==================== design 1
Fig. 1: design 1, met3 routing
Bar = 20 um. Cells faint in the background.
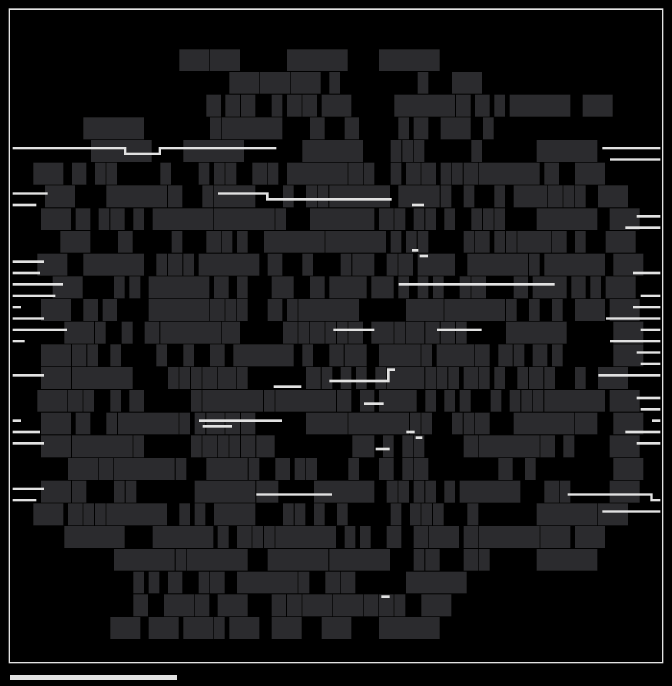

<file path="src/rtl/mwadd_seq.sv">
// ---------------------------------------------------------------------------
// mwadd_seq -- multi-word sequential adder.
//
// Adds two W-bit operands (W = N*WORDS) plus a carry-in using a single N-bit
// ripple-carry slice. The slice is reused once per chunk, lowest chunk first.
// An operand pair is accepted in IDLE. The result is presented WORDS cycles
// later and held in DONE until the consumer takes it.
//
// Parameters:
//   N      chunk width in bits (width of the ripple-carry slice)
//   WORDS  number of chunks per operand (>= 1)
//
// Ports:
//   clk        clock, rising edge
//   rst        synchronous active-high reset
//   in_valid   operand pair and carry-in present
//   in_ready   high only in IDLE; accept = in_valid & in_ready
//   A, B       W-bit operands
//   Cin        carry into chunk 0
//   out_valid  result present on S/Cout (state DONE)
//   out_ready  consumer takes the result
//   S          sum A+B+Cin modulo 2^W (holds last result in IDLE)
//   Cout       carry out of bit W-1
//   OVF        signed overflow of the W-bit add; present only when the
//              macro MWADD_SEQ_OVF_EN is defined
//   busy       high in RUN or DONE
// ---------------------------------------------------------------------------
module mwadd_seq #(
  parameter int N     = 4,
  parameter int WORDS = 4
) (
  input  logic                 clk,
  input  logic                 rst,
  input  logic                 in_valid,
  output logic                 in_ready,
  input  logic [N*WORDS-1:0]   A,
  input  logic [N*WORDS-1:0]   B,
  input  logic                 Cin,
  output logic                 out_valid,
  input  logic                 out_ready,
  output logic [N*WORDS-1:0]   S,
  output logic                 Cout,
`ifdef MWADD_SEQ_OVF_EN
  output logic                 OVF,
`endif
  output logic                 busy
);

  localparam int W  = N * WORDS;
  localparam int IW = (WORDS > 1) ? $clog2(WORDS) : 1;

  typedef enum logic [1:0] {IDLE, RUN, DONE} state_t;

  state_t          state;
  state_t          state_nxt;

  logic [W-1:0]    a_p0;
  logic [W-1:0]    b_p0;
  logic            carry_p0;
  logic [IW-1:0]   idx;
  logic [W-1:0]    s_p1;
  logic            cout_p1;
`ifdef MWADD_SEQ_OVF_EN
  logic            ovf_p1;
`endif

  logic [N:0]      slice;
  logic            last;

  // N-bit ripple-carry slice; returns {carry_out, sum}.
  function automatic logic [N:0] rca_slice(input logic [N-1:0] a,
                                           input logic [N-1:0] b,
                                           input logic         ci);
    logic         c;
    logic [N-1:0] s;
    c = ci;
    s = '0;
    for (int i = 0; i < N; i++) begin
      s[i] = a[i] ^ b[i] ^ c;
      c    = (a[i] & b[i]) | (c & (a[i] ^ b[i]));
    end
    return {c, s};
  endfunction

  assign slice = rca_slice(a_p0[idx*N +: N], b_p0[idx*N +: N], carry_p0);
  assign last  = (idx == IW'(WORDS - 1));

  // ---- state register ----
  always_ff @(posedge clk) begin
    if (rst) state <= IDLE;
    else     state <= state_nxt;
  end

  // ---- next-state logic ----
  always_comb begin
    state_nxt = state;
    case (state)
      IDLE:    if (in_valid)  state_nxt = RUN;
      RUN:     if (last)      state_nxt = DONE;
      DONE:    if (out_ready) state_nxt = IDLE;
      default:                state_nxt = IDLE;
    endcase
  end

  // ---- state-decoded outputs ----
  always_comb begin
    in_ready  = (state == IDLE);
    busy      = (state != IDLE);
    out_valid = (state == DONE);
  end

  // ---- p0: operand capture / p1: chunk-serial accumulation ----
  always_ff @(posedge clk) begin
    if (rst) begin
      a_p0     <= '0;
      b_p0     <= '0;
      carry_p0 <= 1'b0;
      idx      <= '0;
      s_p1     <= '0;
      cout_p1  <= 1'b0;
`ifdef MWADD_SEQ_OVF_EN
      ovf_p1   <= 1'b0;
`endif
    end else begin
      case (state)
        IDLE: begin
          if (in_valid) begin
            a_p0     <= A;
            b_p0     <= B;
            carry_p0 <= Cin;
            idx      <= '0;
          end
        end
        RUN: begin
          s_p1[idx*N +: N] <= slice[N-1:0];
          carry_p0         <= slice[N];
          if (last) begin
            cout_p1 <= slice[N];
`ifdef MWADD_SEQ_OVF_EN
            // Carry into bit W-1 equals a ^ b ^ sum at that bit.
            ovf_p1  <= a_p0[W-1] ^ b_p0[W-1] ^ slice[N-1] ^ slice[N];
`endif
            idx     <= '0;
          end else begin
            idx <= idx + 1'b1;
          end
        end
        default: ;
      endcase
    end
  end

  assign S    = s_p1;
  assign Cout = cout_p1;
`ifdef MWADD_SEQ_OVF_EN
  assign OVF  = ovf_p1;
`endif

endmodule

</file>
<file path="config.mk">
export PLATFORM = sky130hd
export DESIGN_NAME = mwadd_seq
export DESIGN_NICKNAME = d
export VERILOG_FILES = /design/src/rtl/mwadd_seq.sv
export SDC_FILE = /design/constraint.sdc
export NUM_CORES = 1
export LEC_CHECK = 0
export ABC_AREA = 1
export CAP_MARGIN = 20
export CORE_MARGIN = 2
export CORE_UTILIZATION = 45
export CTS_CLUSTER_DIAMETER = 60
export DETAILED_ROUTE_END_ITERATION = 16
export PLACE_DENSITY = 0.76
export SYNTH_ARGS = -nofsm -noshare
export SYNTH_HDL_FRONTEND = slang
export SYNTH_SLANG_ARGS = --single-unit
</file>
<file path="constraint.sdc">
create_clock -name clk -period 3 [get_ports clk]
set_input_delay 0.3 -clock clk [delete_from_list [all_inputs] [get_ports clk]]
set_output_delay 0.3 -clock clk [all_outputs]
set_load 0.005 [all_outputs]
</file>
==================== design 2
$ cat src/rtl/wishbone_spi_slave_regs.sv
// Wishbone classic register front-end for an SPI master core: TX/RX data,
// CTRL, DIVIDER and SS registers, with go/busy handshake and completion IRQ.
module wishbone_spi_slave_regs #(
  parameter int DIV_W = 16,
  parameter int SS_NB = 8
) (
  input  logic               clk_in,
  input  logic               rst_n_in,
  input  logic               cyc_in,
  input  logic               stb_in,
  input  logic               we_in,
  input  logic [4:0]         addr_in,
  input  logic [3:0]         sel_in,
  input  logic [31:0]        data_in,
  output logic [31:0]        data_out,
  output logic               ack_out,
  output logic               int_out,
  input  logic               done_in,
  input  logic [127:0]       rx_data_in,
  output logic [127:0]       tx_data_out,
  output logic               go_out,
  output logic [6:0]         char_len_out,
  output logic               rx_neg_out,
  output logic               tx_neg_out,
  output logic               lsb_out,
  output logic               ass_out,
  output logic [DIV_W-1:0]   divider_out,
  output logic [SS_NB-1:0]   ss_out
);

  localparam logic [2:0] W_CTRL = 3'd4;
  localparam logic [2:0] W_DIV  = 3'd5;
  localparam logic [2:0] W_SS   = 3'd6;

  logic                  ack_q, ack_d;
  logic [31:0]           dat_q, dat_d;
  logic                  irq_q, irq_d;
  logic                  go_q, go_d;
  logic [3:0][31:0]      tx_q, tx_d;
  logic [6:0]            len_q, len_d;
  logic                  rxneg_q, rxneg_d;
  logic                  txneg_q, txneg_d;
  logic                  lsb_q, lsb_d;
  logic                  ie_q, ie_d;
  logic                  ass_q, ass_d;
  logic [DIV_W-1:0]      div_q, div_d;
  logic [SS_NB-1:0]      ss_q, ss_d;

  logic                  access;
  logic                  wr_ok;
  logic                  done_hit;
  logic [2:0]            word;
  logic [31:0]           ctrl_rd;
  logic [31:0]           rd_mux;
  logic [31:0]           ctrl_wr;
  logic [31:0]           div_wr;
  logic [31:0]           ss_wr;
  logic                  unused_bits;

  function automatic logic [31:0] lane_merge(input logic [31:0] old_v,
                                             input logic [31:0] new_v,
                                             input logic [3:0]  sel);
    logic [31:0] r;
    r = old_v;
    for (int i = 0; i < 4; i++) begin
      if (sel[i]) r[8*i +: 8] = new_v[8*i +: 8];
    end
    return r;
  endfunction

  // An access commits only on the edge where ack is low, giving one ack per two cycles.
  assign access   = cyc_in & stb_in & ~ack_q;
  assign wr_ok    = access & we_in & ~go_q;
  assign done_hit = done_in & go_q;
  assign word     = addr_in[4:2];

  assign ctrl_rd = {18'b0, ass_q, ie_q, lsb_q, txneg_q, rxneg_q, go_q, 1'b0, len_q};
  assign ctrl_wr = lane_merge(ctrl_rd, data_in, sel_in);
  assign div_wr  = lane_merge(32'(div_q), data_in, sel_in);
  assign ss_wr   = lane_merge(32'(ss_q), data_in, sel_in);

  assign unused_bits = ^{addr_in[1:0], ctrl_wr[31:14], ctrl_wr[7], div_wr, ss_wr};

  always_comb begin
    rd_mux = 32'b0;
    case (word)
      3'd0, 3'd1, 3'd2, 3'd3: rd_mux = rx_data_in[32*word[1:0] +: 32];
      W_CTRL:                 rd_mux = ctrl_rd;
      W_DIV:                  rd_mux = 32'(div_q);
      W_SS:                   rd_mux = 32'(ss_q);
      default:                rd_mux = 32'b0;
    endcase
  end

  always_comb begin
    ack_d   = access;
    dat_d   = (access && !we_in) ? rd_mux : 32'b0;
    irq_d   = irq_q;
    go_d    = go_q;
    tx_d    = tx_q;
    len_d   = len_q;
    rxneg_d = rxneg_q;
    txneg_d = txneg_q;
    lsb_d   = lsb_q;
    ie_d    = ie_q;
    ass_d   = ass_q;
    div_d   = div_q;
    ss_d    = ss_q;

    if (wr_ok) begin
      case (word)
        3'd0, 3'd1, 3'd2, 3'd3: tx_d[word[1:0]] = lane_merge(tx_q[word[1:0]], data_in, sel_in);
        W_CTRL: begin
          // GO is read as 0 here (idle), so a lane-1 write of 0 leaves it clear.
          len_d   = ctrl_wr[6:0];
          go_d    = ctrl_wr[8];
          rxneg_d = ctrl_wr[9];
          txneg_d = ctrl_wr[10];
          lsb_d   = ctrl_wr[11];
          ie_d    = ctrl_wr[12];
          ass_d   = ctrl_wr[13];
        end
        W_DIV:   div_d = div_wr[DIV_W-1:0];
        W_SS:    ss_d  = ss_wr[SS_NB-1:0];
        default: ;
      endcase
    end

    if (done_hit) go_d = 1'b0;

    // A completion on the same edge as an acked access leaves the interrupt set.
    if (done_hit && ie_q) irq_d = 1'b1;
    else if (access)      irq_d = 1'b0;
  end

  always_ff @(posedge clk_in or negedge rst_n_in) begin
    if (!rst_n_in) begin
      ack_q   <= 1'b0;
      dat_q   <= 32'b0;
      irq_q   <= 1'b0;
      go_q    <= 1'b0;
      tx_q    <= '0;
      len_q   <= 7'b0;
      rxneg_q <= 1'b0;
      txneg_q <= 1'b0;
      lsb_q   <= 1'b0;
      ie_q    <= 1'b0;
      ass_q   <= 1'b0;
      div_q   <= '0;
      ss_q    <= '0;
    end else begin
      ack_q   <= ack_d;
      dat_q   <= dat_d;
      irq_q   <= irq_d;
      go_q    <= go_d;
      tx_q    <= tx_d;
      len_q   <= len_d;
      rxneg_q <= rxneg_d;
      txneg_q <= txneg_d;
      lsb_q   <= lsb_d;
      ie_q    <= ie_d;
      ass_q   <= ass_d;
      div_q   <= div_d;
      ss_q    <= ss_d;
    end
  end

  assign ack_out      = ack_q;
  assign data_out     = dat_q;
  assign int_out      = irq_q;
  assign go_out       = go_q;
  assign tx_data_out  = tx_q;
  assign char_len_out = len_q;
  assign rx_neg_out   = rxneg_q;
  assign tx_neg_out   = txneg_q;
  assign lsb_out      = lsb_q;
  assign ass_out      = ass_q;
  assign divider_out  = div_q;
  assign ss_out       = ss_q;

endmodule
$ cat config.mk
export PLATFORM = sky130hd
export DESIGN_NAME = wishbone_spi_slave_regs
export DESIGN_NICKNAME = d
export VERILOG_FILES = /design/src/rtl/wishbone_spi_slave_regs.sv
export SDC_FILE = /design/constraint.sdc
export NUM_CORES = 1
export LEC_CHECK = 0
export CORE_MARGIN = 4
export CORE_UTILIZATION = 45
export DETAILED_ROUTE_END_ITERATION = 16
export PLACE_DENSITY_LB_ADDON = 0.2
export SYNTH_ARGS = -nofsm -noshare
export SYNTH_HDL_FRONTEND = slang
export SYNTH_SLANG_ARGS = --single-unit
$ cat constraint.sdc
create_clock -name clk_in -period 2.3 [get_ports clk_in]
set_input_delay 0.46 -clock clk_in [delete_from_list [all_inputs] [get_ports clk_in]]
set_output_delay 0.46 -clock clk_in [all_outputs]
set_load 0.02 [all_outputs]
==================== design 3
[config.mk]
export PLATFORM = sky130hd
export DESIGN_NAME = play_sequencer
export DESIGN_NICKNAME = d
export VERILOG_FILES = /design/src/rtl/play_sequencer.sv
export SDC_FILE = /design/constraint.sdc
export NUM_CORES = 1
export LEC_CHECK = 0
export ABC_CLOCK_PERIOD_IN_PS = 2500
export CORE_MARGIN = 3
export CORE_UTILIZATION = 52
export DETAILED_ROUTE_END_ITERATION = 10
export PLACE_DENSITY = 0.85
export SLEW_MARGIN = 5
export SYNTH_ARGS = -nofsm -noshare
export SYNTH_HDL_FRONTEND = slang
export SYNTH_SLANG_ARGS = --single-unit
[constraint.sdc]
create_clock -name clk -period 2.5 [get_ports clk]
set_input_delay 0.5 -clock clk [delete_from_list [all_inputs] [get_ports clk]]
set_output_delay 0.5 -clock clk [all_outputs]
set_load 0.02 [all_outputs]
[src/rtl/play_sequencer.sv]
// Playback controller: walks the Song ROM note by note, hands each note to the
// Sound engine with a start/done handshake, inserts a muted articulation gap
// between notes and executes play/pause/stop/next/prev commands.
module play_sequencer #(
    parameter int SONG_BITS  = 3,
    parameter int NUM_SONGS  = 5,
    parameter int CNT_BITS   = 8,
    parameter int GAP_CYCLES = 2000
) (
    input  logic                 clk,
    input  logic                 rst_n,
    input  logic                 en,
    input  logic [SONG_BITS-1:0] song_sel,
    input  logic                 cmd_play,
    input  logic                 cmd_pause,
    input  logic                 cmd_stop,
    input  logic                 cmd_next,
    input  logic                 cmd_prev,
    input  logic                 loop_all,
    input  logic [CNT_BITS-1:0]  track_last,
    input  logic                 note_done,
    output logic [SONG_BITS-1:0] song_idx,
    output logic [CNT_BITS-1:0]  note_idx,
    output logic                 note_start,
    output logic                 sound_abort,
    output logic                 mute,
    output logic                 playing,
    output logic                 paused,
    output logic                 song_end
);

    // Gap counter only has to hold GAP_CYCLES-1.
    localparam int GAP_W = (GAP_CYCLES > 1) ? $clog2(GAP_CYCLES) : 1;
    localparam logic [GAP_W-1:0]     GAP_LOAD  = GAP_W'(GAP_CYCLES - 1);
    localparam logic [SONG_BITS-1:0] LAST_SONG = SONG_BITS'(NUM_SONGS - 1);

    typedef enum logic [2:0] {
        S_IDLE,
        S_FETCH,
        S_PLAY,
        S_GAP,
        S_PAUSED
    } state_t;

    typedef enum logic [2:0] {
        C_NONE,
        C_STOP,
        C_PREV,
        C_NEXT,
        C_PAUSE,
        C_PLAY
    } cmd_t;

    state_t           state;
    cmd_t             cmd;
    logic [GAP_W-1:0] gap_cnt;

    // Next song index, wrapping after the last song in the ROM.
    function automatic logic [SONG_BITS-1:0] song_inc(input logic [SONG_BITS-1:0] s);
        return (s >= LAST_SONG) ? '0 : s + SONG_BITS'(1);
    endfunction

    // Previous song index, wrapping from song 0 to the last song.
    function automatic logic [SONG_BITS-1:0] song_dec(input logic [SONG_BITS-1:0] s);
        return (s == '0 || s > LAST_SONG) ? LAST_SONG : s - SONG_BITS'(1);
    endfunction

    // Out-of-range song selections fall back to song 0.
    function automatic logic [SONG_BITS-1:0] song_clamp(input logic [SONG_BITS-1:0] s);
        return (s > LAST_SONG) ? '0 : s;
    endfunction

    // Status flags {mute, playing, paused} that hold while in a given state.
    function automatic logic [2:0] flags_for(input state_t s);
        case (s)
            S_FETCH, S_PLAY: return 3'b010;
            S_GAP:           return 3'b110;
            S_PAUSED:        return 3'b101;
            default:         return 3'b100;
        endcase
    endfunction

    // Resolve simultaneous commands to the single highest-priority one; losing
    // auto mode behaves exactly like a stop.
    always_comb begin
        cmd = C_NONE;
        if (!en)            cmd = C_STOP;
        else if (cmd_stop)  cmd = C_STOP;
        else if (cmd_prev)  cmd = C_PREV;
        else if (cmd_next)  cmd = C_NEXT;
        else if (cmd_pause) cmd = C_PAUSE;
        else if (cmd_play)  cmd = C_PLAY;
    end

    // Playback FSM with registered indices, status flags and one-cycle pulses.
    always_ff @(posedge clk or negedge rst_n) begin
        if (!rst_n) begin
            state       <= S_IDLE;
            song_idx    <= '0;
            note_idx    <= '0;
            gap_cnt     <= '0;
            note_start  <= 1'b0;
            sound_abort <= 1'b0;
            song_end    <= 1'b0;
            mute        <= 1'b1;
            playing     <= 1'b0;
            paused      <= 1'b0;
        end else begin
            note_start  <= 1'b0;
            sound_abort <= 1'b0;
            song_end    <= 1'b0;

            if (state == S_IDLE) begin
                if (cmd == C_PLAY) begin
                    song_idx                <= song_clamp(song_sel);
                    note_idx                <= '0;
                    state                   <= S_FETCH;
                    {mute, playing, paused} <= flags_for(S_FETCH);
                end
            end else if (cmd == C_STOP) begin
                sound_abort             <= (state == S_PLAY);
                note_idx                <= '0;
                state                   <= S_IDLE;
                {mute, playing, paused} <= flags_for(S_IDLE);
            end else if (cmd == C_PREV || cmd == C_NEXT) begin
                // Both restart playback at note 0; prev only changes song when
                // already at the first note.
                sound_abort <= (state == S_PLAY);
                if (cmd == C_NEXT)
                    song_idx <= song_inc(song_idx);
                else if (note_idx == '0)
                    song_idx <= song_dec(song_idx);
                note_idx                <= '0;
                state                   <= S_FETCH;
                {mute, playing, paused} <= flags_for(S_FETCH);
            end else if (cmd == C_PAUSE && state != S_PAUSED) begin
                sound_abort             <= (state == S_PLAY);
                state                   <= S_PAUSED;
                {mute, playing, paused} <= flags_for(S_PAUSED);
            end else if (cmd == C_PLAY && state == S_PAUSED) begin
                // Resume re-fetches the held note so it replays from its start.
                state                   <= S_FETCH;
                {mute, playing, paused} <= flags_for(S_FETCH);
            end else begin
                case (state)
                    S_FETCH: begin
                        note_start              <= 1'b1;
                        state                   <= S_PLAY;
                        {mute, playing, paused} <= flags_for(S_PLAY);
                    end
                    S_PLAY: begin
                        if (note_done) begin
                            gap_cnt                 <= GAP_LOAD;
                            state                   <= S_GAP;
                            {mute, playing, paused} <= flags_for(S_GAP);
                        end
                    end
                    S_GAP: begin
                        if (gap_cnt != '0) begin
                            gap_cnt <= gap_cnt - GAP_W'(1);
                        end else if (note_idx < track_last) begin
                            note_idx                <= note_idx + CNT_BITS'(1);
                            state                   <= S_FETCH;
                            {mute, playing, paused} <= flags_for(S_FETCH);
                        end else begin
                            song_end <= 1'b1;
                            note_idx <= '0;
                            if (loop_all) begin
                                song_idx                <= song_inc(song_idx);
                                state                   <= S_FETCH;
                                {mute, playing, paused} <= flags_for(S_FETCH);
                            end else begin
                                state                   <= S_IDLE;
                                {mute, playing, paused} <= flags_for(S_IDLE);
                            end
                        end
                    end
                    default: ;
                endcase
            end
        end
    end

endmodule

Fig. 2: design 2, M1 wires
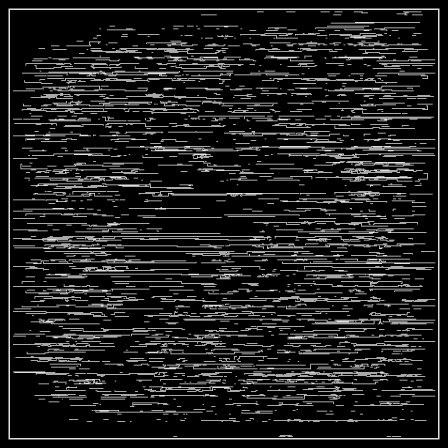
wire length on this layer: 12,200 um
share of all routed wire: 40%
nets with wire on the layer: 1,098
longest straight run: 53.9 um
main direction: horizontal
via count: 7,392
GR Layer Usage met1: 31.6%

Fig. 3: design 2, met3 routing
Bar = 50 um. Cells faint in the background.
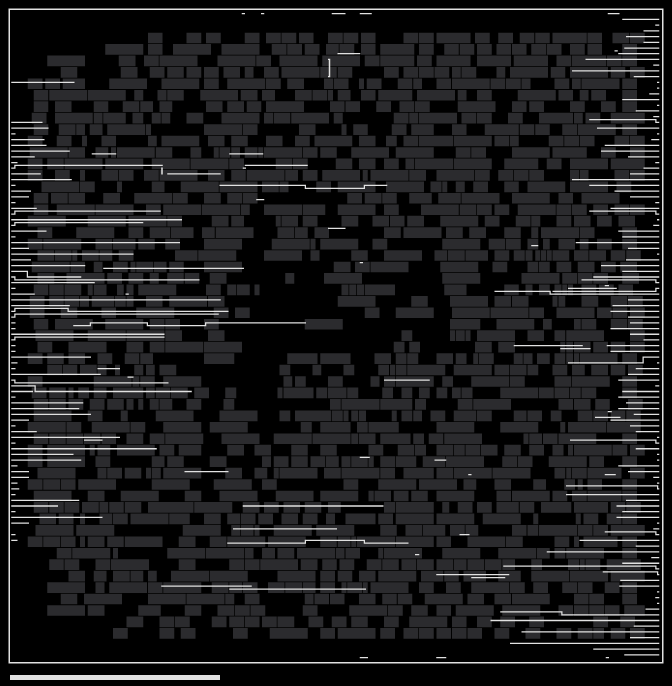
nets with wire on the layer: 214
wire length on this layer: 2,590 um
main direction: horizontal
longest straight run: 49.4 um
final WL: 30,800 um
GR Util met3: 8.46%

==> impl_metrics.toml, design 2 <==
# flow metrics
[status]
status = "completed"

[cells_and_area]
seq_area_share_pct = 34.1
area_delta_synth_final_pct = 50.4
drive_gt1_share_pct = 23.7

[global_routing]
grt_use_total_pct = 25.4

[setup_path]
cp.buffers_inverters = 1
worstSetupEndpointType = "output pin"
path_cells = "clkdlybuf4s50_1"
crit_cells = 1

[logic_synthesis]
ys_sh_xor_pct = 0
synthAdderAreaFrac_pct = 0
synth_seq_share_pct = 51.3

[pwr]
power.switching_mw = 2.82
maxPowerGroup = "sequential cells"

[drt]
via_per_inst = 5.33

[clocking]
postCtsSetupRepairBufs = 0

[worst_hold_path]
min_path_type = "input port to asynchronous set/reset pin"

[floorplanning]
ios = 373
initial_core_util_pct = 45.9

[final_timing]
rsz0062_at_grt = "false"
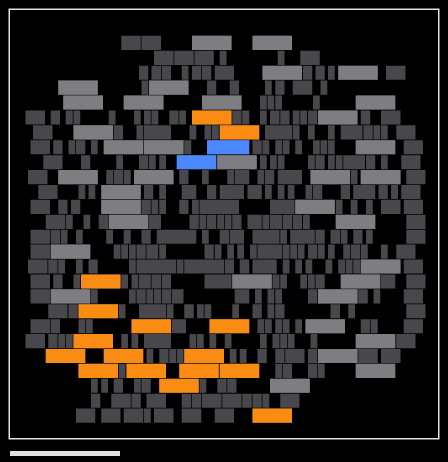
Fig. 4. Register map, names as in the netlist (design 1).
Bar = 20 um. Other sequential cells in the stronger gray, the rest of the logic in the fainter gray.
legend:
  orange:
    netlist_name: a_p0
    sequential_cells: 16
  blue:
    netlist_name: idx
    sequential_cells: 2
not colored: 36
final core utilization: 61.1%
sequential cell area: 0.00108 mm2
Seq area share: 34.0%
Seq group: 0.796 mW

Notes on Fig. 1 above:
longest straight run: 18.4 um
share of all routed wire: 4.8%
nets with wire on the layer: 47
main direction: horizontal
GR Util met3: 4.02%
final WL: 5390 um

==> impl_metrics.toml, design 1 <==
# flow metrics
[cells_and_area]
comb_share_pct = 37.2
diodes = 0
inv_count = 31
seq_cell_count = 54
drive_gt1_share_pct = 5.47
final-comb-area_mm2 = 0.00118

[floorplanning]
dieArea_mm2 = 0.00610

[pwr]
power_density_mw_per_mm2 = 472

[global_routing]
grt_max_degree = 39
use_met2_pct = 33.6
grt_use_total_pct = 19.0

[final_timing]
finalSetupTns_ns = 0
setup_viol = 0
slew_viol_final = 0
layout_setup_ws_ns = 0.194

[logic_synthesis]
synthAdderAreaFrac_pct = 6.28
syn_avg_cell_area_um2 = 7.16
yosys_area_mm2 = 0.00247
syn_inst = 345

[setup_path]
cpMaxStageDelayCell = "fa_1"
r2r_slack_ns = 0.19
endpoint = "S[7]$_SDFFE_PP0P_"

[drt]
antenna_left = 0
drc = 0
route.met3.wl_um = 256

[placement]
gp_congestion = 0.821
placed_area_mm2 = 0.00309
hpwl_um = 4110

[flow_run]
max_cap_violations = 0

[status]
status = "completed"
Fig. 5: design 3, register map, names as in the netlist
Bar = 20 um. Other sequential cells in the stronger gray, the rest of the logic in the fainter gray.
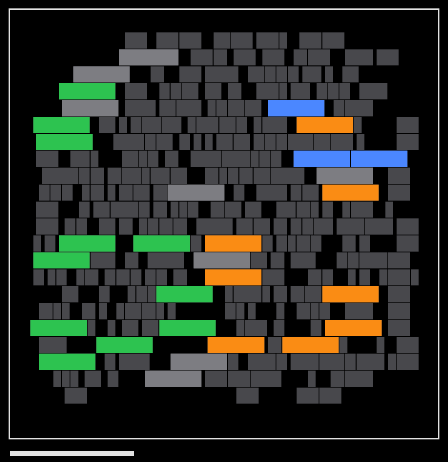
legend:
  blue:
    netlist_name: song_idx
    sequential_cells: 3
  green:
    netlist_name: gap_cnt
    sequential_cells: 11
  orange:
    netlist_name: note_idx
    sequential_cells: 8
Seq area share: 27.8%
Seq group: 0.601 mW

==> impl_metrics.toml, design 3 <==
# flow metrics
[status]
status = "completed"

[setup_path]
crit_start = "track_last[1]"
cp_data_required_time_ns = 2.72
endpoint = "state[0]$_DFFE_PN0P_"
r2r_start = "gap_cnt[5]$_DFFE_PN0P_"
rr_endpoint = "note_idx[4]$_DFFE_PN0P_"

[drt]
dr.first_iter.drc_count = 157

[logic_synthesis]
fp_nets = 274
aoi_share_pct = 22.4
synthTopLogicFamily = "simple AND/OR/NAND/NOR gates"
ys_cells = 240

[pwr]
pg_comb_mw = 0.698
p_leak_nw = 1.21
clk-power_mw = 0.401
power.total_mw = 1.70

[floorplanning]
dieArea_mm2 = 0.00474
initial_core_util_pct = 54.8
die_width_um = 68.8

[cells_and_area]
buf_share_pct = 19.8
comb_share_pct = 44.2
top_regs = "gap_cnt (11), note_idx (8), song_idx (3)"

[flow_run]
warnings = 28

[global_routing]
grt_busiest_layer = "met2"
grt_pass1_wl_um = 8330

## Gallery

Routing congestion map.
(a)
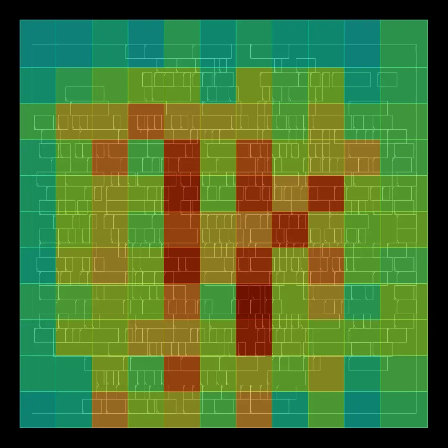
(b)
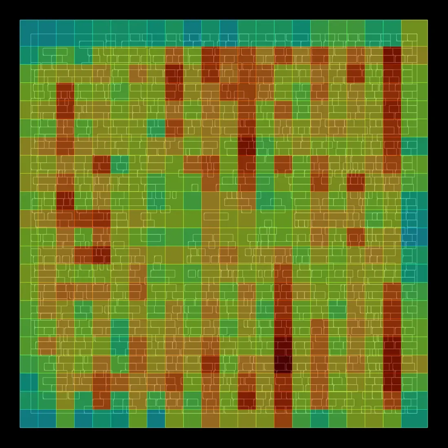
(c)
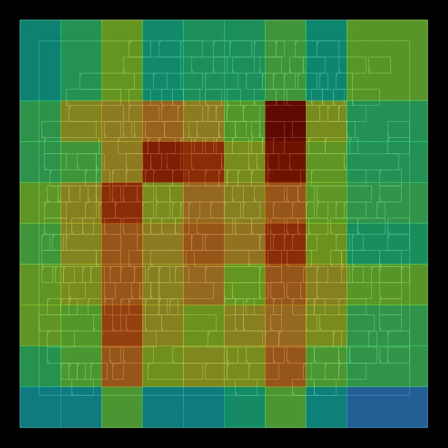
design 3: (c)
design 2: (b)
design 1: (a)
- most wire per cell: (b)
- least wire per cell: (a)


==================== design 4
==> src/rtl/orao_tape_rec.sv <==
// rtl/orao_tape_rec.sv - tape-save decoder: toggle intervals to bytes written into the tape buffer
module orao_tape_rec #(
    parameter int                CNT_W       = 12,
    parameter logic [CNT_W-1:0]  HALF_THRESH = 12'd400,
    parameter logic [CNT_W-1:0]  TIMEOUT     = 12'd4000
) (
    input  logic        clk,
    input  logic        reset,
    input  logic        ce,
    input  logic [15:0] addr,
    input  logic        rec_clear,
    output logic [15:0] tape_wr_addr,
    output logic [7:0]  tape_wr_data,
    output logic        tape_wr,
    input  logic        tape_wr_ack,
    output logic        rec_active,
    output logic        rec_err,
    output logic        rec_overrun
);

    typedef enum logic [1:0] {
        IDLE   = 2'd0,
        FIRST  = 2'd1,
        SECOND = 2'd2
    } state_t;

    state_t           state;
    state_t           next_state;
    logic [CNT_W-1:0] cnt;
    logic [2:0]       bit_cnt;
    logic [7:0]       shreg;
    logic             h1;

    logic             ev;
    logic             is_long;
    logic             timed_out;
    logic             shift_en;
    logic             err_set;
    logic             h1_load;
    logic             bits_clr;
    logic             byte_done;
    logic [7:0]       byte_val;
    logic             retire;
    logic             busy;
    logic             unused_addr;

    // Any access in the tape flip-flop window flips the output, so every such cycle is a toggle.
    assign ev          = ce && (addr[15:11] == 5'b10001);
    assign unused_addr = ^addr[10:0];
    assign is_long     = (cnt > HALF_THRESH);
    assign timed_out   = (cnt == TIMEOUT);
    assign rec_active  = (state != IDLE);
    assign byte_done   = shift_en && (bit_cnt == 3'd7);
    assign byte_val    = {is_long, shreg[7:1]};
    // Ack retires the old write before a same-cycle byte completion looks at tape_wr.
    assign retire      = tape_wr && tape_wr_ack;
    assign busy        = tape_wr && !tape_wr_ack;

    // State register.
    always_ff @(posedge clk or posedge reset) begin
        if (reset) begin
            state <= IDLE;
        end else if (rec_clear) begin
            state <= IDLE;
        end else begin
            state <= next_state;
        end
    end

    // Next-state logic and per-cycle decode strobes; an event always beats a timeout.
    always_comb begin
        next_state = state;
        shift_en   = 1'b0;
        err_set    = 1'b0;
        h1_load    = 1'b0;
        bits_clr   = 1'b0;
        case (state)
            IDLE: begin
                if (ev) begin
                    next_state = FIRST;
                end
            end
            FIRST: begin
                if (ev) begin
                    h1_load    = 1'b1;
                    next_state = SECOND;
                end else if (timed_out) begin
                    bits_clr   = 1'b1;
                    next_state = IDLE;
                end
            end
            SECOND: begin
                if (ev) begin
                    if (h1 == is_long) begin
                        shift_en   = 1'b1;
                        next_state = FIRST;
                    end else begin
                        err_set    = 1'b1;
                        h1_load    = 1'b1;
                    end
                end else if (timed_out) begin
                    bits_clr   = 1'b1;
                    next_state = IDLE;
                end
            end
            default: begin
                next_state = IDLE;
            end
        endcase
    end

    // Interval counter, bit assembly, sticky flags and the buffer write handshake.
    always_ff @(posedge clk or posedge reset) begin
        if (reset) begin
            cnt          <= '0;
            bit_cnt      <= 3'd0;
            shreg        <= 8'd0;
            h1           <= 1'b0;
            tape_wr      <= 1'b0;
            tape_wr_addr <= 16'd0;
            tape_wr_data <= 8'd0;
            rec_err      <= 1'b0;
            rec_overrun  <= 1'b0;
        end else if (rec_clear) begin
            cnt          <= '0;
            bit_cnt      <= 3'd0;
            shreg        <= 8'd0;
            tape_wr      <= 1'b0;
            tape_wr_addr <= 16'd0;
            rec_err      <= 1'b0;
            rec_overrun  <= 1'b0;
        end else begin
            if (ev) begin
                cnt <= '0;
            end else if (ce && !timed_out) begin
                cnt <= cnt + 1'b1;
            end

            if (h1_load) begin
                h1 <= is_long;
            end
            if (err_set) begin
                rec_err <= 1'b1;
            end

            if (bits_clr) begin
                bit_cnt <= 3'd0;
            end else if (shift_en) begin
                shreg   <= byte_val;
                bit_cnt <= bit_cnt + 3'd1;
            end

            if (retire) begin
                tape_wr      <= 1'b0;
                tape_wr_addr <= tape_wr_addr + 16'd1;
            end
            if (byte_done) begin
                if (busy) begin
                    rec_overrun <= 1'b1;
                end else begin
                    tape_wr      <= 1'b1;
                    tape_wr_data <= byte_val;
                end
            end
        end
    end

endmodule

==> config.mk <==
export PLATFORM = sky130hd
export DESIGN_NAME = orao_tape_rec
export DESIGN_NICKNAME = d
export VERILOG_FILES = /design/src/rtl/orao_tape_rec.sv
export SDC_FILE = /design/constraint.sdc
export NUM_CORES = 1
export LEC_CHECK = 0
export CORE_MARGIN = 4
export CORE_UTILIZATION = 35
export CTS_BUF_LIST = sky130_fd_sc_hd__clkbuf_8 sky130_fd_sc_hd__clkbuf_16
export DETAILED_ROUTE_END_ITERATION = 8
export PLACE_DENSITY = 0.68
export SYNTH_ARGS = -nofsm -noshare
export SYNTH_HDL_FRONTEND = slang
export SYNTH_SLANG_ARGS = --single-unit
export TNS_END_PERCENT = 1
==> constraint.sdc <==
create_clock -name clk -period 2.8 [get_ports clk]
set_input_delay 0.42 -clock clk [delete_from_list [all_inputs] [get_ports clk]]
set_output_delay 0.42 -clock clk [all_outputs]
set_load 0.01 [all_outputs]
==================== design 5
==> config.mk <==
export PLATFORM = sky130hd
export DESIGN_NAME = pc_gen_flat
export DESIGN_NICKNAME = d
export VERILOG_FILES = /design/src/rtl/pc_pkg.sv /design/src/rtl/pc_gen_if.sv /design/src/rtl/pc_redirect_latch.sv /design/src/rtl/pc_gen.sv /design/src/flat_wrapper.sv
export SDC_FILE = /design/constraint.sdc
export NUM_CORES = 1
export LEC_CHECK = 0
export CAP_MARGIN = 10
export CELL_PAD_IN_SITES_DETAIL_PLACEMENT = 1
export CELL_PAD_IN_SITES_GLOBAL_PLACEMENT = 2
export CORE_MARGIN = 2
export CORE_UTILIZATION = 25
export CTS_BUF_LIST = sky130_fd_sc_hd__clkbuf_2
export DETAILED_ROUTE_END_ITERATION = 12
export HOLD_SLACK_MARGIN = 0.06
export PLACE_DENSITY_LB_ADDON = 0.1
export SLEW_MARGIN = 40
export SYNTH_ARGS = -nofsm -noshare
export SYNTH_HDL_FRONTEND = slang
export SYNTH_SLANG_ARGS = --single-unit
==> constraint.sdc <==
create_clock -name clk -period 3.9 [get_ports clk]
set_input_delay 1.17 -clock clk [delete_from_list [all_inputs] [get_ports clk]]
set_output_delay 1.17 -clock clk [all_outputs]
set_load 0.005 [all_outputs]
==> src/rtl/pc_pkg.sv <==
// Shared types and defaults for the fetch-stage PC generator.
// Redirect source priority enum plus default vectors and width.
package pc_pkg;

  localparam int unsigned PC_W = 32;
  localparam logic [31:0] RST_VEC_DEF = 32'h0000_0000;
  localparam logic [31:0] EXC_VEC_DEF = 32'h0000_0080;

  // Numeric order is priority order; the pending latch relies on it.
  typedef enum logic [2:0] {
    SRC_SEQ  = 3'd0,
    SRC_JUMP = 3'd1,
    SRC_BR   = 3'd2,
    SRC_JR   = 3'd3,
    SRC_ERET = 3'd4,
    SRC_EXC  = 3'd5
  } pc_src_e;

endpackage

==> src/rtl/pc_gen_if.sv <==
// Request/status bundle between control logic and pc_gen.
// master: hazard/decode/exception side; slave: pc_gen.
interface pc_gen_if #(
  parameter int unsigned WIDTH = 32
);

  logic             stall;
  logic             jump;
  logic [WIDTH-1:0] jump_target;
  logic             branch_taken;
  logic [WIDTH-1:0] branch_target;
  logic             jr;
  logic [WIDTH-1:0] jr_target;
  logic             exc;
  logic [WIDTH-1:0] exc_pc;
  logic             eret;
  logic [WIDTH-1:0] pc;
  logic [WIDTH-1:0] pc_plus;
  logic [WIDTH-1:0] epc;
  logic             redirect;
  logic             addr_err;

  modport master (
    output stall, jump, jump_target,
    output branch_taken, branch_target,
    output jr, jr_target,
    output exc, exc_pc, eret,
    input  pc, pc_plus, epc,
    input  redirect, addr_err
  );

  modport slave (
    input  stall, jump, jump_target,
    input  branch_taken, branch_target,
    input  jr, jr_target,
    input  exc, exc_pc, eret,
    output pc, pc_plus, epc,
    output redirect, addr_err
  );

endinterface

==> src/rtl/pc_redirect_latch.sv <==
// Holds a redirect that arrived while fetch was stalled.
// Ports: clk/rst, clr_i, cap_i, src_i/tgt_i in; vld_o, src_o, tgt_o out.
module pc_redirect_latch
  import pc_pkg::*;
#(
  parameter int unsigned WIDTH = 32
) (
  input  logic             clk,
  input  logic             rst,
  input  logic             clr_i,
  input  logic             cap_i,
  input  pc_src_e          src_i,
  input  logic [WIDTH-1:0] tgt_i,
  output logic             vld_o,
  output pc_src_e          src_o,
  output logic [WIDTH-1:0] tgt_o
);

  logic             vld_q, vld_d;
  pc_src_e          src_q, src_d;
  logic [WIDTH-1:0] tgt_q, tgt_d;

  always_comb begin
    vld_d = vld_q;
    src_d = src_q;
    tgt_d = tgt_q;
    if (clr_i) begin
      vld_d = 1'b0;
      src_d = SRC_SEQ;
    end else if (cap_i && (!vld_q || src_i >= src_q)) begin
      // Equal priority overwrites: the newer request wins.
      vld_d = 1'b1;
      src_d = src_i;
      tgt_d = tgt_i;
    end
  end

  always_ff @(posedge clk) begin
    if (rst) begin
      vld_q <= 1'b0;
      src_q <= SRC_SEQ;
      tgt_q <= '0;
    end else begin
      vld_q <= vld_d;
      src_q <= src_d;
      tgt_q <= tgt_d;
    end
  end

  assign vld_o = vld_q;
  assign src_o = src_q;
  assign tgt_o = tgt_q;

endmodule

==> src/rtl/pc_gen.sv <==
// Fetch-stage PC register, EPC and next-PC priority select.
// Ports: clk, rst (sync, active-high), bus (pc_gen_if.slave).
module pc_gen
  import pc_pkg::*;
#(
  parameter int unsigned      WIDTH      = PC_W,
  parameter int unsigned      INC        = 4,
  parameter logic [WIDTH-1:0] RESET_VEC  = RST_VEC_DEF,
  parameter logic [WIDTH-1:0] EXC_VEC    = EXC_VEC_DEF,
  parameter int unsigned      ALIGN_BITS = 2
) (
  input logic clk,
  input logic rst,
  pc_gen_if.slave bus
);

  localparam logic [WIDTH-1:0] AMASK =
    (ALIGN_BITS == 0) ? '0 :
    WIDTH'((64'd1 << ALIGN_BITS) - 64'd1);
  localparam logic [WIDTH-1:0] INC_W = WIDTH'(INC);

  logic [WIDTH-1:0] pc_q, pc_d;
  logic [WIDTH-1:0] epc_q, epc_d;
  logic             redir_q, redir_d;
  logic             aerr_q, aerr_d;

  pc_src_e          req_src;
  logic [WIDTH-1:0] req_tgt;
  logic             req;
  logic             pend_vld;
  pc_src_e          pend_src;
  logic [WIDTH-1:0] pend_tgt;
  logic             pend_clr;
  logic             pend_cap;
  logic [WIDTH-1:0] sel_tgt;
  logic             sel_vld;
  logic             misal;

  always_comb begin
    req_src = SRC_SEQ;
    req_tgt = '0;
    priority case (1'b1)
      bus.jr: begin
        req_src = SRC_JR;
        req_tgt = bus.jr_target;
      end
      bus.branch_taken: begin
        req_src = SRC_BR;
        req_tgt = bus.branch_target;
      end
      bus.jump: begin
        req_src = SRC_JUMP;
        req_tgt = bus.jump_target;
      end
      default: ;
    endcase
  end

  assign req     = (req_src != SRC_SEQ);
  // A fresh redirect on release beats the pending one.
  assign sel_vld = req | pend_vld;
  assign sel_tgt = req ? req_tgt : pend_tgt;
  assign misal   = |(sel_tgt & AMASK);

  always_comb begin
    pc_d     = pc_q;
    epc_d    = epc_q;
    redir_d  = 1'b0;
    aerr_d   = 1'b0;
    pend_clr = 1'b0;
    pend_cap = 1'b0;
    if (bus.exc) begin
      pc_d     = EXC_VEC;
      epc_d    = bus.exc_pc;
      redir_d  = 1'b1;
      pend_clr = 1'b1;
    end else if (bus.eret) begin
      pc_d     = epc_q;
      redir_d  = 1'b1;
      pend_clr = 1'b1;
    end else if (bus.stall) begin
      pend_cap = req;
    end else begin
      pend_clr = 1'b1;
      if (sel_vld) begin
        redir_d = 1'b1;
        if (misal) begin
          // Trap: EPC records the PC that issued the bad target.
          pc_d   = EXC_VEC;
          epc_d  = pc_q;
          aerr_d = 1'b1;
        end else begin
          pc_d = sel_tgt;
        end
      end else begin
        pc_d = pc_q + INC_W;
      end
    end
  end

  always_ff @(posedge clk) begin
    if (rst) begin
      pc_q    <= RESET_VEC;
      epc_q   <= '0;
      redir_q <= 1'b0;
      aerr_q  <= 1'b0;
    end else begin
      pc_q    <= pc_d;
      epc_q   <= epc_d;
      redir_q <= redir_d;
      aerr_q  <= aerr_d;
    end
  end

  pc_redirect_latch #(
    .WIDTH (WIDTH)
  ) u_latch (
    .clk   (clk),
    .rst   (rst),
    .clr_i (pend_clr),
    .cap_i (pend_cap),
    .src_i (req_src),
    .tgt_i (req_tgt),
    .vld_o (pend_vld),
    .src_o (pend_src),
    .tgt_o (pend_tgt)
  );

  // Priority is only used inside the latch.
  logic unused_src;
  assign unused_src = ^pend_src;

  assign bus.pc       = pc_q;
  assign bus.pc_plus  = pc_q + INC_W;
  assign bus.epc      = epc_q;
  assign bus.redirect = redir_q;
  assign bus.addr_err = aerr_q;

endmodule
==> src/flat_wrapper.sv <==
// flat-port wrapper written by rule: the top's interface ports become plain ports
module pc_gen_flat import pc_pkg::*;
#(
  parameter int unsigned      WIDTH      = PC_W,
  parameter int unsigned      INC        = 4,
  parameter logic [WIDTH-1:0] RESET_VEC  = RST_VEC_DEF,
  parameter logic [WIDTH-1:0] EXC_VEC    = EXC_VEC_DEF,
  parameter int unsigned      ALIGN_BITS = 2
)
  (clk, rst, bus_stall, bus_jump, bus_jump_target, bus_branch_taken, bus_branch_target, bus_jr, bus_jr_target, bus_exc, bus_exc_pc, bus_eret, bus_pc, bus_pc_plus, bus_epc, bus_redirect, bus_addr_err);
  pc_gen_if #(.WIDTH(WIDTH)) bus_i ();
  input logic clk;
  input logic rst;
  input wire logic [$bits(bus_i.stall)-1:0] bus_stall;
  input wire logic [$bits(bus_i.jump)-1:0] bus_jump;
  input wire logic [$bits(bus_i.jump_target)-1:0] bus_jump_target;
  input wire logic [$bits(bus_i.branch_taken)-1:0] bus_branch_taken;
  input wire logic [$bits(bus_i.branch_target)-1:0] bus_branch_target;
  input wire logic [$bits(bus_i.jr)-1:0] bus_jr;
  input wire logic [$bits(bus_i.jr_target)-1:0] bus_jr_target;
  input wire logic [$bits(bus_i.exc)-1:0] bus_exc;
  input wire logic [$bits(bus_i.exc_pc)-1:0] bus_exc_pc;
  input wire logic [$bits(bus_i.eret)-1:0] bus_eret;
  output wire logic [$bits(bus_i.pc)-1:0] bus_pc;
  output wire logic [$bits(bus_i.pc_plus)-1:0] bus_pc_plus;
  output wire logic [$bits(bus_i.epc)-1:0] bus_epc;
  output wire logic [$bits(bus_i.redirect)-1:0] bus_redirect;
  output wire logic [$bits(bus_i.addr_err)-1:0] bus_addr_err;
  assign bus_i.stall = bus_stall;
  assign bus_i.jump = bus_jump;
  assign bus_i.jump_target = bus_jump_target;
  assign bus_i.branch_taken = bus_branch_taken;
  assign bus_i.branch_target = bus_branch_target;
  assign bus_i.jr = bus_jr;
  assign bus_i.jr_target = bus_jr_target;
  assign bus_i.exc = bus_exc;
  assign bus_i.exc_pc = bus_exc_pc;
  assign bus_i.eret = bus_eret;
  assign bus_pc = bus_i.pc;
  assign bus_pc_plus = bus_i.pc_plus;
  assign bus_epc = bus_i.epc;
  assign bus_redirect = bus_i.redirect;
  assign bus_addr_err = bus_i.addr_err;
  pc_gen #(.WIDTH(WIDTH), .INC(INC), .RESET_VEC(RESET_VEC), .EXC_VEC(EXC_VEC), .ALIGN_BITS(ALIGN_BITS)) u_core (.clk(clk), .rst(rst), .bus(bus_i));
endmodule
==================== design 6
==> config.mk <==
export PLATFORM = sky130hd
export DESIGN_NAME = freq_duty_meter
export DESIGN_NICKNAME = d
export VERILOG_FILES = /design/src/rtl/fdm_pkg.sv /design/src/rtl/fdm_divider.sv /design/src/rtl/freq_duty_meter.sv
export SDC_FILE = /design/constraint.sdc
export NUM_CORES = 1
export LEC_CHECK = 0
export ABC_AREA = 1
export CAP_MARGIN = 10
export CORE_MARGIN = 1.5
export CORE_UTILIZATION = 50
export CTS_BUF_LIST = sky130_fd_sc_hd__clkbuf_2
export DETAILED_ROUTE_END_ITERATION = 10
export PLACE_DENSITY = 0.72
export SYNTH_ARGS = -nofsm -noshare
export SYNTH_HDL_FRONTEND = slang
export SYNTH_HIERARCHICAL = 1
export SYNTH_SLANG_ARGS = --single-unit
==> constraint.sdc <==
create_clock -name freq_source -period 3.2 [get_ports freq_source]
set_input_delay 0.64 -clock freq_source [delete_from_list [all_inputs] [get_ports freq_source]]
set_output_delay 0.64 -clock freq_source [all_outputs]
set_load 0.005 [all_outputs]
==> src/rtl/fdm_pkg.sv <==
// Shared constants and control-state encoding for the frequency / duty-cycle meter.
package fdm_pkg;

    localparam int DUTY_SCALE = 10000;
    localparam int NUM_W      = 40;
    localparam int DUTY_MAX   = 10000;
    // Wide enough to hold GATE_CYCLES up to 2^26 (and a full-window high count).
    localparam int DEN_W      = 27;
    localparam int ITER_W     = 6;

    typedef enum logic [1:0] {
        S_IDLE = 2'd0,
        S_DIV  = 2'd1,
        S_DONE = 2'd2
    } fdm_state_e;

endpackage

==> src/rtl/fdm_divider.sv <==
// Restoring divider: one quotient bit per cycle, NUM_W iterations after start.
// done pulses for one cycle with the floor quotient on 'quotient'.
module fdm_divider
    import fdm_pkg::*;
(
    input  logic             clk,
    input  logic             rst,
    input  logic             start,
    input  logic [NUM_W-1:0] num,
    input  logic [DEN_W-1:0] den,
    output logic             busy,
    output logic             done,
    output logic [NUM_W-1:0] quotient
);

    logic [DEN_W-1:0]  rem_q, rem_d;
    logic [NUM_W-1:0]  quo_q, quo_d;
    logic [DEN_W-1:0]  den_q, den_d;
    logic [ITER_W-1:0] iter_q, iter_d;
    logic              busy_q, busy_d;
    logic              done_q, done_d;
    logic [DEN_W:0]    trial;

    // quo_q shifts the numerator out of its top while quotient bits enter at the bottom.
    always_comb begin
        rem_d  = rem_q;
        quo_d  = quo_q;
        den_d  = den_q;
        iter_d = iter_q;
        busy_d = busy_q;
        done_d = 1'b0;
        trial  = {rem_q, quo_q[NUM_W-1]};
        if (start) begin
            rem_d  = '0;
            quo_d  = num;
            den_d  = den;
            iter_d = '0;
            busy_d = 1'b1;
        end else if (busy_q) begin
            if (trial >= {1'b0, den_q}) begin
                rem_d = DEN_W'(trial - {1'b0, den_q});
                quo_d = {quo_q[NUM_W-2:0], 1'b1};
            end else begin
                rem_d = trial[DEN_W-1:0];
                quo_d = {quo_q[NUM_W-2:0], 1'b0};
            end
            if (iter_q == ITER_W'(NUM_W - 1)) begin
                busy_d = 1'b0;
                done_d = 1'b1;
            end else begin
                iter_d = iter_q + 1'b1;
            end
        end
    end

    always_ff @(posedge clk) begin
        if (rst) begin
            rem_q  <= '0;
            quo_q  <= '0;
            den_q  <= '0;
            iter_q <= '0;
            busy_q <= 1'b0;
            done_q <= 1'b0;
        end else begin
            rem_q  <= rem_d;
            quo_q  <= quo_d;
            den_q  <= den_d;
            iter_q <= iter_d;
            busy_q <= busy_d;
            done_q <= done_d;
        end
    end

    assign busy     = busy_q;
    assign done     = done_q;
    assign quotient = quo_q;

endmodule

==> src/rtl/freq_duty_meter.sv <==
// Gated edge counter with optional duty-cycle measurement (enabled by macro FDM_DUTY_EN).
// state  | meaning
// S_IDLE | waiting for a window to close
// S_DIV  | divider computing high_cnt*10000 / GATE_CYCLES
// S_DONE | one cycle, duty_data/duty_valid presented
module freq_duty_meter
    import fdm_pkg::*;
#(
    parameter int GATE_CYCLES = 50000000
)
(
    input  logic        freq_source,
    input  logic        rst,
    input  logic        sig_in,
    output logic [31:0] freq_data,
    output logic        freq_valid,
    output logic [15:0] duty_data,
    output logic        duty_valid
);

    localparam int GATE_W = $clog2(GATE_CYCLES);
    localparam logic [GATE_W-1:0] GATE_LAST = GATE_W'(GATE_CYCLES - 1);

    logic              s1_q, s1_d, s2_q, s2_d, s3_q, s3_d;
    logic [GATE_W-1:0] gate_cnt_q, gate_cnt_d;
    logic [31:0]       edge_cnt_q, edge_cnt_d;
    logic [31:0]       freq_data_q, freq_data_d;
    logic              freq_valid_q, freq_valid_d;
    logic              rise;
    logic              win_close;
    logic [31:0]       edge_final;

    // The closing cycle's own edge is folded into the reported count.
    always_comb begin
        s1_d       = sig_in;
        s2_d       = s1_q;
        s3_d       = s2_q;
        rise       = s2_q & ~s3_q;
        win_close  = (gate_cnt_q == GATE_LAST);
        edge_final = (rise && (edge_cnt_q != 32'hFFFF_FFFF)) ? edge_cnt_q + 32'd1 : edge_cnt_q;
        gate_cnt_d = win_close ? '0 : gate_cnt_q + 1'b1;
        edge_cnt_d = win_close ? '0 : edge_final;
        freq_data_d  = win_close ? edge_final : freq_data_q;
        freq_valid_d = win_close;
    end

    always_ff @(posedge freq_source) begin
        if (rst) begin
            s1_q         <= 1'b0;
            s2_q         <= 1'b0;
            s3_q         <= 1'b0;
            gate_cnt_q   <= '0;
            edge_cnt_q   <= '0;
            freq_data_q  <= '0;
            freq_valid_q <= 1'b0;
        end else begin
            s1_q         <= s1_d;
            s2_q         <= s2_d;
            s3_q         <= s3_d;
            gate_cnt_q   <= gate_cnt_d;
            edge_cnt_q   <= edge_cnt_d;
            freq_data_q  <= freq_data_d;
            freq_valid_q <= freq_valid_d;
        end
    end

    assign freq_data  = freq_data_q;
    assign freq_valid = freq_valid_q;

`ifdef FDM_DUTY_EN
    fdm_state_e       state_q, state_d;
    logic [DEN_W-1:0] high_cnt_q, high_cnt_d;
    logic [DEN_W-1:0] high_final;
    logic [15:0]      duty_data_q, duty_data_d;
    logic             duty_valid_q, duty_valid_d;
    logic             div_start, div_busy, div_done;
    logic [NUM_W-1:0] div_num, div_quo;

    always_comb begin
        high_final   = high_cnt_q + DEN_W'(s2_q);
        high_cnt_d   = win_close ? '0 : high_final;
        div_num      = NUM_W'(high_final) * NUM_W'(DUTY_SCALE);
        state_d      = state_q;
        duty_data_d  = duty_data_q;
        duty_valid_d = 1'b0;
        div_start    = 1'b0;
        case (state_q)
            S_IDLE: begin
                if (win_close && !div_busy) begin
                    div_start = 1'b1;
                    state_d   = S_DIV;
                end
            end
            S_DIV: begin
                if (div_done) begin
                    state_d      = S_DONE;
                    duty_valid_d = 1'b1;
                    duty_data_d  = (div_quo > NUM_W'(DUTY_MAX)) ? 16'(DUTY_MAX) : div_quo[15:0];
                end
            end
            S_DONE:  state_d = S_IDLE;
            default: state_d = S_IDLE;
        endcase
    end

    always_ff @(posedge freq_source) begin
        if (rst) begin
            state_q      <= S_IDLE;
            high_cnt_q   <= '0;
            duty_data_q  <= '0;
            duty_valid_q <= 1'b0;
        end else begin
            state_q      <= state_d;
            high_cnt_q   <= high_cnt_d;
            duty_data_q  <= duty_data_d;
            duty_valid_q <= duty_valid_d;
        end
    end

    fdm_divider u_div (
        .clk      (freq_source),
        .rst      (rst),
        .start    (div_start),
        .num      (div_num),
        .den      (DEN_W'(GATE_CYCLES)),
        .busy     (div_busy),
        .done     (div_done),
        .quotient (div_quo)
    );

    assign duty_data  = duty_data_q;
    assign duty_valid = duty_valid_q;
`else
    assign duty_data  = 16'd0;
    assign duty_valid = 1'b0;
`endif

endmodule

Fig. 6: design 6, met3 routing
Bar = 20 um. Cells faint in the background.
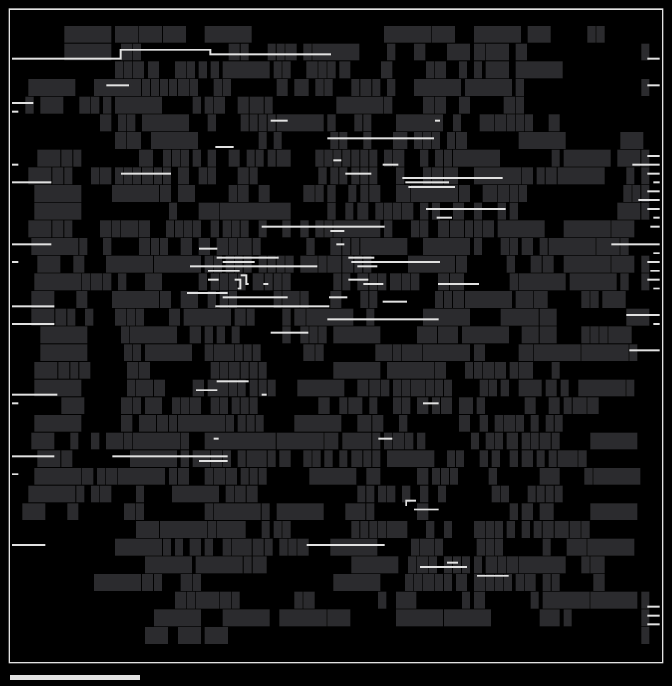
wire length on this layer: 451 um
share of all routed wire: 4.1%
nets with wire on the layer: 71
longest straight run: 19.3 um
GR Util met3: 2.92%
via count: 4,461

==> impl_metrics.toml, design 6 <==
# flow metrics
[clocking]
cts_buffers = 9

[worst_hold_path]
hold_path_depth = 2

[global_routing]
grt_max_degree = 59

[cells_and_area]
clock_buffers = 10
area_delta_synth_final_pct = 10.3
seq_area_share_pct = 36.0

[logic_synthesis]
syn_inst = 726
yosysTopAreaCellShare_pct = 39.7
ys_sh_xor_pct = 2.40
synth_cell_types = 27

[setup_path]
crit_cells = 8
cpMaxStageDelayCell = "buf_4"
cp.buffers_inverters = 1

[pwr]
pg_comb_mw = 0.0443

[drt]
via_per_inst = 5.12
antenna_left = 0
route.met3.wl_um = 450

[placement]
dpl.cell_count = 855

[status]
status = "completed"
Fig. 7: design 4, routing congestion map
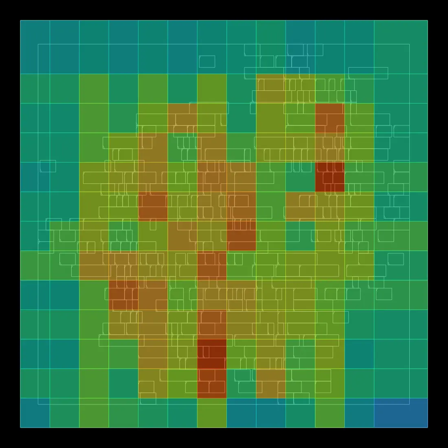
gr busiest metal: met2
WL/cell: 13.1 um

==> impl_metrics.toml, design 4 <==
# flow metrics
[setup_path]
r2r_start = "cnt[0]$_DFFE_PP0P_"
crit_fanout = 8

[floorplanning]
dieArea_mm2 = 0.00909
core.rowCount = 31

[global_routing]
grt_max_degree = 28
use_met3_pct = 2.84

[placement]
gp_congestion = 0.820

[clocking]
cts-root-buf = "clkbuf_8"
cts.clk_slew.worst_paths_ns = 0.09
cts_buffers = 5
postCtsSetupRepairBufs = 0

[cells_and_area]
seq_cell_count = 52
seq_area_share_pct = 40.2
final_core_util_pct = 44.1
nFillCells = 698
top_regs = "tape_wr_addr (16), cnt (12), tape_wr_data (8)"

[logic_synthesis]
ys_cells = 262
syn_avg_cell_area_um2 = 10.2

[status]
status = "completed"
Fig. 8: design 5, met4 routing
Bar = 50 um.
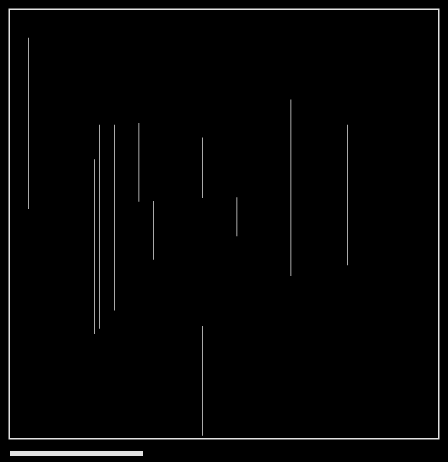
wire length on this layer: 522 um
main direction: vertical
longest straight run: 76.2 um
share of all routed wire: 1.9%
final WL: 26,800 um
via count: 6,735

==> impl_metrics.toml, design 5 <==
# flow metrics
[placement]
placed_area_mm2 = 0.00886
hpwl_um = 20300

[flow_run]
max_cap_violations = 0

[final_timing]
period_needed_ns = 3.78
rsz0062_at_grt = "true"

[setup_path]
critical_path.top_delay_family = "simple AND/OR/NAND/NOR gates"
cp_common_cell = "buf_4"
path_cells = "nand4_1 -> nor4_4 -> buf_4 -> buf_4 -> buf_4 -> nand4_1 -> xnor2_2 -> buf_2"
cp.buffers_inverters = 4
crit_fanout = 5
worstPathArrival_ns = 2.61

[floorplanning]
die_h_um = 160
core_mm2 = 0.0242

[pwr]
maxPowerGroup = "sequential cells"
clk-power_mw = 0.528
pg_comb_mw = 0.643
p_comb_share_pct = 27.9

[logic_synthesis]
ys_top_cells_by_count = "dfxtp_1 (101), nor2_1 (87), nand2_1 (71)"
yosysTopAreaCellShare_pct = 33.0
syn_inst = 754
yosysWarningCount = 0

[clocking]
cts_max_path_buffers = 2
cts_tree = "done"
cts_buffers = 9

[drt]
drt_pass1_iterations = 4

[global_routing]
grt_busiest_layer = "met2"

[status]
status = "completed"

[cells_and_area]
layout_top_cells = "clkdlybuf4s50_1 (206), dfxtp_1 (87), nor2_1 (83)"
clock_buffers = 11

==================== design 7
Fig. 9: design 7, M1 wires
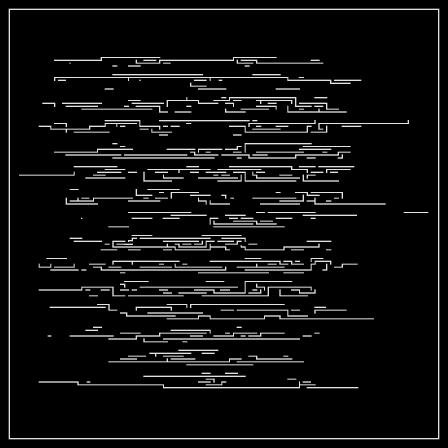

`src/rtl/bit_serializer_if.sv`:
```
// Word-in / bit-out bus for bit_serializer: parallel valid/ready input side
// plus the serial stream and status outputs.
interface bit_serializer_if #(
    parameter int DATA_W = 8
);
    logic [DATA_W-1:0] din;
    logic              din_valid;
    logic              din_ready;
    logic              ser_out;
    logic              ser_valid;
    logic              word_done;
    logic              busy;

    modport master (
        output din, din_valid,
        input  din_ready, ser_out, ser_valid, word_done, busy
    );

    modport slave (
        input  din, din_valid,
        output din_ready, ser_out, ser_valid, word_done, busy
    );
endinterface

```
`src/rtl/bit_serializer.sv`:
```
// Parallel-to-serial feeder with a one-word holding register for gapless streaming.
// Optional even-parity bit after each word when SER_PARITY_EN is defined.
module bit_serializer #(
    parameter int   DATA_W    = 8,
    parameter bit   MSB_FIRST = 1'b1,
    parameter logic IDLE_BIT  = 1'b0
) (
    input  logic            clk,
    input  logic            rst_n,
    bit_serializer_if.slave bus
);

`ifdef SER_PARITY_EN
    localparam int LEN = DATA_W + 1;
`else
    localparam int LEN = DATA_W;
`endif
    localparam int              CNT_W    = $clog2(DATA_W + 1);
    localparam logic [CNT_W-1:0] CNT_LAST = CNT_W'(LEN - 1);

    typedef enum logic {
        IDLE,
        SHIFT
    } state_t;

    state_t            state_q, state_d;
    logic [DATA_W-1:0] hold_q, hold_d;
    logic              hold_full_q, hold_full_d;
    logic [DATA_W-1:0] sreg_q, sreg_d;
    logic [CNT_W-1:0]  cnt_q, cnt_d;
    logic              ser_out_q, ser_out_d;
    logic              ser_valid_q, ser_valid_d;
    logic              word_done_q, word_done_d;

    logic last_bit;
    logic load_now;
    logic accept;
    logic data_bit;
    logic cur_bit;

    assign last_bit      = (state_q == SHIFT) && (cnt_q == CNT_LAST);
    assign load_now      = hold_full_q && ((state_q == IDLE) || last_bit);
    assign bus.din_ready = rst_n && (!hold_full_q || load_now);
    assign accept        = bus.din_valid && bus.din_ready;
    assign data_bit      = MSB_FIRST ? sreg_q[DATA_W-1] : sreg_q[0];

`ifdef SER_PARITY_EN
    logic par_q, par_d;
    // Once all data bits have shifted out, the final slot carries the parity captured at load.
    assign cur_bit = (cnt_q == CNT_W'(DATA_W)) ? par_q : data_bit;
`else
    assign cur_bit = data_bit;
`endif

    always_comb begin
        state_d     = state_q;
        hold_d      = hold_q;
        hold_full_d = hold_full_q;
        sreg_d      = sreg_q;
        cnt_d       = cnt_q;
        ser_out_d   = IDLE_BIT;
        ser_valid_d = 1'b0;
        word_done_d = 1'b0;
`ifdef SER_PARITY_EN
        par_d       = par_q;
`endif

        // Reading hold out and writing a new word can share one edge; the write wins.
        if (load_now) begin
            hold_full_d = 1'b0;
        end
        if (accept) begin
            hold_d      = bus.din;
            hold_full_d = 1'b1;
        end

        case (state_q)
            IDLE: begin
                if (load_now) begin
                    sreg_d  = hold_q;
                    cnt_d   = '0;
                    state_d = SHIFT;
`ifdef SER_PARITY_EN
                    par_d   = ^hold_q;
`endif
                end
            end
            SHIFT: begin
                ser_out_d   = cur_bit;
                ser_valid_d = 1'b1;
                word_done_d = last_bit;
                sreg_d      = MSB_FIRST ? {sreg_q[DATA_W-2:0], 1'b0}
                                        : {1'b0, sreg_q[DATA_W-1:1]};
                cnt_d       = cnt_q + CNT_W'(1);
                if (last_bit) begin
                    if (load_now) begin
                        sreg_d = hold_q;
                        cnt_d  = '0;
`ifdef SER_PARITY_EN
                        par_d  = ^hold_q;
`endif
                    end else begin
                        state_d = IDLE;
                    end
                end
            end
            default: state_d = IDLE;
        endcase
    end

    always_ff @(posedge clk) begin
        if (!rst_n) begin
            state_q     <= IDLE;
            hold_q      <= '0;
            hold_full_q <= 1'b0;
            sreg_q      <= '0;
            cnt_q       <= '0;
            ser_out_q   <= IDLE_BIT;
            ser_valid_q <= 1'b0;
            word_done_q <= 1'b0;
`ifdef SER_PARITY_EN
            par_q       <= 1'b0;
`endif
        end else begin
            state_q     <= state_d;
            hold_q      <= hold_d;
            hold_full_q <= hold_full_d;
            sreg_q      <= sreg_d;
            cnt_q       <= cnt_d;
            ser_out_q   <= ser_out_d;
            ser_valid_q <= ser_valid_d;
            word_done_q <= word_done_d;
`ifdef SER_PARITY_EN
            par_q       <= par_d;
`endif
        end
    end

    assign bus.ser_out   = ser_out_q;
    assign bus.ser_valid = ser_valid_q;
    assign bus.word_done = word_done_q;
    assign bus.busy      = (state_q == SHIFT) || hold_full_q;

endmodule

```
`src/flat_wrapper.sv`:
```
// flat-port wrapper written by rule: the top's interface ports become plain ports
module bit_serializer_flat 
#(
    parameter int   DATA_W    = 8,
    parameter bit   MSB_FIRST = 1'b1,
    parameter logic IDLE_BIT  = 1'b0
)
  (clk, rst_n, bus_din, bus_din_valid, bus_din_ready, bus_ser_out, bus_ser_valid, bus_word_done, bus_busy);
  bit_serializer_if #(.DATA_W(DATA_W)) bus_i ();
  input  logic clk;
  input  logic rst_n;
  input wire logic [$bits(bus_i.din)-1:0] bus_din;
  input wire logic [$bits(bus_i.din_valid)-1:0] bus_din_valid;
  output wire logic [$bits(bus_i.din_ready)-1:0] bus_din_ready;
  output wire logic [$bits(bus_i.ser_out)-1:0] bus_ser_out;
  output wire logic [$bits(bus_i.ser_valid)-1:0] bus_ser_valid;
  output wire logic [$bits(bus_i.word_done)-1:0] bus_word_done;
  output wire logic [$bits(bus_i.busy)-1:0] bus_busy;
  assign bus_i.din = bus_din;
  assign bus_i.din_valid = bus_din_valid;
  assign bus_din_ready = bus_i.din_ready;
  assign bus_ser_out = bus_i.ser_out;
  assign bus_ser_valid = bus_i.ser_valid;
  assign bus_word_done = bus_i.word_done;
  assign bus_busy = bus_i.busy;
  bit_serializer #(.DATA_W(DATA_W), .MSB_FIRST(MSB_FIRST), .IDLE_BIT(IDLE_BIT)) u_core (.clk(clk), .rst_n(rst_n), .bus(bus_i));
endmodule
```
`config.mk`:
```
export PLATFORM = sky130hd
export DESIGN_NAME = bit_serializer_flat
export DESIGN_NICKNAME = d
export VERILOG_FILES = /design/src/rtl/bit_serializer_if.sv /design/src/rtl/bit_serializer.sv /design/src/flat_wrapper.sv
export SDC_FILE = /design/constraint.sdc
export NUM_CORES = 1
export LEC_CHECK = 0
export CORE_MARGIN = 3
export CORE_UTILIZATION = 54
export CTS_BUF_LIST = sky130_fd_sc_hd__clkbuf_4
export DETAILED_ROUTE_END_ITERATION = 8
export DONT_BUFFER_PORTS = 1
export GPL_ROUTABILITY_DRIVEN = 1
export PLACE_DENSITY = 0.74
export SYNTH_ARGS = -nofsm -noshare
export SYNTH_HDL_FRONTEND = slang
export SYNTH_SLANG_ARGS = --single-unit
```
`constraint.sdc`:
```
create_clock -name clk -period 1.6 [get_ports clk]
set_clock_uncertainty 0.2 [all_clocks]
set_input_delay 0.48 -clock clk [delete_from_list [all_inputs] [get_ports clk]]
set_output_delay 0.48 -clock clk [all_outputs]
set_load 0.005 [all_outputs]
```
==================== design 8
[src/rtl/genius_pkg.sv]
// Shared types and helpers for the genius memory-game engine.
package genius_pkg;

  typedef enum logic [2:0] {
    ST_IDLE     = 3'd0,
    ST_SHOW_ON  = 3'd1,
    ST_SHOW_GAP = 3'd2,
    ST_INPUT    = 3'd3,
    ST_LEVEL_UP = 3'd4,
    ST_WIN      = 3'd5,
    ST_LOSE     = 3'd6
  } state_e;

  localparam int unsigned LFSR_W       = 16;
  // Fibonacci taps 16,14,13,11 expressed as a mask over bits [15:0]
  localparam logic [LFSR_W-1:0] LFSR_TAPS    = 16'hB400;
  localparam logic [LFSR_W-1:0] DEFAULT_SEED = 16'hACE1;

  function automatic int unsigned width_of(input int unsigned n);
    return (n < 2) ? 1 : $clog2(n);
  endfunction

  function automatic logic [LFSR_W-1:0] lfsr_advance(input logic [LFSR_W-1:0] q);
    return {q[LFSR_W-2:0], ^(q & LFSR_TAPS)};
  endfunction

endpackage

[src/rtl/genius_lfsr.sv]
// 16-bit sequence generator: load a seed or advance one step per request.
module genius_lfsr
  import genius_pkg::*;
(
  input  logic              clock,
  input  logic              reset,
  input  logic              load_i,
  input  logic [LFSR_W-1:0] load_val_i,
  input  logic              step_i,
  output logic [LFSR_W-1:0] state_o
);

  logic [LFSR_W-1:0] state_q;

  always_ff @(posedge clock or posedge reset) begin
    if (reset) begin
      state_q <= '0;
    end else if (load_i) begin
      state_q <= load_val_i;
    end else if (step_i) begin
      state_q <= lfsr_advance(state_q);
    end
  end

  assign state_o = state_q;

endmodule

[src/rtl/genius_engine.sv]
// Memory-game engine: replays a seeded pseudo-random sequence and checks the player's presses.
// Define GENIUS_TIMEOUT_EN to make TIMEOUT_TICKS idle ticks in INPUT lose the game.
module genius_engine
  import genius_pkg::*;
#(
  parameter int unsigned NUM_BTN       = 4,
  parameter int unsigned MAX_LEVEL     = 16,
  parameter int unsigned SHOW_TICKS    = 4,
  parameter int unsigned GAP_TICKS     = 1,
  parameter int unsigned TIMEOUT_TICKS = 64,
  localparam int unsigned SYM_W        = width_of(NUM_BTN),
  localparam int unsigned LVL_W        = $clog2(MAX_LEVEL + 1)
) (
  input  logic               clock,
  input  logic               reset,
  input  logic               tick,
  input  logic               start,
  input  logic [15:0]        seed,
  input  logic [NUM_BTN-1:0] btn,
  output logic               show_valid,
  output logic [SYM_W-1:0]   show_sym,
  output logic [LVL_W-1:0]   level,
  output logic [LVL_W-1:0]   progress,
  output logic [2:0]         state_o,
  output logic               win,
  output logic               lose
);

  localparam int unsigned MAX_SG    = (SHOW_TICKS > GAP_TICKS) ? SHOW_TICKS : GAP_TICKS;
  localparam int unsigned MAX_TICKS = (MAX_SG > TIMEOUT_TICKS) ? MAX_SG : TIMEOUT_TICKS;
  localparam int unsigned CNT_W     = width_of(MAX_TICKS);

  state_e            state_q, state_d;
  logic [LVL_W-1:0]  level_q, level_d;
  logic [LVL_W-1:0]  progress_q, progress_d;
  logic [LVL_W-1:0]  idx_q, idx_d;
  logic [CNT_W-1:0]  cnt_q, cnt_d;
  logic [15:0]       seed_q, seed_d;
  logic              win_q, win_d;
  logic              lose_q, lose_d;
  logic              show_valid_q, show_valid_d;
  logic [SYM_W-1:0]  show_sym_q, show_sym_d;

  logic              lfsr_load, lfsr_step;
  logic [15:0]       lfsr_ld_val, lfsr_q;
  logic [SYM_W-1:0]  nxt_raw;
  logic [NUM_BTN-1:0] exp_oh;

  // Fold the raw LFSR bits into the legal symbol range
  function automatic logic [SYM_W-1:0] sym_of(input logic [SYM_W-1:0] raw);
    if (32'(raw) >= NUM_BTN) begin
      return raw - SYM_W'(NUM_BTN);
    end
    return raw;
  endfunction

  genius_lfsr u_lfsr (
    .clock      (clock),
    .reset      (reset),
    .load_i     (lfsr_load),
    .load_val_i (lfsr_ld_val),
    .step_i     (lfsr_step),
    .state_o    (lfsr_q)
  );

  assign exp_oh = NUM_BTN'(1) << sym_of(lfsr_q[SYM_W-1:0]);

  always_comb begin
    state_d     = state_q;
    level_d     = level_q;
    progress_d  = progress_q;
    idx_d       = idx_q;
    cnt_d       = cnt_q;
    seed_d      = seed_q;
    win_d       = win_q;
    lose_d      = lose_q;
    lfsr_load   = 1'b0;
    lfsr_step   = 1'b0;
    lfsr_ld_val = seed_q;

    case (state_q)
      ST_IDLE, ST_WIN, ST_LOSE: begin
        if (start) begin
          seed_d      = (seed == '0) ? DEFAULT_SEED : seed;
          level_d     = LVL_W'(1);
          progress_d  = '0;
          idx_d       = '0;
          win_d       = 1'b0;
          lose_d      = 1'b0;
          lfsr_load   = 1'b1;
          lfsr_ld_val = seed_d;
          state_d     = ST_SHOW_ON;
        end
      end
      ST_SHOW_ON: begin
        if (tick) begin
          if (cnt_q == CNT_W'(SHOW_TICKS - 1)) begin
            lfsr_step = 1'b1;
            idx_d     = idx_q + LVL_W'(1);
            state_d   = ST_SHOW_GAP;
          end else begin
            cnt_d = cnt_q + CNT_W'(1);
          end
        end
      end
      ST_SHOW_GAP: begin
        if (tick) begin
          if (cnt_q == CNT_W'(GAP_TICKS - 1)) begin
            if (idx_q == level_q) begin
              lfsr_load = 1'b1;
              state_d   = ST_INPUT;
            end else begin
              state_d = ST_SHOW_ON;
            end
          end else begin
            cnt_d = cnt_q + CNT_W'(1);
          end
        end
      end
      ST_INPUT: begin
`ifdef GENIUS_TIMEOUT_EN
        if (tick) begin
          cnt_d = cnt_q + CNT_W'(1);
        end
`endif
        if (btn != '0) begin
          if (btn == exp_oh) begin
            progress_d = progress_q + LVL_W'(1);
            lfsr_step  = 1'b1;
            cnt_d      = '0;
            if (progress_d == level_q) begin
              state_d = ST_LEVEL_UP;
            end
          end else begin
            lose_d  = 1'b1;
            state_d = ST_LOSE;
          end
        end
`ifdef GENIUS_TIMEOUT_EN
        else if (tick && (cnt_q == CNT_W'(TIMEOUT_TICKS - 1))) begin
          lose_d  = 1'b1;
          state_d = ST_LOSE;
        end
`endif
      end
      ST_LEVEL_UP: begin
        if (level_q == LVL_W'(MAX_LEVEL)) begin
          win_d   = 1'b1;
          state_d = ST_WIN;
        end else begin
          level_d    = level_q + LVL_W'(1);
          progress_d = '0;
          idx_d      = '0;
          lfsr_load  = 1'b1;
          state_d    = ST_SHOW_ON;
        end
      end
      default: state_d = ST_IDLE;
    endcase

    if (state_d != state_q) begin
      cnt_d = '0;
    end

    // Register the display from the LFSR value that will be current in the next state
    if (lfsr_load) begin
      nxt_raw = lfsr_ld_val[SYM_W-1:0];
    end else if (lfsr_step) begin
      nxt_raw = SYM_W'(lfsr_advance(lfsr_q));
    end else begin
      nxt_raw = lfsr_q[SYM_W-1:0];
    end
    show_valid_d = (state_d == ST_SHOW_ON);
    show_sym_d   = show_valid_d ? sym_of(nxt_raw) : '0;
  end

  always_ff @(posedge clock or posedge reset) begin
    if (reset) begin
      state_q      <= ST_IDLE;
      level_q      <= '0;
      progress_q   <= '0;
      idx_q        <= '0;
      cnt_q        <= '0;
      seed_q       <= '0;
      win_q        <= 1'b0;
      lose_q       <= 1'b0;
      show_valid_q <= 1'b0;
      show_sym_q   <= '0;
    end else begin
      state_q      <= state_d;
      level_q      <= level_d;
      progress_q   <= progress_d;
      idx_q        <= idx_d;
      cnt_q        <= cnt_d;
      seed_q       <= seed_d;
      win_q        <= win_d;
      lose_q       <= lose_d;
      show_valid_q <= show_valid_d;
      show_sym_q   <= show_sym_d;
    end
  end

  assign show_valid = show_valid_q;
  assign show_sym   = show_sym_q;
  assign level      = level_q;
  assign progress   = progress_q;
  assign state_o    = state_q;
  assign win        = win_q;
  assign lose       = lose_q;

endmodule

[config.mk]
export PLATFORM = sky130hd
export DESIGN_NAME = genius_engine
export DESIGN_NICKNAME = d
export VERILOG_FILES = /design/src/rtl/genius_pkg.sv /design/src/rtl/genius_lfsr.sv /design/src/rtl/genius_engine.sv
export SDC_FILE = /design/constraint.sdc
export NUM_CORES = 1
export LEC_CHECK = 0
export ABC_AREA = 1
export CORE_MARGIN = 1
export CORE_UTILIZATION = 50
export CTS_CLUSTER_DIAMETER = 40
export DETAILED_ROUTE_END_ITERATION = 8
export PLACE_DENSITY = 0.77
export SLEW_MARGIN = 25
export SYNTH_ARGS = -nofsm -noshare
export SYNTH_HDL_FRONTEND = slang
export SYNTH_SLANG_ARGS = --single-unit
[constraint.sdc]
create_clock -name clock -period 2.2 [get_ports clock]
set_input_delay 0.22 -clock clock [delete_from_list [all_inputs] [get_ports clock]]
set_output_delay 0.22 -clock clock [all_outputs]
set_load 0.05 [all_outputs]
==================== design 9
`src/rtl/spi_cfg_slave.sv`:
```
// SPI mode-0 slave that turns 24-bit frames into memory access strobes for dsp_top.
// Optional write-address window check: define SPI_CFG_ADDR_CHECK_EN.
//
// state      | meaning
// IDLE       | waiting for cs_n falling edge
// SHIFT_HDR  | shifting in rw + reserved + 10-bit address
// RD_STROBE  | msg_in high for the read access
// RD_WAIT    | counting READ_LAT clk until mem_read_out is valid
// SHIFT_DATA | shifting 8 data bits in (write) or out on miso (read)
// WR_COMMIT  | coeff_in stable; issue the write strobe
// DONE       | frame complete, waiting for cs_n high
`timescale 1ns/1ps
module spi_cfg_slave #(
  parameter int READ_LAT    = 3,
  parameter int SYNC_STAGES = 2
) (
  input  logic       clk,
  input  logic       rst_n,
  input  logic       sclk,
  input  logic       cs_n,
  input  logic       mosi,
  output logic       miso,
  input  logic [7:0] mem_read_out,
  output logic       msg_in,
  output logic       rw,
  output logic [9:0] mem_addr,
  output logic [7:0] coeff_in,
  output logic       addr_err
);

  localparam int WW = (READ_LAT < 2) ? 1 : $clog2(READ_LAT);

  typedef enum logic [2:0] {
    IDLE, SHIFT_HDR, RD_STROBE, RD_WAIT, SHIFT_DATA, WR_COMMIT, DONE
  } state_t;

  state_t                 state;
  logic [SYNC_STAGES-1:0] sclk_sync, cs_sync, mosi_sync;
  logic                   sclk_prev, cs_prev;
  logic                   sclk_s, cs_s, mosi_s;
  logic                   sclk_rise, sclk_fall, cs_rise, cs_fall;
  logic [4:0]             bit_cnt;
  logic [15:0]            rx_sh;
  logic [15:0]            rx_next;
  logic [7:0]             tx_sh;
  logic [WW-1:0]          wait_cnt;
  logic                   addr_ok;

  // cs_n chain resets to "low" so a frame already in progress at reset release
  // never produces a falling edge; a real cs_n high period is needed first.
  always_ff @(posedge clk or negedge rst_n) begin
    if (!rst_n) begin
      sclk_sync <= '0;
      cs_sync   <= '0;
      mosi_sync <= '0;
      sclk_prev <= 1'b0;
      cs_prev   <= 1'b0;
    end else begin
      sclk_sync <= {sclk_sync[SYNC_STAGES-2:0], sclk};
      cs_sync   <= {cs_sync[SYNC_STAGES-2:0], cs_n};
      mosi_sync <= {mosi_sync[SYNC_STAGES-2:0], mosi};
      sclk_prev <= sclk_s;
      cs_prev   <= cs_s;
    end
  end

  assign sclk_s    = sclk_sync[SYNC_STAGES-1];
  assign cs_s      = cs_sync[SYNC_STAGES-1];
  assign mosi_s    = mosi_sync[SYNC_STAGES-1];
  assign sclk_rise = sclk_s & ~sclk_prev;
  assign sclk_fall = ~sclk_s & sclk_prev;
  assign cs_rise   = cs_s & ~cs_prev;
  assign cs_fall   = ~cs_s & cs_prev;
  assign rx_next   = {rx_sh[14:0], mosi_s};

`ifdef SPI_CFG_ADDR_CHECK_EN
  assign addr_ok = (mem_addr >= 10'd128 && mem_addr <= 10'd198) ||
                   (mem_addr >= 10'd256 && mem_addr <= 10'd326);
`else
  assign addr_ok = 1'b1;
`endif

  always_ff @(posedge clk or negedge rst_n) begin
    if (!rst_n) begin
      state    <= IDLE;
      bit_cnt  <= '0;
      rx_sh    <= '0;
      tx_sh    <= '0;
      wait_cnt <= '0;
      miso     <= 1'b0;
      msg_in   <= 1'b0;
      rw       <= 1'b0;
      mem_addr <= '0;
      coeff_in <= '0;
      addr_err <= 1'b0;
    end else begin
      msg_in <= 1'b0;
      if (cs_rise && state != IDLE && state != DONE) begin
        state   <= IDLE;
        bit_cnt <= '0;
        rx_sh   <= '0;
        tx_sh   <= '0;
        miso    <= 1'b0;
      end else begin
        case (state)
          IDLE: begin
            miso <= 1'b0;
            if (cs_fall) begin
              state   <= SHIFT_HDR;
              bit_cnt <= '0;
              rx_sh   <= '0;
              tx_sh   <= '0;
            end
          end
          SHIFT_HDR: begin
            if (sclk_rise) begin
              rx_sh   <= rx_next;
              bit_cnt <= bit_cnt + 5'd1;
              if (bit_cnt == 5'd15) begin
                rw       <= rx_next[15];
                mem_addr <= rx_next[9:0];
                if (rx_next[15]) begin
                  state <= SHIFT_DATA;
                end else begin
                  state  <= RD_STROBE;
                  msg_in <= 1'b1;
                end
              end
            end
          end
          RD_STROBE: begin
            wait_cnt <= WW'(READ_LAT - 1);
            state    <= RD_WAIT;
          end
          RD_WAIT: begin
            if (wait_cnt == '0) begin
              tx_sh <= mem_read_out;
              state <= SHIFT_DATA;
            end else begin
              wait_cnt <= wait_cnt - 1'b1;
            end
          end
          SHIFT_DATA: begin
            if (sclk_fall) begin
              miso  <= tx_sh[7];
              tx_sh <= {tx_sh[6:0], 1'b0};
            end
            if (sclk_rise) begin
              rx_sh   <= rx_next;
              bit_cnt <= bit_cnt + 5'd1;
              if (bit_cnt == 5'd23) begin
                if (rw) begin
                  coeff_in <= rx_next[7:0];
                  state    <= WR_COMMIT;
                end else begin
                  state <= DONE;
                end
              end
            end
          end
          WR_COMMIT: begin
            state <= DONE;
            if (addr_ok) msg_in   <= 1'b1;
            else         addr_err <= 1'b1;
          end
          DONE: begin
            miso <= 1'b0;
            if (cs_s) state <= IDLE;
          end
          default: state <= IDLE;
        endcase
      end
    end
  end

endmodule

```
`config.mk`:
```
export PLATFORM = sky130hd
export DESIGN_NAME = spi_cfg_slave
export DESIGN_NICKNAME = d
export VERILOG_FILES = /design/src/rtl/spi_cfg_slave.sv
export SDC_FILE = /design/constraint.sdc
export NUM_CORES = 1
export LEC_CHECK = 0
export CORE_MARGIN = 5
export CORE_UTILIZATION = 50
export CTS_BUF_LIST = sky130_fd_sc_hd__clkbuf_16
export DETAILED_ROUTE_END_ITERATION = 8
export DONT_BUFFER_PORTS = 1
export GPL_ROUTABILITY_DRIVEN = 0
export HOLD_SLACK_MARGIN = 0.1
export PLACE_DENSITY = 0.77
export SYNTH_ARGS = -nofsm -noshare
export SYNTH_HDL_FRONTEND = slang
export SYNTH_SLANG_ARGS = --single-unit
```
`constraint.sdc`:
```
create_clock -name clk -period 2.7 [get_ports clk]
set_clock_uncertainty 0.05 [all_clocks]
set_input_delay 0.54 -clock clk [delete_from_list [all_inputs] [get_ports clk]]
set_output_delay 0.54 -clock clk [all_outputs]
set_load 0.005 [all_outputs]
```
==================== design 10
<file path="src/rtl/l2_cache_pkg.sv">
// Shared types for the L2 controller: FSM state encoding and a way-index to one-hot helper.
// Purely declarative; no timing or flow-control behaviour lives here.
package l2_cache_pkg;

  typedef enum logic [2:0] {
    IDLE      = 3'd0,
    LOOKUP    = 3'd1,
    WRITEBACK = 3'd2,
    FETCH     = 3'd3,
    ALLOC     = 3'd4
  } state_e;

  localparam int MAX_WAYS = 64;

  // Wide result; callers cast down to their own way count.
  function automatic logic [MAX_WAYS-1:0] onehot(input logic [31:0] idx, input logic [31:0] n);
    logic [MAX_WAYS-1:0] r;
    r = '0;
    for (int i = 0; i < MAX_WAYS; i++) begin
      r[i] = (32'(i) == idx) && (32'(i) < n);
    end
    return r;
  endfunction

endpackage

</file>
<file path="src/rtl/l2_victim_sel.sv">
// Victim picker: lowest-index invalid way, else the LRU way; purely combinational.
// Zero latency, no flow control.
module l2_victim_sel #(
  parameter int S_ASSOC = 8,
  parameter int S_WIDTH = $clog2(S_ASSOC)
) (
  input  logic [S_ASSOC-1:0] valid_vec_i,
  input  logic [S_WIDTH-1:0] lru_i,
  output logic [S_WIDTH-1:0] victim_o
);

  // Descending scan so the lowest invalid index is the last one written.
  always_comb begin
    victim_o = lru_i;
    for (int i = S_ASSOC - 1; i >= 0; i--) begin
      if (!valid_vec_i[i]) victim_o = S_WIDTH'(i);
    end
  end

endmodule

</file>
<file path="src/rtl/l2_cache_ctrl_gen.sv">
// L2 controller FSM: hit responds 2 cycles after request; misses write back/fetch/allocate.
// Upstream request is held until mem_resp; pmem requests are held until pmem_resp.
module l2_cache_ctrl_gen
  import l2_cache_pkg::*;
#(
  parameter int S_ASSOC         = 8,
  parameter int S_WIDTH         = $clog2(S_ASSOC),
  parameter bit FULL_LINE_WRITE = 1'b1,
  parameter int CNT_W           = 32
) (
  input  logic               clk,
  input  logic               rst,
  input  logic               mem_read,
  input  logic               mem_write,
  input  logic               pmem_resp,
  input  logic               hit,
  input  logic [S_ASSOC-1:0] tag_hit,
  input  logic [S_ASSOC-1:0] valid_vec,
  input  logic [S_ASSOC-1:0] dirty_vec,
  input  logic [S_WIDTH-1:0] lru_out,
  input  logic               ctr_clear,
  output logic               pmem_read,
  output logic               pmem_write,
  output logic               pmem_addr_sel,
  output logic               mem_resp,
  output logic               read_data,
  output logic [S_ASSOC-1:0] load_data,
  output logic [S_ASSOC-1:0] load_tag,
  output logic [S_ASSOC-1:0] set_valid,
  output logic [S_ASSOC-1:0] set_dirty,
  output logic [S_ASSOC-1:0] clear_dirty,
  output logic               load_lru,
  output logic [S_WIDTH-1:0] victim_way,
  output logic [CNT_W-1:0]   hit_count,
  output logic [CNT_W-1:0]   miss_count,
  output logic [CNT_W-1:0]   wb_count
);

  typedef logic [S_ASSOC-1:0] way_vec_t;

  state_e             state_q, state_d;
  logic [S_WIDTH-1:0] victim_q, victim_d;
  logic               relookup_q, relookup_d;
  logic [CNT_W-1:0]   hit_cnt_q, miss_cnt_q, wb_cnt_q;
  logic               hit_inc, miss_inc, wb_inc;

  logic               req, is_write, victim_dirty;
  logic [S_WIDTH-1:0] victim_sel;
  way_vec_t           victim_oh;
  state_e             fill_state;

  assign req      = mem_read | mem_write;
  assign is_write = mem_write & ~mem_read;

  l2_victim_sel #(
    .S_ASSOC (S_ASSOC),
    .S_WIDTH (S_WIDTH)
  ) u_victim_sel (
    .valid_vec_i (valid_vec),
    .lru_i       (lru_out),
    .victim_o    (victim_sel)
  );

  assign victim_dirty = valid_vec[victim_sel] & dirty_vec[victim_sel];
  assign victim_oh    = way_vec_t'(onehot(32'(victim_q), 32'(S_ASSOC)));
  // Reads and merge-writes need the old line from memory; full-line writes skip the fetch.
  assign fill_state   = (!is_write || !FULL_LINE_WRITE) ? FETCH : ALLOC;

  always_comb begin
    state_d       = state_q;
    victim_d      = victim_q;
    relookup_d    = relookup_q;
    hit_inc       = 1'b0;
    miss_inc      = 1'b0;
    wb_inc        = 1'b0;
    pmem_read     = 1'b0;
    pmem_write    = 1'b0;
    pmem_addr_sel = 1'b0;
    mem_resp      = 1'b0;
    read_data     = 1'b0;
    load_data     = '0;
    load_tag      = '0;
    set_valid     = '0;
    set_dirty     = '0;
    clear_dirty   = '0;
    load_lru      = 1'b0;
    case (state_q)
      IDLE: begin
        read_data = req;
        if (req) state_d = LOOKUP;
      end
      LOOKUP: begin
        relookup_d = 1'b0;
        if (hit) begin
          mem_resp = 1'b1;
          load_lru = 1'b1;
          hit_inc  = ~relookup_q;
          if (is_write) begin
            load_data = tag_hit;
            set_dirty = tag_hit;
          end
          state_d = IDLE;
        end else begin
          miss_inc = ~relookup_q;
          victim_d = victim_sel;
          state_d  = victim_dirty ? WRITEBACK : fill_state;
        end
      end
      WRITEBACK: begin
        pmem_addr_sel = 1'b1;
        pmem_write    = ~pmem_resp;
        if (pmem_resp) begin
          clear_dirty = victim_oh;
          wb_inc      = 1'b1;
          state_d     = fill_state;
        end
      end
      FETCH: begin
        pmem_read = ~pmem_resp;
        if (pmem_resp) begin
          load_data = victim_oh;
          load_tag  = victim_oh;
          set_valid = victim_oh;
          // A write re-enters LOOKUP so the now-resident line takes the merge on a hit.
          if (is_write) begin
            relookup_d = 1'b1;
            state_d    = LOOKUP;
          end else begin
            mem_resp = 1'b1;
            load_lru = 1'b1;
            state_d  = IDLE;
          end
        end
      end
      ALLOC: begin
        load_data = victim_oh;
        load_tag  = victim_oh;
        set_valid = victim_oh;
        set_dirty = victim_oh;
        load_lru  = 1'b1;
        mem_resp  = 1'b1;
        state_d   = IDLE;
      end
      default: begin
        state_d    = IDLE;
        relookup_d = 1'b0;
      end
    endcase
  end

  always_ff @(posedge clk) begin
    if (rst) begin
      state_q    <= IDLE;
      victim_q   <= '0;
      relookup_q <= 1'b0;
    end else begin
      state_q    <= state_d;
      victim_q   <= victim_d;
      relookup_q <= relookup_d;
    end
  end

  always_ff @(posedge clk) begin
    if (rst || ctr_clear) begin
      hit_cnt_q  <= '0;
      miss_cnt_q <= '0;
      wb_cnt_q   <= '0;
    end else begin
      if (hit_inc && hit_cnt_q != '1)   hit_cnt_q  <= hit_cnt_q + CNT_W'(1);
      if (miss_inc && miss_cnt_q != '1) miss_cnt_q <= miss_cnt_q + CNT_W'(1);
      if (wb_inc && wb_cnt_q != '1)     wb_cnt_q   <= wb_cnt_q + CNT_W'(1);
    end
  end

  assign victim_way = victim_q;
  assign hit_count  = hit_cnt_q;
  assign miss_count = miss_cnt_q;
  assign wb_count   = wb_cnt_q;

endmodule

</file>
<file path="config.mk">
export PLATFORM = sky130hd
export DESIGN_NAME = l2_cache_ctrl_gen
export DESIGN_NICKNAME = d
export VERILOG_FILES = /design/src/rtl/l2_cache_pkg.sv /design/src/rtl/l2_victim_sel.sv /design/src/rtl/l2_cache_ctrl_gen.sv
export SDC_FILE = /design/constraint.sdc
export NUM_CORES = 1
export LEC_CHECK = 0
export CORE_ASPECT_RATIO = 0.5
export CORE_MARGIN = 2
export CORE_UTILIZATION = 50
export DETAILED_ROUTE_END_ITERATION = 8
export PLACE_DENSITY = 0.83
export SYNTH_ARGS = -nofsm -noshare
export SYNTH_HDL_FRONTEND = slang
export SYNTH_SLANG_ARGS = --single-unit
</file>
<file path="constraint.sdc">
create_clock -name clk -period 6.23 [get_ports clk]
set_input_delay 0.9345 -clock clk [delete_from_list [all_inputs] [get_ports clk]]
set_output_delay 0.9345 -clock clk [all_outputs]
set_load 0.005 [all_outputs]
</file>
Fig. 10: design 8, M1 wires
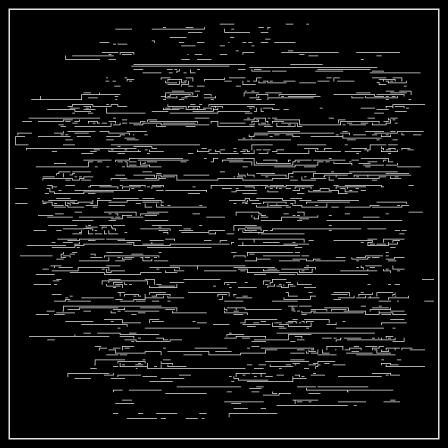
share of all routed wire: 44%
wire length on this layer: 3,490 um
longest straight run: 25.8 um
nets with wire on the layer: 497
final WL: 7910 um
via count: 3,236
GR Layer Usage met1: 29.3%

Fig. 11: design 8, met3 routing
Bar = 20 um. Cells faint in the background.
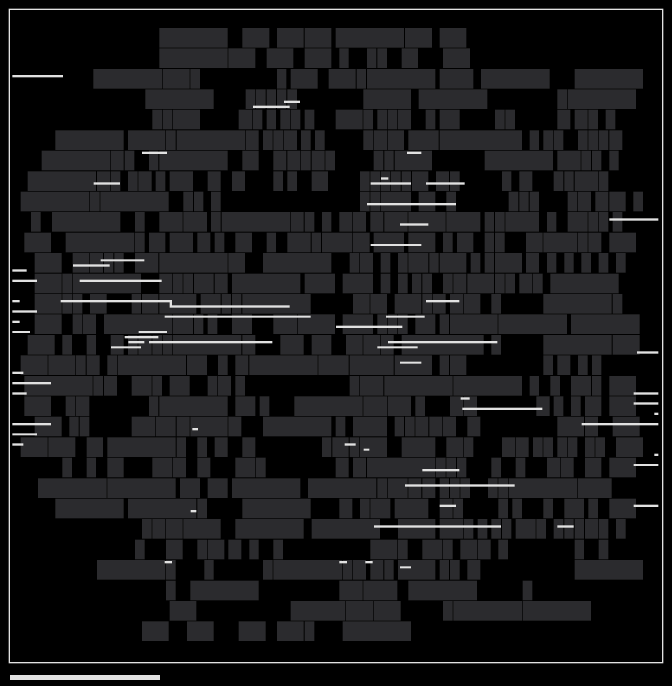
wire length on this layer: 306 um
main direction: horizontal
longest straight run: 19.1 um
nets with wire on the layer: 48
GR Util met3: 3.43%

==> impl_metrics.toml, design 8 <==
# flow metrics
[setup_path]
endpoint = "state_o[1]"

[clocking]
htree_levels = 3
clk_latency_ns = 0.34

[flow_run]
max_cap_violations = 0

[pwr]
pwr-share-clk_pct = 18.4

[logic_synthesis]
synth_cell_types = 41
syn_area_mm2 = 0.00358
synth_seq_share_pct = 42.6
mux_area_share_pct = 0
yosys.area_share.simple_pct = 32.9

[final_timing]
layout_setup_ws_ns = 0.204

[global_routing]
use_met2_pct = 39.3

[cells_and_area]
layout_top_cells = "nand2_1 (122), dfrtp_1 (61), inv_1 (59)"
seq_area_share_pct = 34.9
final-comb-area_mm2 = 0.00173

[floorplanning]
core.rowCount = 30

[status]
status = "completed"
Fig. 12: design 7, routing congestion map
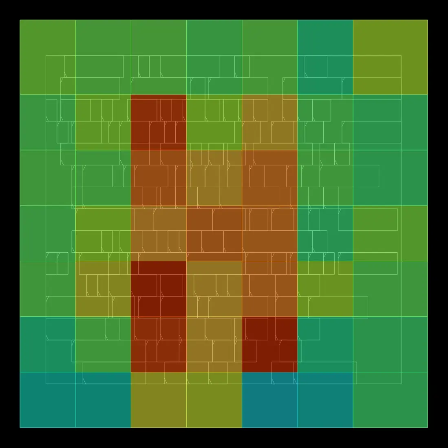
final core utilization: 71.7%
gr busiest metal: met2

Notes on Fig. 9 above:
wire length on this layer: 1,140 um
nets with wire on the layer: 140
share of all routed wire: 47%
longest straight run: 27.6 um
main direction: horizontal
via count: 931
GR Layer Usage met1: 26.9%

==> impl_metrics.toml, design 7 <==
# flow metrics
[setup_path]
cpMaxStageDelayCell = "dfxtp_2"
path_cells = "ha_4 -> and3b_4 -> nor2_4 -> a21oi_2"
critPathLaunchType = "register"
r2r_slack_ns = -0.09
worstSetupEndpointType = "output pin"

[cells_and_area]
final-comb-area_um2 = 553
inv_count = 3
seq_area_um2 = 508
seq_cell_count = 25
num-multi-input-gates = 87

[logic_synthesis]
ys_cells = 122
ys_sh_xor_pct = 1.63
synthTopLogicFamily = "AND-OR/OR-AND gates"

[status]
violations = "setup timing"
status = "finished with violations"

[final_timing]
slew_headroom_pct = 82.1
setup_viol = 9
layout_setup_ws_ns = -0.307

[clocking]
cts-root-buf = "clkbuf_4"
htree_levels = 1

[floorplanning]
die_width_um = 50.7

[pwr]
maxPowerGroup = "sequential cells"
p_int_mw = 0.842
p_leak_nw = 0.518

[flow_run]
max_cap_violations = 0
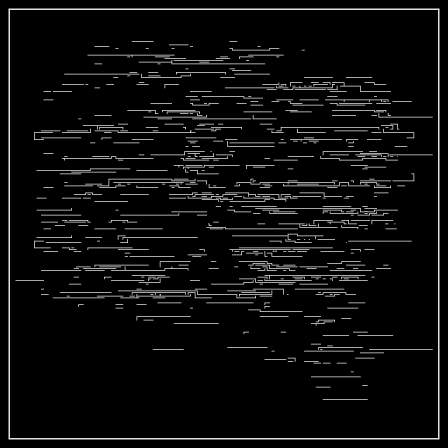
Fig. 13. M1 wires (design 9).
main direction: horizontal
wire length on this layer: 2,190 um
nets with wire on the layer: 225
final WL: 5010 um
via count: 1,760

==> impl_metrics.toml, design 9 <==
# flow metrics
[cells_and_area]
largest-register = "rx_sh"
area_delta_synth_final_pct = 12.1
layout_top_cells = "dfrtp_1 (62), mux2_2 (21), a22o_1 (16)"
top_regs = "rx_sh (15), mem_addr (10)"
final_nets = 244
seq_area_share_pct = 49.7

[setup_path]
endpoint = "bit_cnt[3]$_DFFE_PN0P_"
critPathLaunchType = "register"
cpMaxStageDelayCell = "dfrtp_1"
r2r_start = "state[1]$_DFFE_PN0P_"

[drt]
top_layer = "met4"
antenna_left = 0

[worst_hold_path]
min_path_type = "input port to register"

[clocking]
postCtsSetupRepairBufs = 0
clk_latency_ns = 0.32

[floorplanning]
initial_core_util_pct = 50.8
core.rowCount = 27

[global_routing]
grt_util_met1_pct = 20.3
use_met3_pct = 6.58
grt_busiest_layer = "met2"

[logic_synthesis]
syn_area_mm2 = 0.00278
synth-edff-count = 0
mux_area_share_pct = 9.99
most_common_cell = "dfrtp_1"

[placement]
portBuffers = 0
place_ws_ns = 0.539

[final_timing]
slew_viol_final = 0

[status]
status = "completed"

[pwr]
maxPowerGroup = "sequential cells"
power_density_mw_per_mm2 = 957
Fig. 14: design 10, met4 routing
Bar = 50 um.
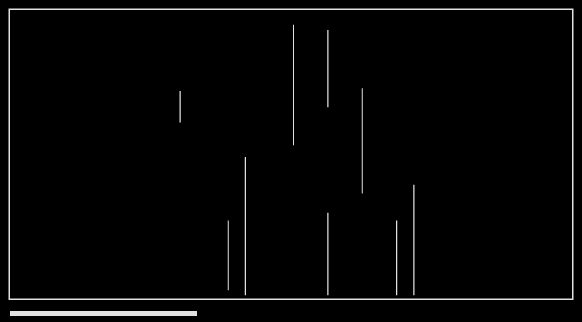
share of all routed wire: 1.5%
longest straight run: 36.7 um
wire length on this layer: 214 um
nets with wire on the layer: 8
via count: 5,210
final WL: 14,000 um

==> impl_metrics.toml, design 10 <==
# flow metrics
[status]
status = "completed"

[drt]
drt_pass1_iterations = 5
route.met3.wl_um = 608

[clocking]
htree_levels = 3
cts.sinks = 103

[pwr]
p_seq_share_pct = 50.6
clk-power_mw = 0.553

[cells_and_area]
nFillCells = 832
buf_share_pct = 24.0

[logic_synthesis]
yosysTopAreaCellShare_pct = 38.5
fp_nets = 715

[setup_path]
path_cells = "clkdlybuf4s50_1 -> nand2b_1 -> nor4_2 -> nand2_1 -> o21ai_0 -> o21bai_1 -> clkdlybuf4s50_1"

[global_routing]
antenna_found_initial = 0
use_met3_pct = 6.07

[final_timing]
layout_setup_ws_ns = 2.16

==> screenshots <==
The metal 2 layer.
shot_01.png
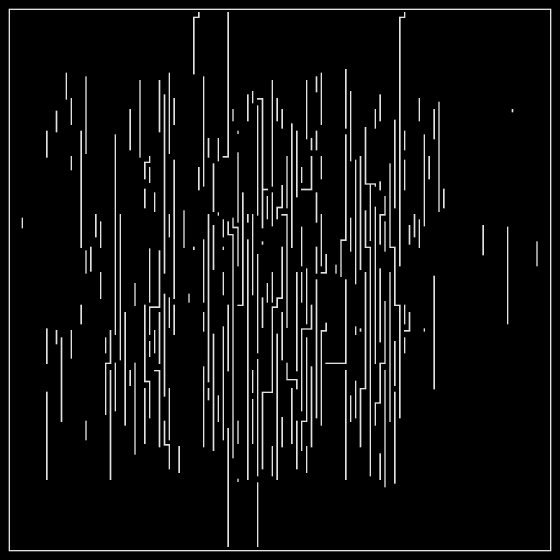
shot_02.png
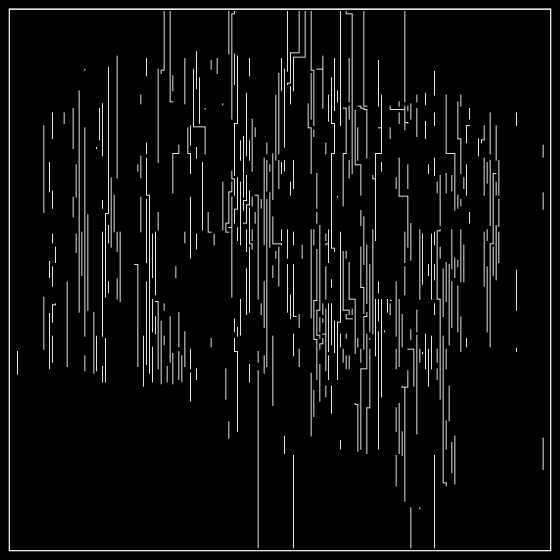
shot_03.png
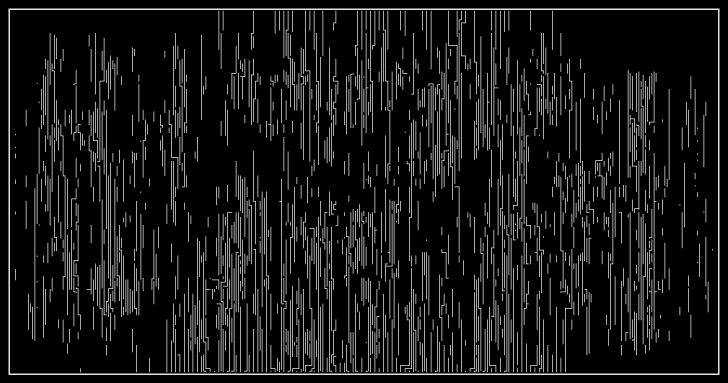
shot_04.png
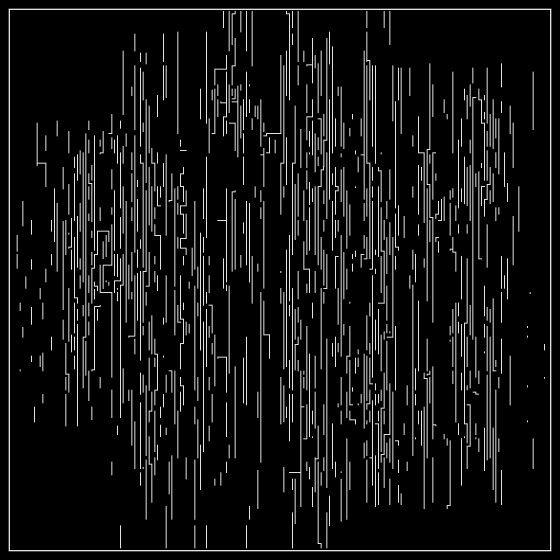
- design 10 = shot_03.png
- design 8 = shot_04.png
- design 7 = shot_01.png
- design 9 = shot_02.png


==================== design 11
Fig. 15: design 11, met3 routing
Bar = 20 um. Cells faint in the background.
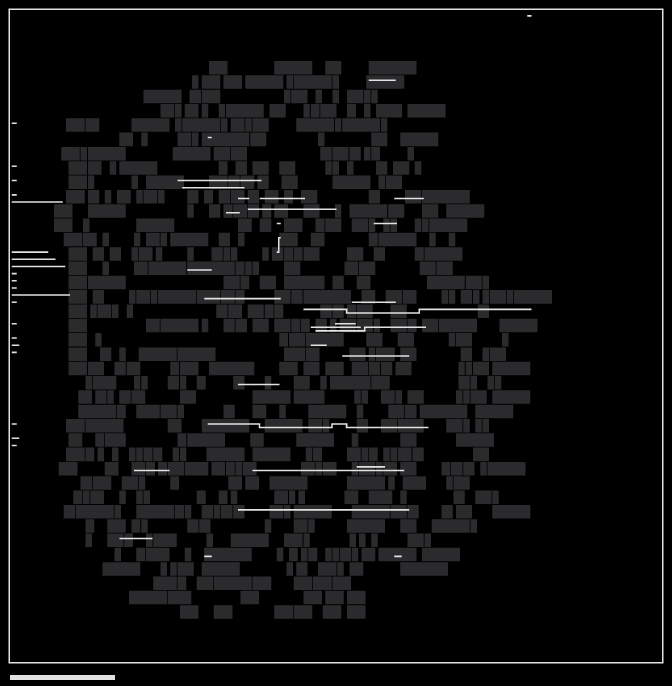

[src/rtl/game_timing_pkg.sv]
// Shared timing definitions for the game's timing chain.
// - pt_state_e: pulse_train_gen FSM states (2-bit encoding).
// - CLK_FREQ_HZ and derived TICK_* periods, handed to pulse_train_gen's
//   period operand by its instantiators and used by downstream counters.
package game_timing_pkg;

  typedef enum logic [1:0] {
    PT_IDLE = 2'd0,
    PT_RUN  = 2'd1,
    PT_DONE = 2'd2
  } pt_state_e;

  localparam int unsigned CLK_FREQ_HZ = 100_000_000;

  localparam int unsigned TICK_1MS   = CLK_FREQ_HZ / 1000;
  localparam int unsigned TICK_10MS  = CLK_FREQ_HZ / 100;
  localparam int unsigned TICK_100MS = CLK_FREQ_HZ / 10;
  localparam int unsigned TICK_1S    = CLK_FREQ_HZ;

  // Clock cycles in a whole number of milliseconds.
  function automatic int unsigned ticks_for_ms(input int unsigned ms);
    return ms * TICK_1MS;
  endfunction

endpackage

[src/rtl/period_counter.sv]
// Cycle counter for pulse_train_gen.
// Ports:
//   Clk    - clock, rising edge
//   Rst    - synchronous active-low reset, clears the count
//   clr    - force the count to zero (priority over en)
//   en     - advance the count; it wraps to zero on terminal count
//   period - latched period P (must be nonzero while en is high)
//   tc     - terminal count, high when the count equals P-1
module period_counter #(
  parameter int unsigned PERIOD_W = 27
) (
  input  logic                Clk,
  input  logic                Rst,
  input  logic                clr,
  input  logic                en,
  input  logic [PERIOD_W-1:0] period,
  output logic                tc
);

  logic [PERIOD_W-1:0] cyc_q, cyc_d;

  assign tc = (cyc_q == (period - PERIOD_W'(1)));

  always_comb begin
    cyc_d = cyc_q;
    if (clr) begin
      cyc_d = '0;
    end else if (en) begin
      cyc_d = tc ? '0 : cyc_q + PERIOD_W'(1);
    end
  end

  always_ff @(posedge Clk) begin
    if (!Rst) begin
      cyc_q <= '0;
    end else begin
      cyc_q <= cyc_d;
    end
  end

endmodule

[src/rtl/pulse_train_gen.sv]
// Programmable strobe source: on an accepted start it emits `count`
// single-cycle strobes on pulseOut, one every `period` cycles, then a
// one-cycle done. Operands are latched at start; abort cancels silently.
// Ports:
//   Clk, Rst  - clock (rising edge), synchronous active-low reset
//   start     - request a train, sampled only in IDLE
//   period    - cycles between strobes
//   count     - number of strobes
//   abort     - cancel a train in RUN or DONE (no done is produced)
//   pulseOut  - registered single-cycle strobe
//   busy      - registered, high while a train is in RUN or DONE
//   done      - registered one-cycle completion flag
module pulse_train_gen
  import game_timing_pkg::*;
#(
  parameter int unsigned PERIOD_W = 27,
  parameter int unsigned COUNT_W  = 7
) (
  input  logic                Clk,
  input  logic                Rst,
  input  logic                start,
  input  logic [PERIOD_W-1:0] period,
  input  logic [COUNT_W-1:0]  count,
  input  logic                abort,
  output logic                pulseOut,
  output logic                busy,
  output logic                done
);

  pt_state_e           state_q, state_d;
  logic [PERIOD_W-1:0] period_q, period_d;
  logic [COUNT_W-1:0]  rem_q, rem_d;
  logic                pulse_q, pulse_d;
  logic                busy_q, busy_d;
  logic                done_q, done_d;

  logic cnt_clr;
  logic cnt_en;
  logic tc;
  logic accept;
  logic empty_train;

  // abort beats a simultaneous start even though abort alone is a no-op in IDLE.
  assign accept      = (state_q == PT_IDLE) && start && !abort;
  assign empty_train = (period == '0) || (count == '0);

  period_counter #(
    .PERIOD_W (PERIOD_W)
  ) u_period_counter (
    .Clk    (Clk),
    .Rst    (Rst),
    .clr    (cnt_clr),
    .en     (cnt_en),
    .period (period_q),
    .tc     (tc)
  );

  // State register and all output/datapath flops.
  always_ff @(posedge Clk) begin
    if (!Rst) begin
      state_q  <= PT_IDLE;
      period_q <= '0;
      rem_q    <= '0;
      pulse_q  <= 1'b0;
      busy_q   <= 1'b0;
      done_q   <= 1'b0;
    end else begin
      state_q  <= state_d;
      period_q <= period_d;
      rem_q    <= rem_d;
      pulse_q  <= pulse_d;
      busy_q   <= busy_d;
      done_q   <= done_d;
    end
  end

  // Next-state logic.
  always_comb begin
    state_d = state_q;
    case (state_q)
      PT_IDLE: begin
        if (accept) begin
          state_d = empty_train ? PT_DONE : PT_RUN;
        end
      end
      PT_RUN: begin
        if (abort) begin
          state_d = PT_IDLE;
        end else if (tc && (rem_q == COUNT_W'(1))) begin
          state_d = PT_DONE;
        end
      end
      PT_DONE: state_d = PT_IDLE;
      default: state_d = PT_IDLE;
    endcase
  end

  // Output and datapath next values.
  always_comb begin
    period_d = period_q;
    rem_d    = rem_q;
    pulse_d  = 1'b0;
    busy_d   = 1'b0;
    done_d   = 1'b0;
    cnt_clr  = 1'b0;
    cnt_en   = 1'b0;
    case (state_q)
      PT_IDLE: begin
        if (accept) begin
          period_d = period;
          rem_d    = count;
          busy_d   = 1'b1;
          cnt_clr  = 1'b1;
        end
      end
      PT_RUN: begin
        if (abort) begin
          cnt_clr = 1'b1;
        end else begin
          busy_d = 1'b1;
          cnt_en = 1'b1;
          if (tc) begin
            pulse_d = 1'b1;
            if (rem_q != '0) begin
              rem_d = rem_q - COUNT_W'(1);
            end
          end
        end
      end
      PT_DONE: begin
        // busy stays up through the done cycle and drops one edge later.
        if (!abort) begin
          done_d = 1'b1;
          busy_d = 1'b1;
        end
      end
      default: ;
    endcase
  end

  assign pulseOut = pulse_q;
  assign busy     = busy_q;
  assign done     = done_q;

endmodule

[config.mk]
export PLATFORM = sky130hd
export DESIGN_NAME = pulse_train_gen
export DESIGN_NICKNAME = d
export VERILOG_FILES = /design/src/rtl/game_timing_pkg.sv /design/src/rtl/period_counter.sv /design/src/rtl/pulse_train_gen.sv
export SDC_FILE = /design/constraint.sdc
export NUM_CORES = 1
export LEC_CHECK = 0
export CORE_MARGIN = 8
export CORE_UTILIZATION = 35
export CTS_CLUSTER_DIAMETER = 80
export DETAILED_ROUTE_END_ITERATION = 8
export PLACE_DENSITY = 0.62
export REMOVE_ABC_BUFFERS = 1
export SLEW_MARGIN = 20
export SYNTH_ARGS = -nofsm -noshare
export SYNTH_HDL_FRONTEND = slang
export SYNTH_SLANG_ARGS = --single-unit
[constraint.sdc]
create_clock -name Clk -period 4.4 [get_ports Clk]
set_input_delay 0.44 -clock Clk [delete_from_list [all_inputs] [get_ports Clk]]
set_output_delay 0.44 -clock Clk [all_outputs]
set_load 0.02 [all_outputs]
==================== design 12
===== config.mk =====
export PLATFORM = sky130hd
export DESIGN_NAME = keypad_scanner
export DESIGN_NICKNAME = d
export VERILOG_FILES = /design/src/rtl/calc_pkg.sv /design/src/rtl/keypad_sync.sv /design/src/rtl/keypad_scanner.sv
export SDC_FILE = /design/constraint.sdc
export NUM_CORES = 1
export LEC_CHECK = 0
export CAP_MARGIN = 20
export CORE_ASPECT_RATIO = 0.75
export CORE_MARGIN = 4
export CORE_UTILIZATION = 25
export DETAILED_ROUTE_END_ITERATION = 10
export GPL_TIMING_DRIVEN = 1
export SYNTH_ARGS = -nofsm -noshare
export SYNTH_HDL_FRONTEND = slang
export SYNTH_SLANG_ARGS = --single-unit

===== constraint.sdc =====
create_clock -name clk -period 2.9 [get_ports clk]
set_input_delay 0.435 -clock clk [delete_from_list [all_inputs] [get_ports clk]]
set_output_delay 0.435 -clock clk [all_outputs]
set_load 0.01 [all_outputs]

===== src/rtl/calc_pkg.sv =====
// calc_pkg: operator codes, key kinds, scanner states and keymap decode shared by the calculator
package calc_pkg;

    localparam logic [2:0] OP_NONE = 3'b000;
    localparam logic [2:0] OP_ADD  = 3'b001;
    localparam logic [2:0] OP_SUB  = 3'b010;
    localparam logic [2:0] OP_MUL  = 3'b100;

    typedef enum logic [2:0] {KEY_DIGIT, KEY_OP, KEY_EQ, KEY_CLR, KEY_NONE} key_kind_t;

    typedef enum logic [1:0] {ST_SCAN, ST_DEBOUNCE, ST_EMIT, ST_WAIT_RELEASE} scan_state_t;

    typedef struct packed {
        key_kind_t  kind;
        logic [3:0] val;
    } key_t;

    function automatic key_t key_decode(input logic [1:0] row, input logic [1:0] col);
        key_t k;
        k.kind = KEY_NONE;
        k.val  = 4'd0;
        if (col == 2'd3) begin
            k.kind = (row == 2'd3) ? KEY_NONE : KEY_OP;
            k.val  = (row == 2'd0) ? {1'b0, OP_ADD} : (row == 2'd1) ? {1'b0, OP_SUB} :
                     (row == 2'd2) ? {1'b0, OP_MUL} : {1'b0, OP_NONE};
        end else if (row == 2'd3) begin
            k.kind = (col == 2'd0) ? KEY_CLR : (col == 2'd1) ? KEY_DIGIT : KEY_EQ;
        end else begin
            k.kind = KEY_DIGIT;
            k.val  = {2'b00, row} * 4'd3 + {2'b00, col} + 4'd1;
        end
        return k;
    endfunction

    function automatic logic [1:0] lowest_row(input logic [3:0] rows_n);
        return !rows_n[0] ? 2'd0 : !rows_n[1] ? 2'd1 : !rows_n[2] ? 2'd2 : 2'd3;
    endfunction

endpackage


===== src/rtl/keypad_sync.sv =====
// keypad_sync: 2-flop synchroniser for the active-low row lines, idles high
module keypad_sync (
    input  logic       clk,
    input  logic       rst,
    input  logic [3:0] d,
    output logic [3:0] q
);

    logic [3:0] meta_q, meta_d, sync_q, sync_d;

    // two-stage shift toward the synchronised output
    always_comb begin
        meta_d = d;
        sync_d = meta_q;
    end

    // released keys read as high, so reset to all ones
    always_ff @(posedge clk or posedge rst) begin
        if (rst) begin
            meta_q <= 4'hF;
            sync_q <= 4'hF;
        end else begin
            meta_q <= meta_d;
            sync_q <= sync_d;
        end
    end

    assign q = sync_q;

endmodule


===== src/rtl/keypad_scanner.sv =====
// keypad_scanner: scans, debounces and decodes a 4x4 keypad into gencon input events
// Optional auto-repeat of held digit keys is enabled by defining KEYPAD_AUTOREPEAT_EN
module keypad_scanner
    import calc_pkg::*;
#(
    parameter int SCAN_DIV     = 1000,
    parameter int DEBOUNCE_CNT = 4,
    parameter int REPEAT_SCANS = 64
) (
    input  logic       clk,
    input  logic       RST,
    input  logic [3:0] row_in,
    output logic [3:0] col_out,
    output logic [3:0] keypad_input,
    output logic       read_input,
    output logic [2:0] operator_input,
    output logic       equal_input,
    output logic       clear_out
);

    localparam int DW   = (SCAN_DIV > 1) ? $clog2(SCAN_DIV) : 1;
    localparam int MAXC = (DEBOUNCE_CNT > REPEAT_SCANS) ? DEBOUNCE_CNT : REPEAT_SCANS;
    localparam int CW   = $clog2(MAXC + 1);
    localparam logic [DW-1:0] DWELL_END = DW'(SCAN_DIV - 1);
    localparam logic [CW-1:0] DB        = CW'(DEBOUNCE_CNT);

    logic [3:0]    rows_s;
    scan_state_t   state_q, state_d;
    logic [1:0]    col_q, col_d, row_q, row_d;
    key_t          cand_q, cand_d, hit;
    logic [DW-1:0] dwell_q, dwell_d;
    logic [CW-1:0] cnt_q, cnt_d;
    logic [3:0]    key_q, key_d;
    logic [2:0]    op_q, op_d;
    logic          read_q, read_d, eq_q, eq_d, clr_q, clr_d;
    logic          sample, any_low;
    logic [1:0]    low_row;
`ifdef KEYPAD_AUTOREPEAT_EN
    logic [CW-1:0] rpt_q, rpt_d;
    localparam logic [CW-1:0] RP = CW'(REPEAT_SCANS);
`endif

    keypad_sync u_sync (
        .clk (clk),
        .rst (RST),
        .d   (row_in),
        .q   (rows_s)
    );

    assign sample  = dwell_q == DWELL_END;
    assign any_low = rows_s != 4'hF;
    assign low_row = lowest_row(rows_s);
    assign hit     = key_decode(low_row, col_q);

    // scan/debounce/emit/release sequencing and next values of every registered output
    always_comb begin
        state_d = state_q;
        col_d   = col_q;
        row_d   = row_q;
        cand_d  = cand_q;
        cnt_d   = cnt_q;
        dwell_d = sample ? '0 : dwell_q + DW'(1);
        key_d   = key_q;
        op_d    = op_q;
        read_d  = 1'b0;
        eq_d    = 1'b0;
        clr_d   = 1'b0;
`ifdef KEYPAD_AUTOREPEAT_EN
        rpt_d   = rpt_q;
`endif
        case (state_q)
            ST_SCAN: if (sample) begin
                if (any_low && hit.kind != KEY_NONE) begin
                    row_d   = low_row;
                    cand_d  = hit;
                    cnt_d   = CW'(1);
                    state_d = (DEBOUNCE_CNT <= 1) ? ST_EMIT : ST_DEBOUNCE;
                end else begin
                    col_d = col_q + 2'd1;
                end
            end
            ST_DEBOUNCE: if (sample) begin
                if (any_low && low_row == row_q) begin
                    cnt_d   = cnt_q + CW'(1);
                    state_d = (cnt_q + CW'(1) == DB) ? ST_EMIT : ST_DEBOUNCE;
                end else begin
                    cnt_d   = '0;
                    col_d   = col_q + 2'd1;
                    state_d = ST_SCAN;
                end
            end
            ST_EMIT: begin
                cnt_d   = '0;
                state_d = ST_WAIT_RELEASE;
                read_d  = cand_q.kind == KEY_DIGIT;
                eq_d    = cand_q.kind == KEY_EQ;
                clr_d   = cand_q.kind == KEY_CLR;
                key_d   = (cand_q.kind == KEY_DIGIT) ? cand_q.val : key_q;
                op_d    = (cand_q.kind == KEY_OP) ? cand_q.val[2:0] :
                          (cand_q.kind == KEY_CLR) ? OP_NONE : op_q;
`ifdef KEYPAD_AUTOREPEAT_EN
                rpt_d   = '0;
`endif
            end
            ST_WAIT_RELEASE: if (sample) begin
                cnt_d = any_low ? '0 : cnt_q + CW'(1);
                if (!any_low && cnt_q + CW'(1) == DB) begin
                    cnt_d   = '0;
                    col_d   = col_q + 2'd1;
                    state_d = ST_SCAN;
                end
`ifdef KEYPAD_AUTOREPEAT_EN
                rpt_d = rows_s[row_q] ? '0 : rpt_q + CW'(1);
                if (!rows_s[row_q] && cand_q.kind == KEY_DIGIT && rpt_q + CW'(1) == RP)
                    state_d = ST_EMIT;
`endif
            end
            default: state_d = ST_SCAN;
        endcase
    end

    // state and outputs; reset aborts any debounce or hold in progress
    always_ff @(posedge clk or posedge RST) begin
        if (RST) begin
            state_q <= ST_SCAN;
            col_q   <= '0;
            row_q   <= '0;
            cand_q  <= '{kind: KEY_NONE, val: 4'd0};
            dwell_q <= '0;
            cnt_q   <= '0;
            key_q   <= '0;
            op_q    <= OP_NONE;
            read_q  <= 1'b0;
            eq_q    <= 1'b0;
            clr_q   <= 1'b0;
`ifdef KEYPAD_AUTOREPEAT_EN
            rpt_q   <= '0;
`endif
        end else begin
            state_q <= state_d;
            col_q   <= col_d;
            row_q   <= row_d;
            cand_q  <= cand_d;
            dwell_q <= dwell_d;
            cnt_q   <= cnt_d;
            key_q   <= key_d;
            op_q    <= op_d;
            read_q  <= read_d;
            eq_q    <= eq_d;
            clr_q   <= clr_d;
`ifdef KEYPAD_AUTOREPEAT_EN
            rpt_q   <= rpt_d;
`endif
        end
    end

    assign col_out        = ~(4'b0001 << col_q);
    assign keypad_input   = key_q;
    assign read_input     = read_q;
    assign operator_input = op_q;
    assign equal_input    = eq_q;
    assign clear_out      = clr_q;

endmodule


Fig. 16: design 11, the metal 2 layer
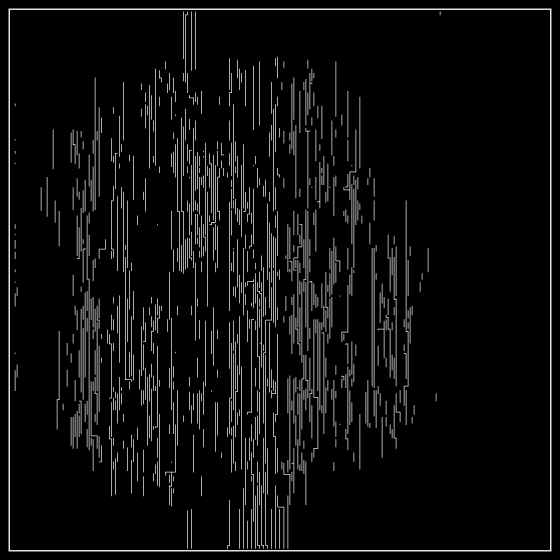
longest straight run: 39.2 um
wire length on this layer: 4,630 um
share of all routed wire: 46%
nets with wire on the layer: 473
grt met2 use: 22.7%
via count: 3,613

Fig. 17: design 11, M1 wires
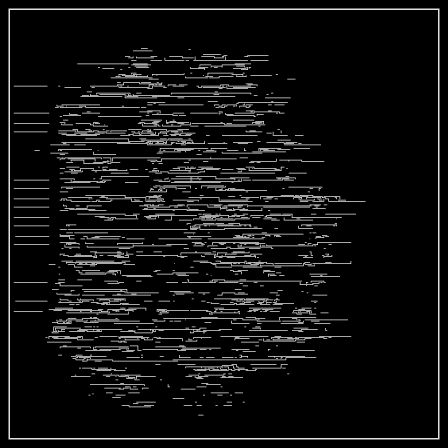
nets with wire on the layer: 550
share of all routed wire: 47%
GR Layer Usage met1: 17.8%
final WL: 10,000 um

## Picture notes: Fig. 15
share of all routed wire: 3.8%
nets with wire on the layer: 38
longest straight run: 32.2 um
GR Util met3: 2.45%

==> impl_metrics.toml, design 11 <==
# flow metrics
[final_timing]
period_needed_ns = 3.71
slew_headroom_pct = 53.2
worst_hold_slack_ns = 0.472

[status]
status = "completed"

[cells_and_area]
fin_cells = 688
final_core_util_pct = 42.3
nFillCells = 1125
buffers = 43

[logic_synthesis]
syn_avg_cell_area_um2 = 7.92
yosys.area_share.simple_pct = 32.2
yosys_register_bits = 66
ys_sh_xor_pct = 12.7
aoi_share_pct = 14.5

[pwr]
pwr-share-clk_pct = 30.0
pg_comb_mw = 0.774

[setup_path]
path_cells = "inv_1 -> ha_1 -> nor4b_1 -> nand3_1 -> or3_1 -> xnor2_1 -> o2111ai_1 -> or4_4 -> nor4b_4 -> mux2i_1 -> nor2b_1"

[flow_run]
warnings = 29

[global_routing]
grt_pass1_vias = 3529
grt_pass1_wl_um = 17200
overflow = 0

[floorplanning]
die_width_um = 124
initial_core_util_pct = 35.8

[clocking]
cts-root-buf = "clkbuf_16"

[drt]
wl_per_cell_um = 14.5
wl_met2_um = 4630

[worst_hold_path]
min-delay-start = "period_q[26]$_SDFFE_PN0P_"

[placement]
dpl.cell_count = 675
Fig. 18: design 12, the metal 2 layer
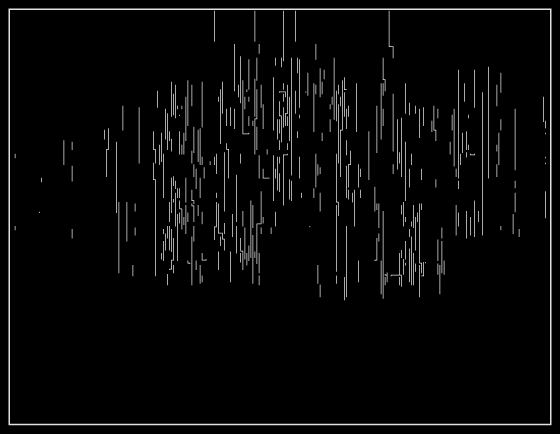
share of all routed wire: 39%
longest straight run: 32.3 um
nets with wire on the layer: 211
final WL: 4530 um
grt met2 use: 11.9%

==> impl_metrics.toml, design 12 <==
# flow metrics
[status]
status = "completed"

[logic_synthesis]
aoi_share_pct = 13.5
synth_seq_share_pct = 49.6
ff_type = "dfrtp_1"
yosys_area_mm2 = 0.00244

[clocking]
cts_resized = 0
clk_latency_ns = 0.29
cts_tree = "done"

[final_timing]
final-hold-violation-count = 0

[placement]
gp_congestion = 0.754

[setup_path]
cpMaxStageDelayCell = "dfstp_2"
critPathLaunchType = "register"
endpoint = "cand_q[2]$_DFFE_PP0P_"
cp_data_required_time_ns = 3.10

[global_routing]
grt_busiest_layer = "met1"
use_met3_pct = 2.60
grt_pass1_vias = 1665

[pwr]
power.total_mw = 1.42
power.switching_mw = 0.283
p_leak_nw = 1.28

[drt]
via_count = 1677
top_layer = "met4"
wirelength_met1_um = 2550
dr.first_iter.drc_count = 119

[floorplanning]
taps = 128

[cells_and_area]
top_regs = "dwell_q (10), cand_q (7), cnt_q (7)"
fin_cells = 389
buffers = 23


==> layout pictures side by side <==
Routing congestion map.
picture 1
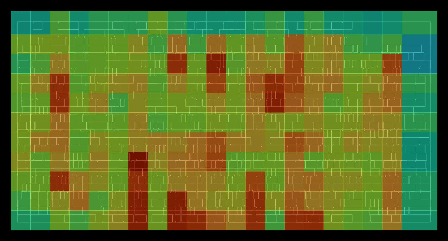
picture 2
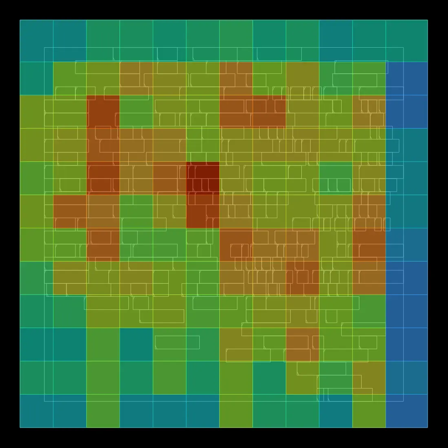
picture 3
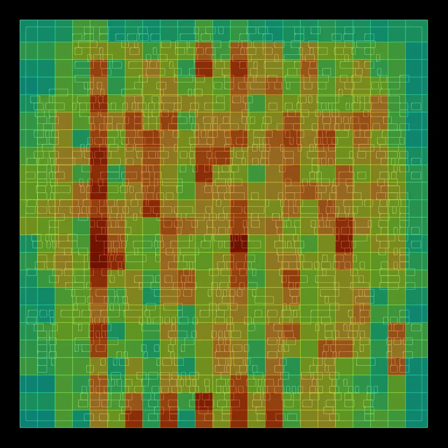
picture 4
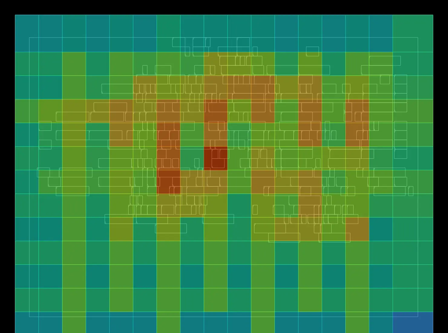
picture 5
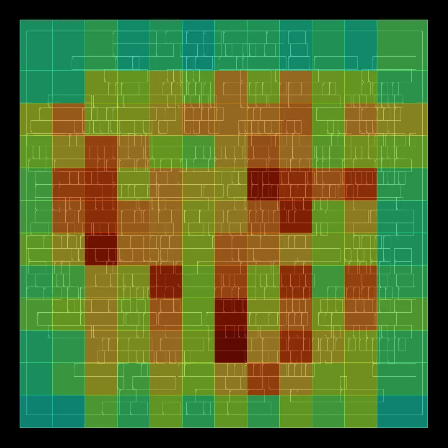
picture 6
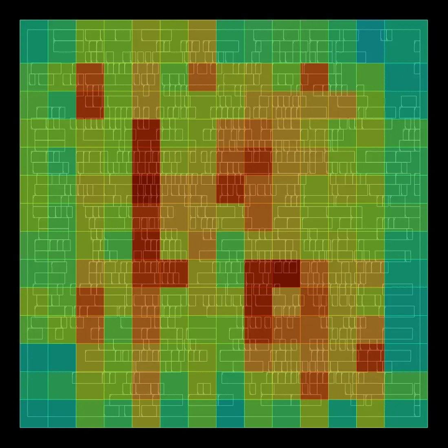
Of these, lowest utilization: picture 4
Of these, lowest track usage: picture 4
picture 2 -> design 9
picture 1 -> design 10
picture 3 -> design 5
picture 6 -> design 6
picture 4 -> design 12
picture 5 -> design 8


==> notes/layouts.md <==
Pictures saved along the way, in no particular order.

Met3 routing.
panel A
Bar = 50 um. Cells faint in the background.
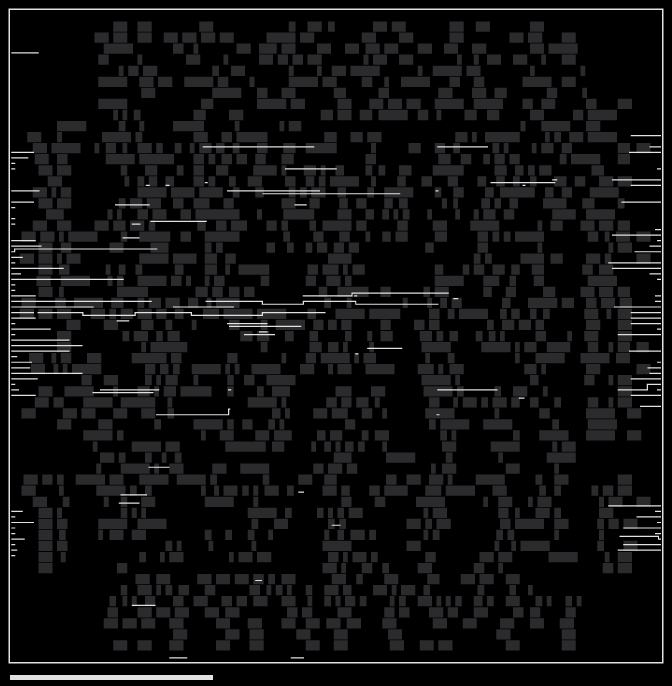
panel B
Bar = 20 um. Cells faint in the background.
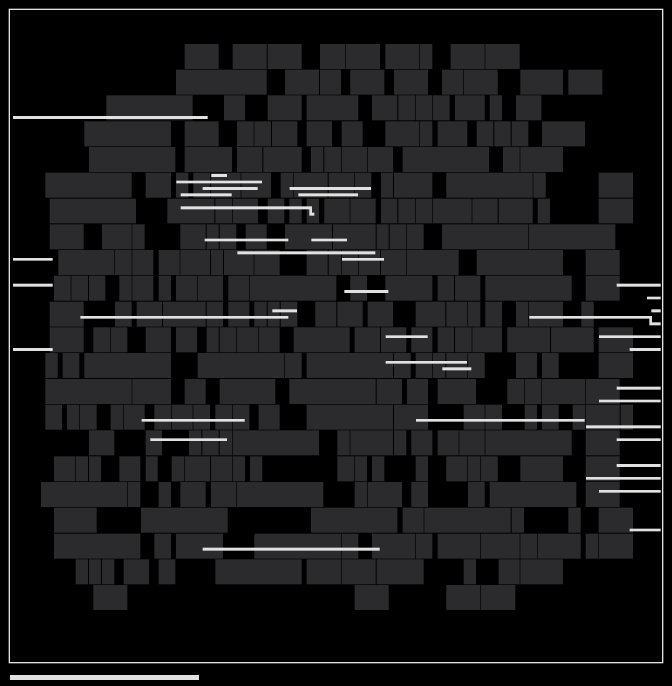
panel C
Bar = 20 um. Cells faint in the background.
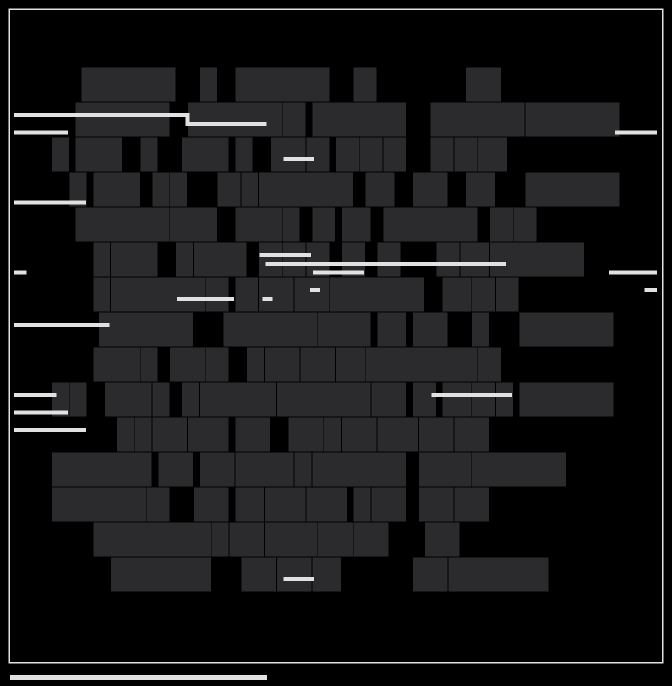
panel D
Bar = 20 um. Cells faint in the background.
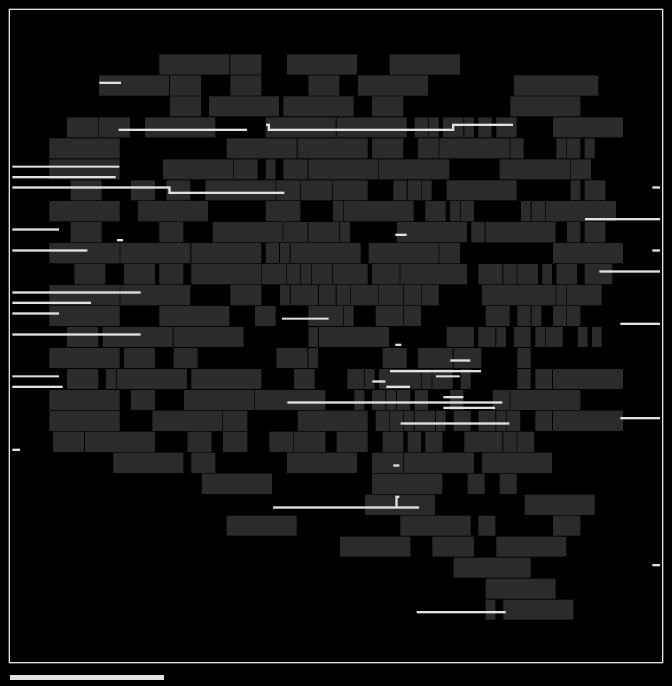
panel E
Bar = 50 um. Cells faint in the background.
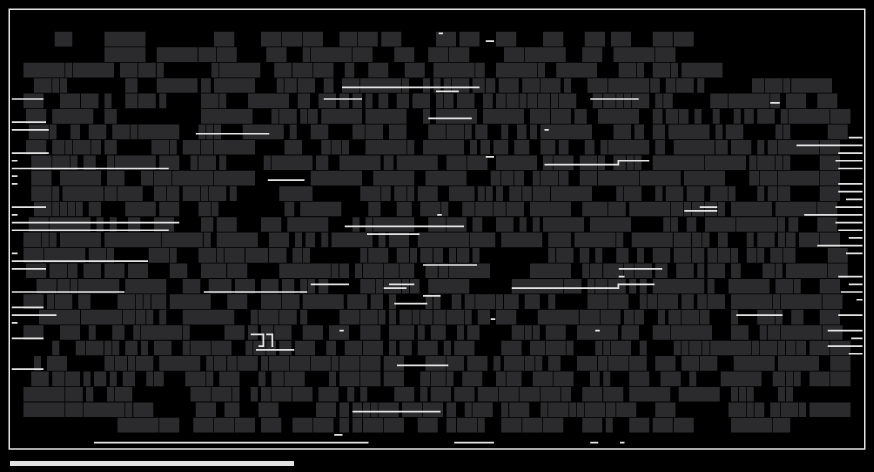
panel F
Bar = 20 um. Cells faint in the background.
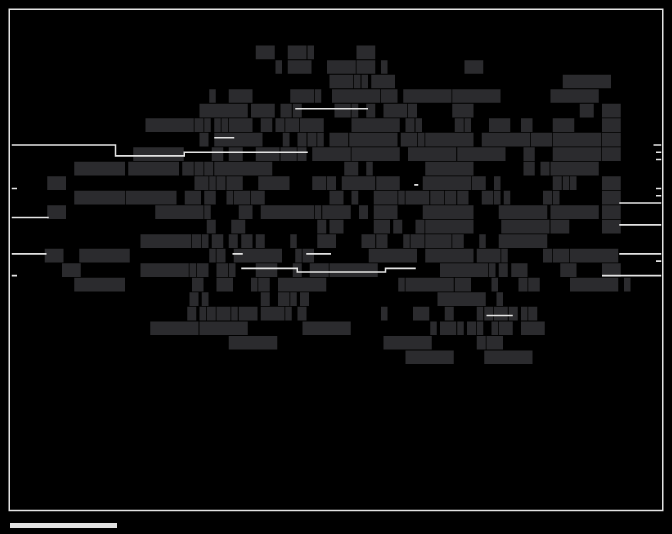
- largest die: panel A
- smallest die: panel C
| from | picture |
|---|---|
| design 10 | panel E |
| design 5 | panel A |
| design 9 | panel D |
| design 7 | panel C |
| design 12 | panel F |
| design 3 | panel B |

Key to panel C:
longest straight run: 18.4 um
share of all routed wire: 4.0%
nets with wire on the layer: 16
wire length on this layer: 96.8 um
main direction: horizontal

Power and IR drop assume default switching activity.
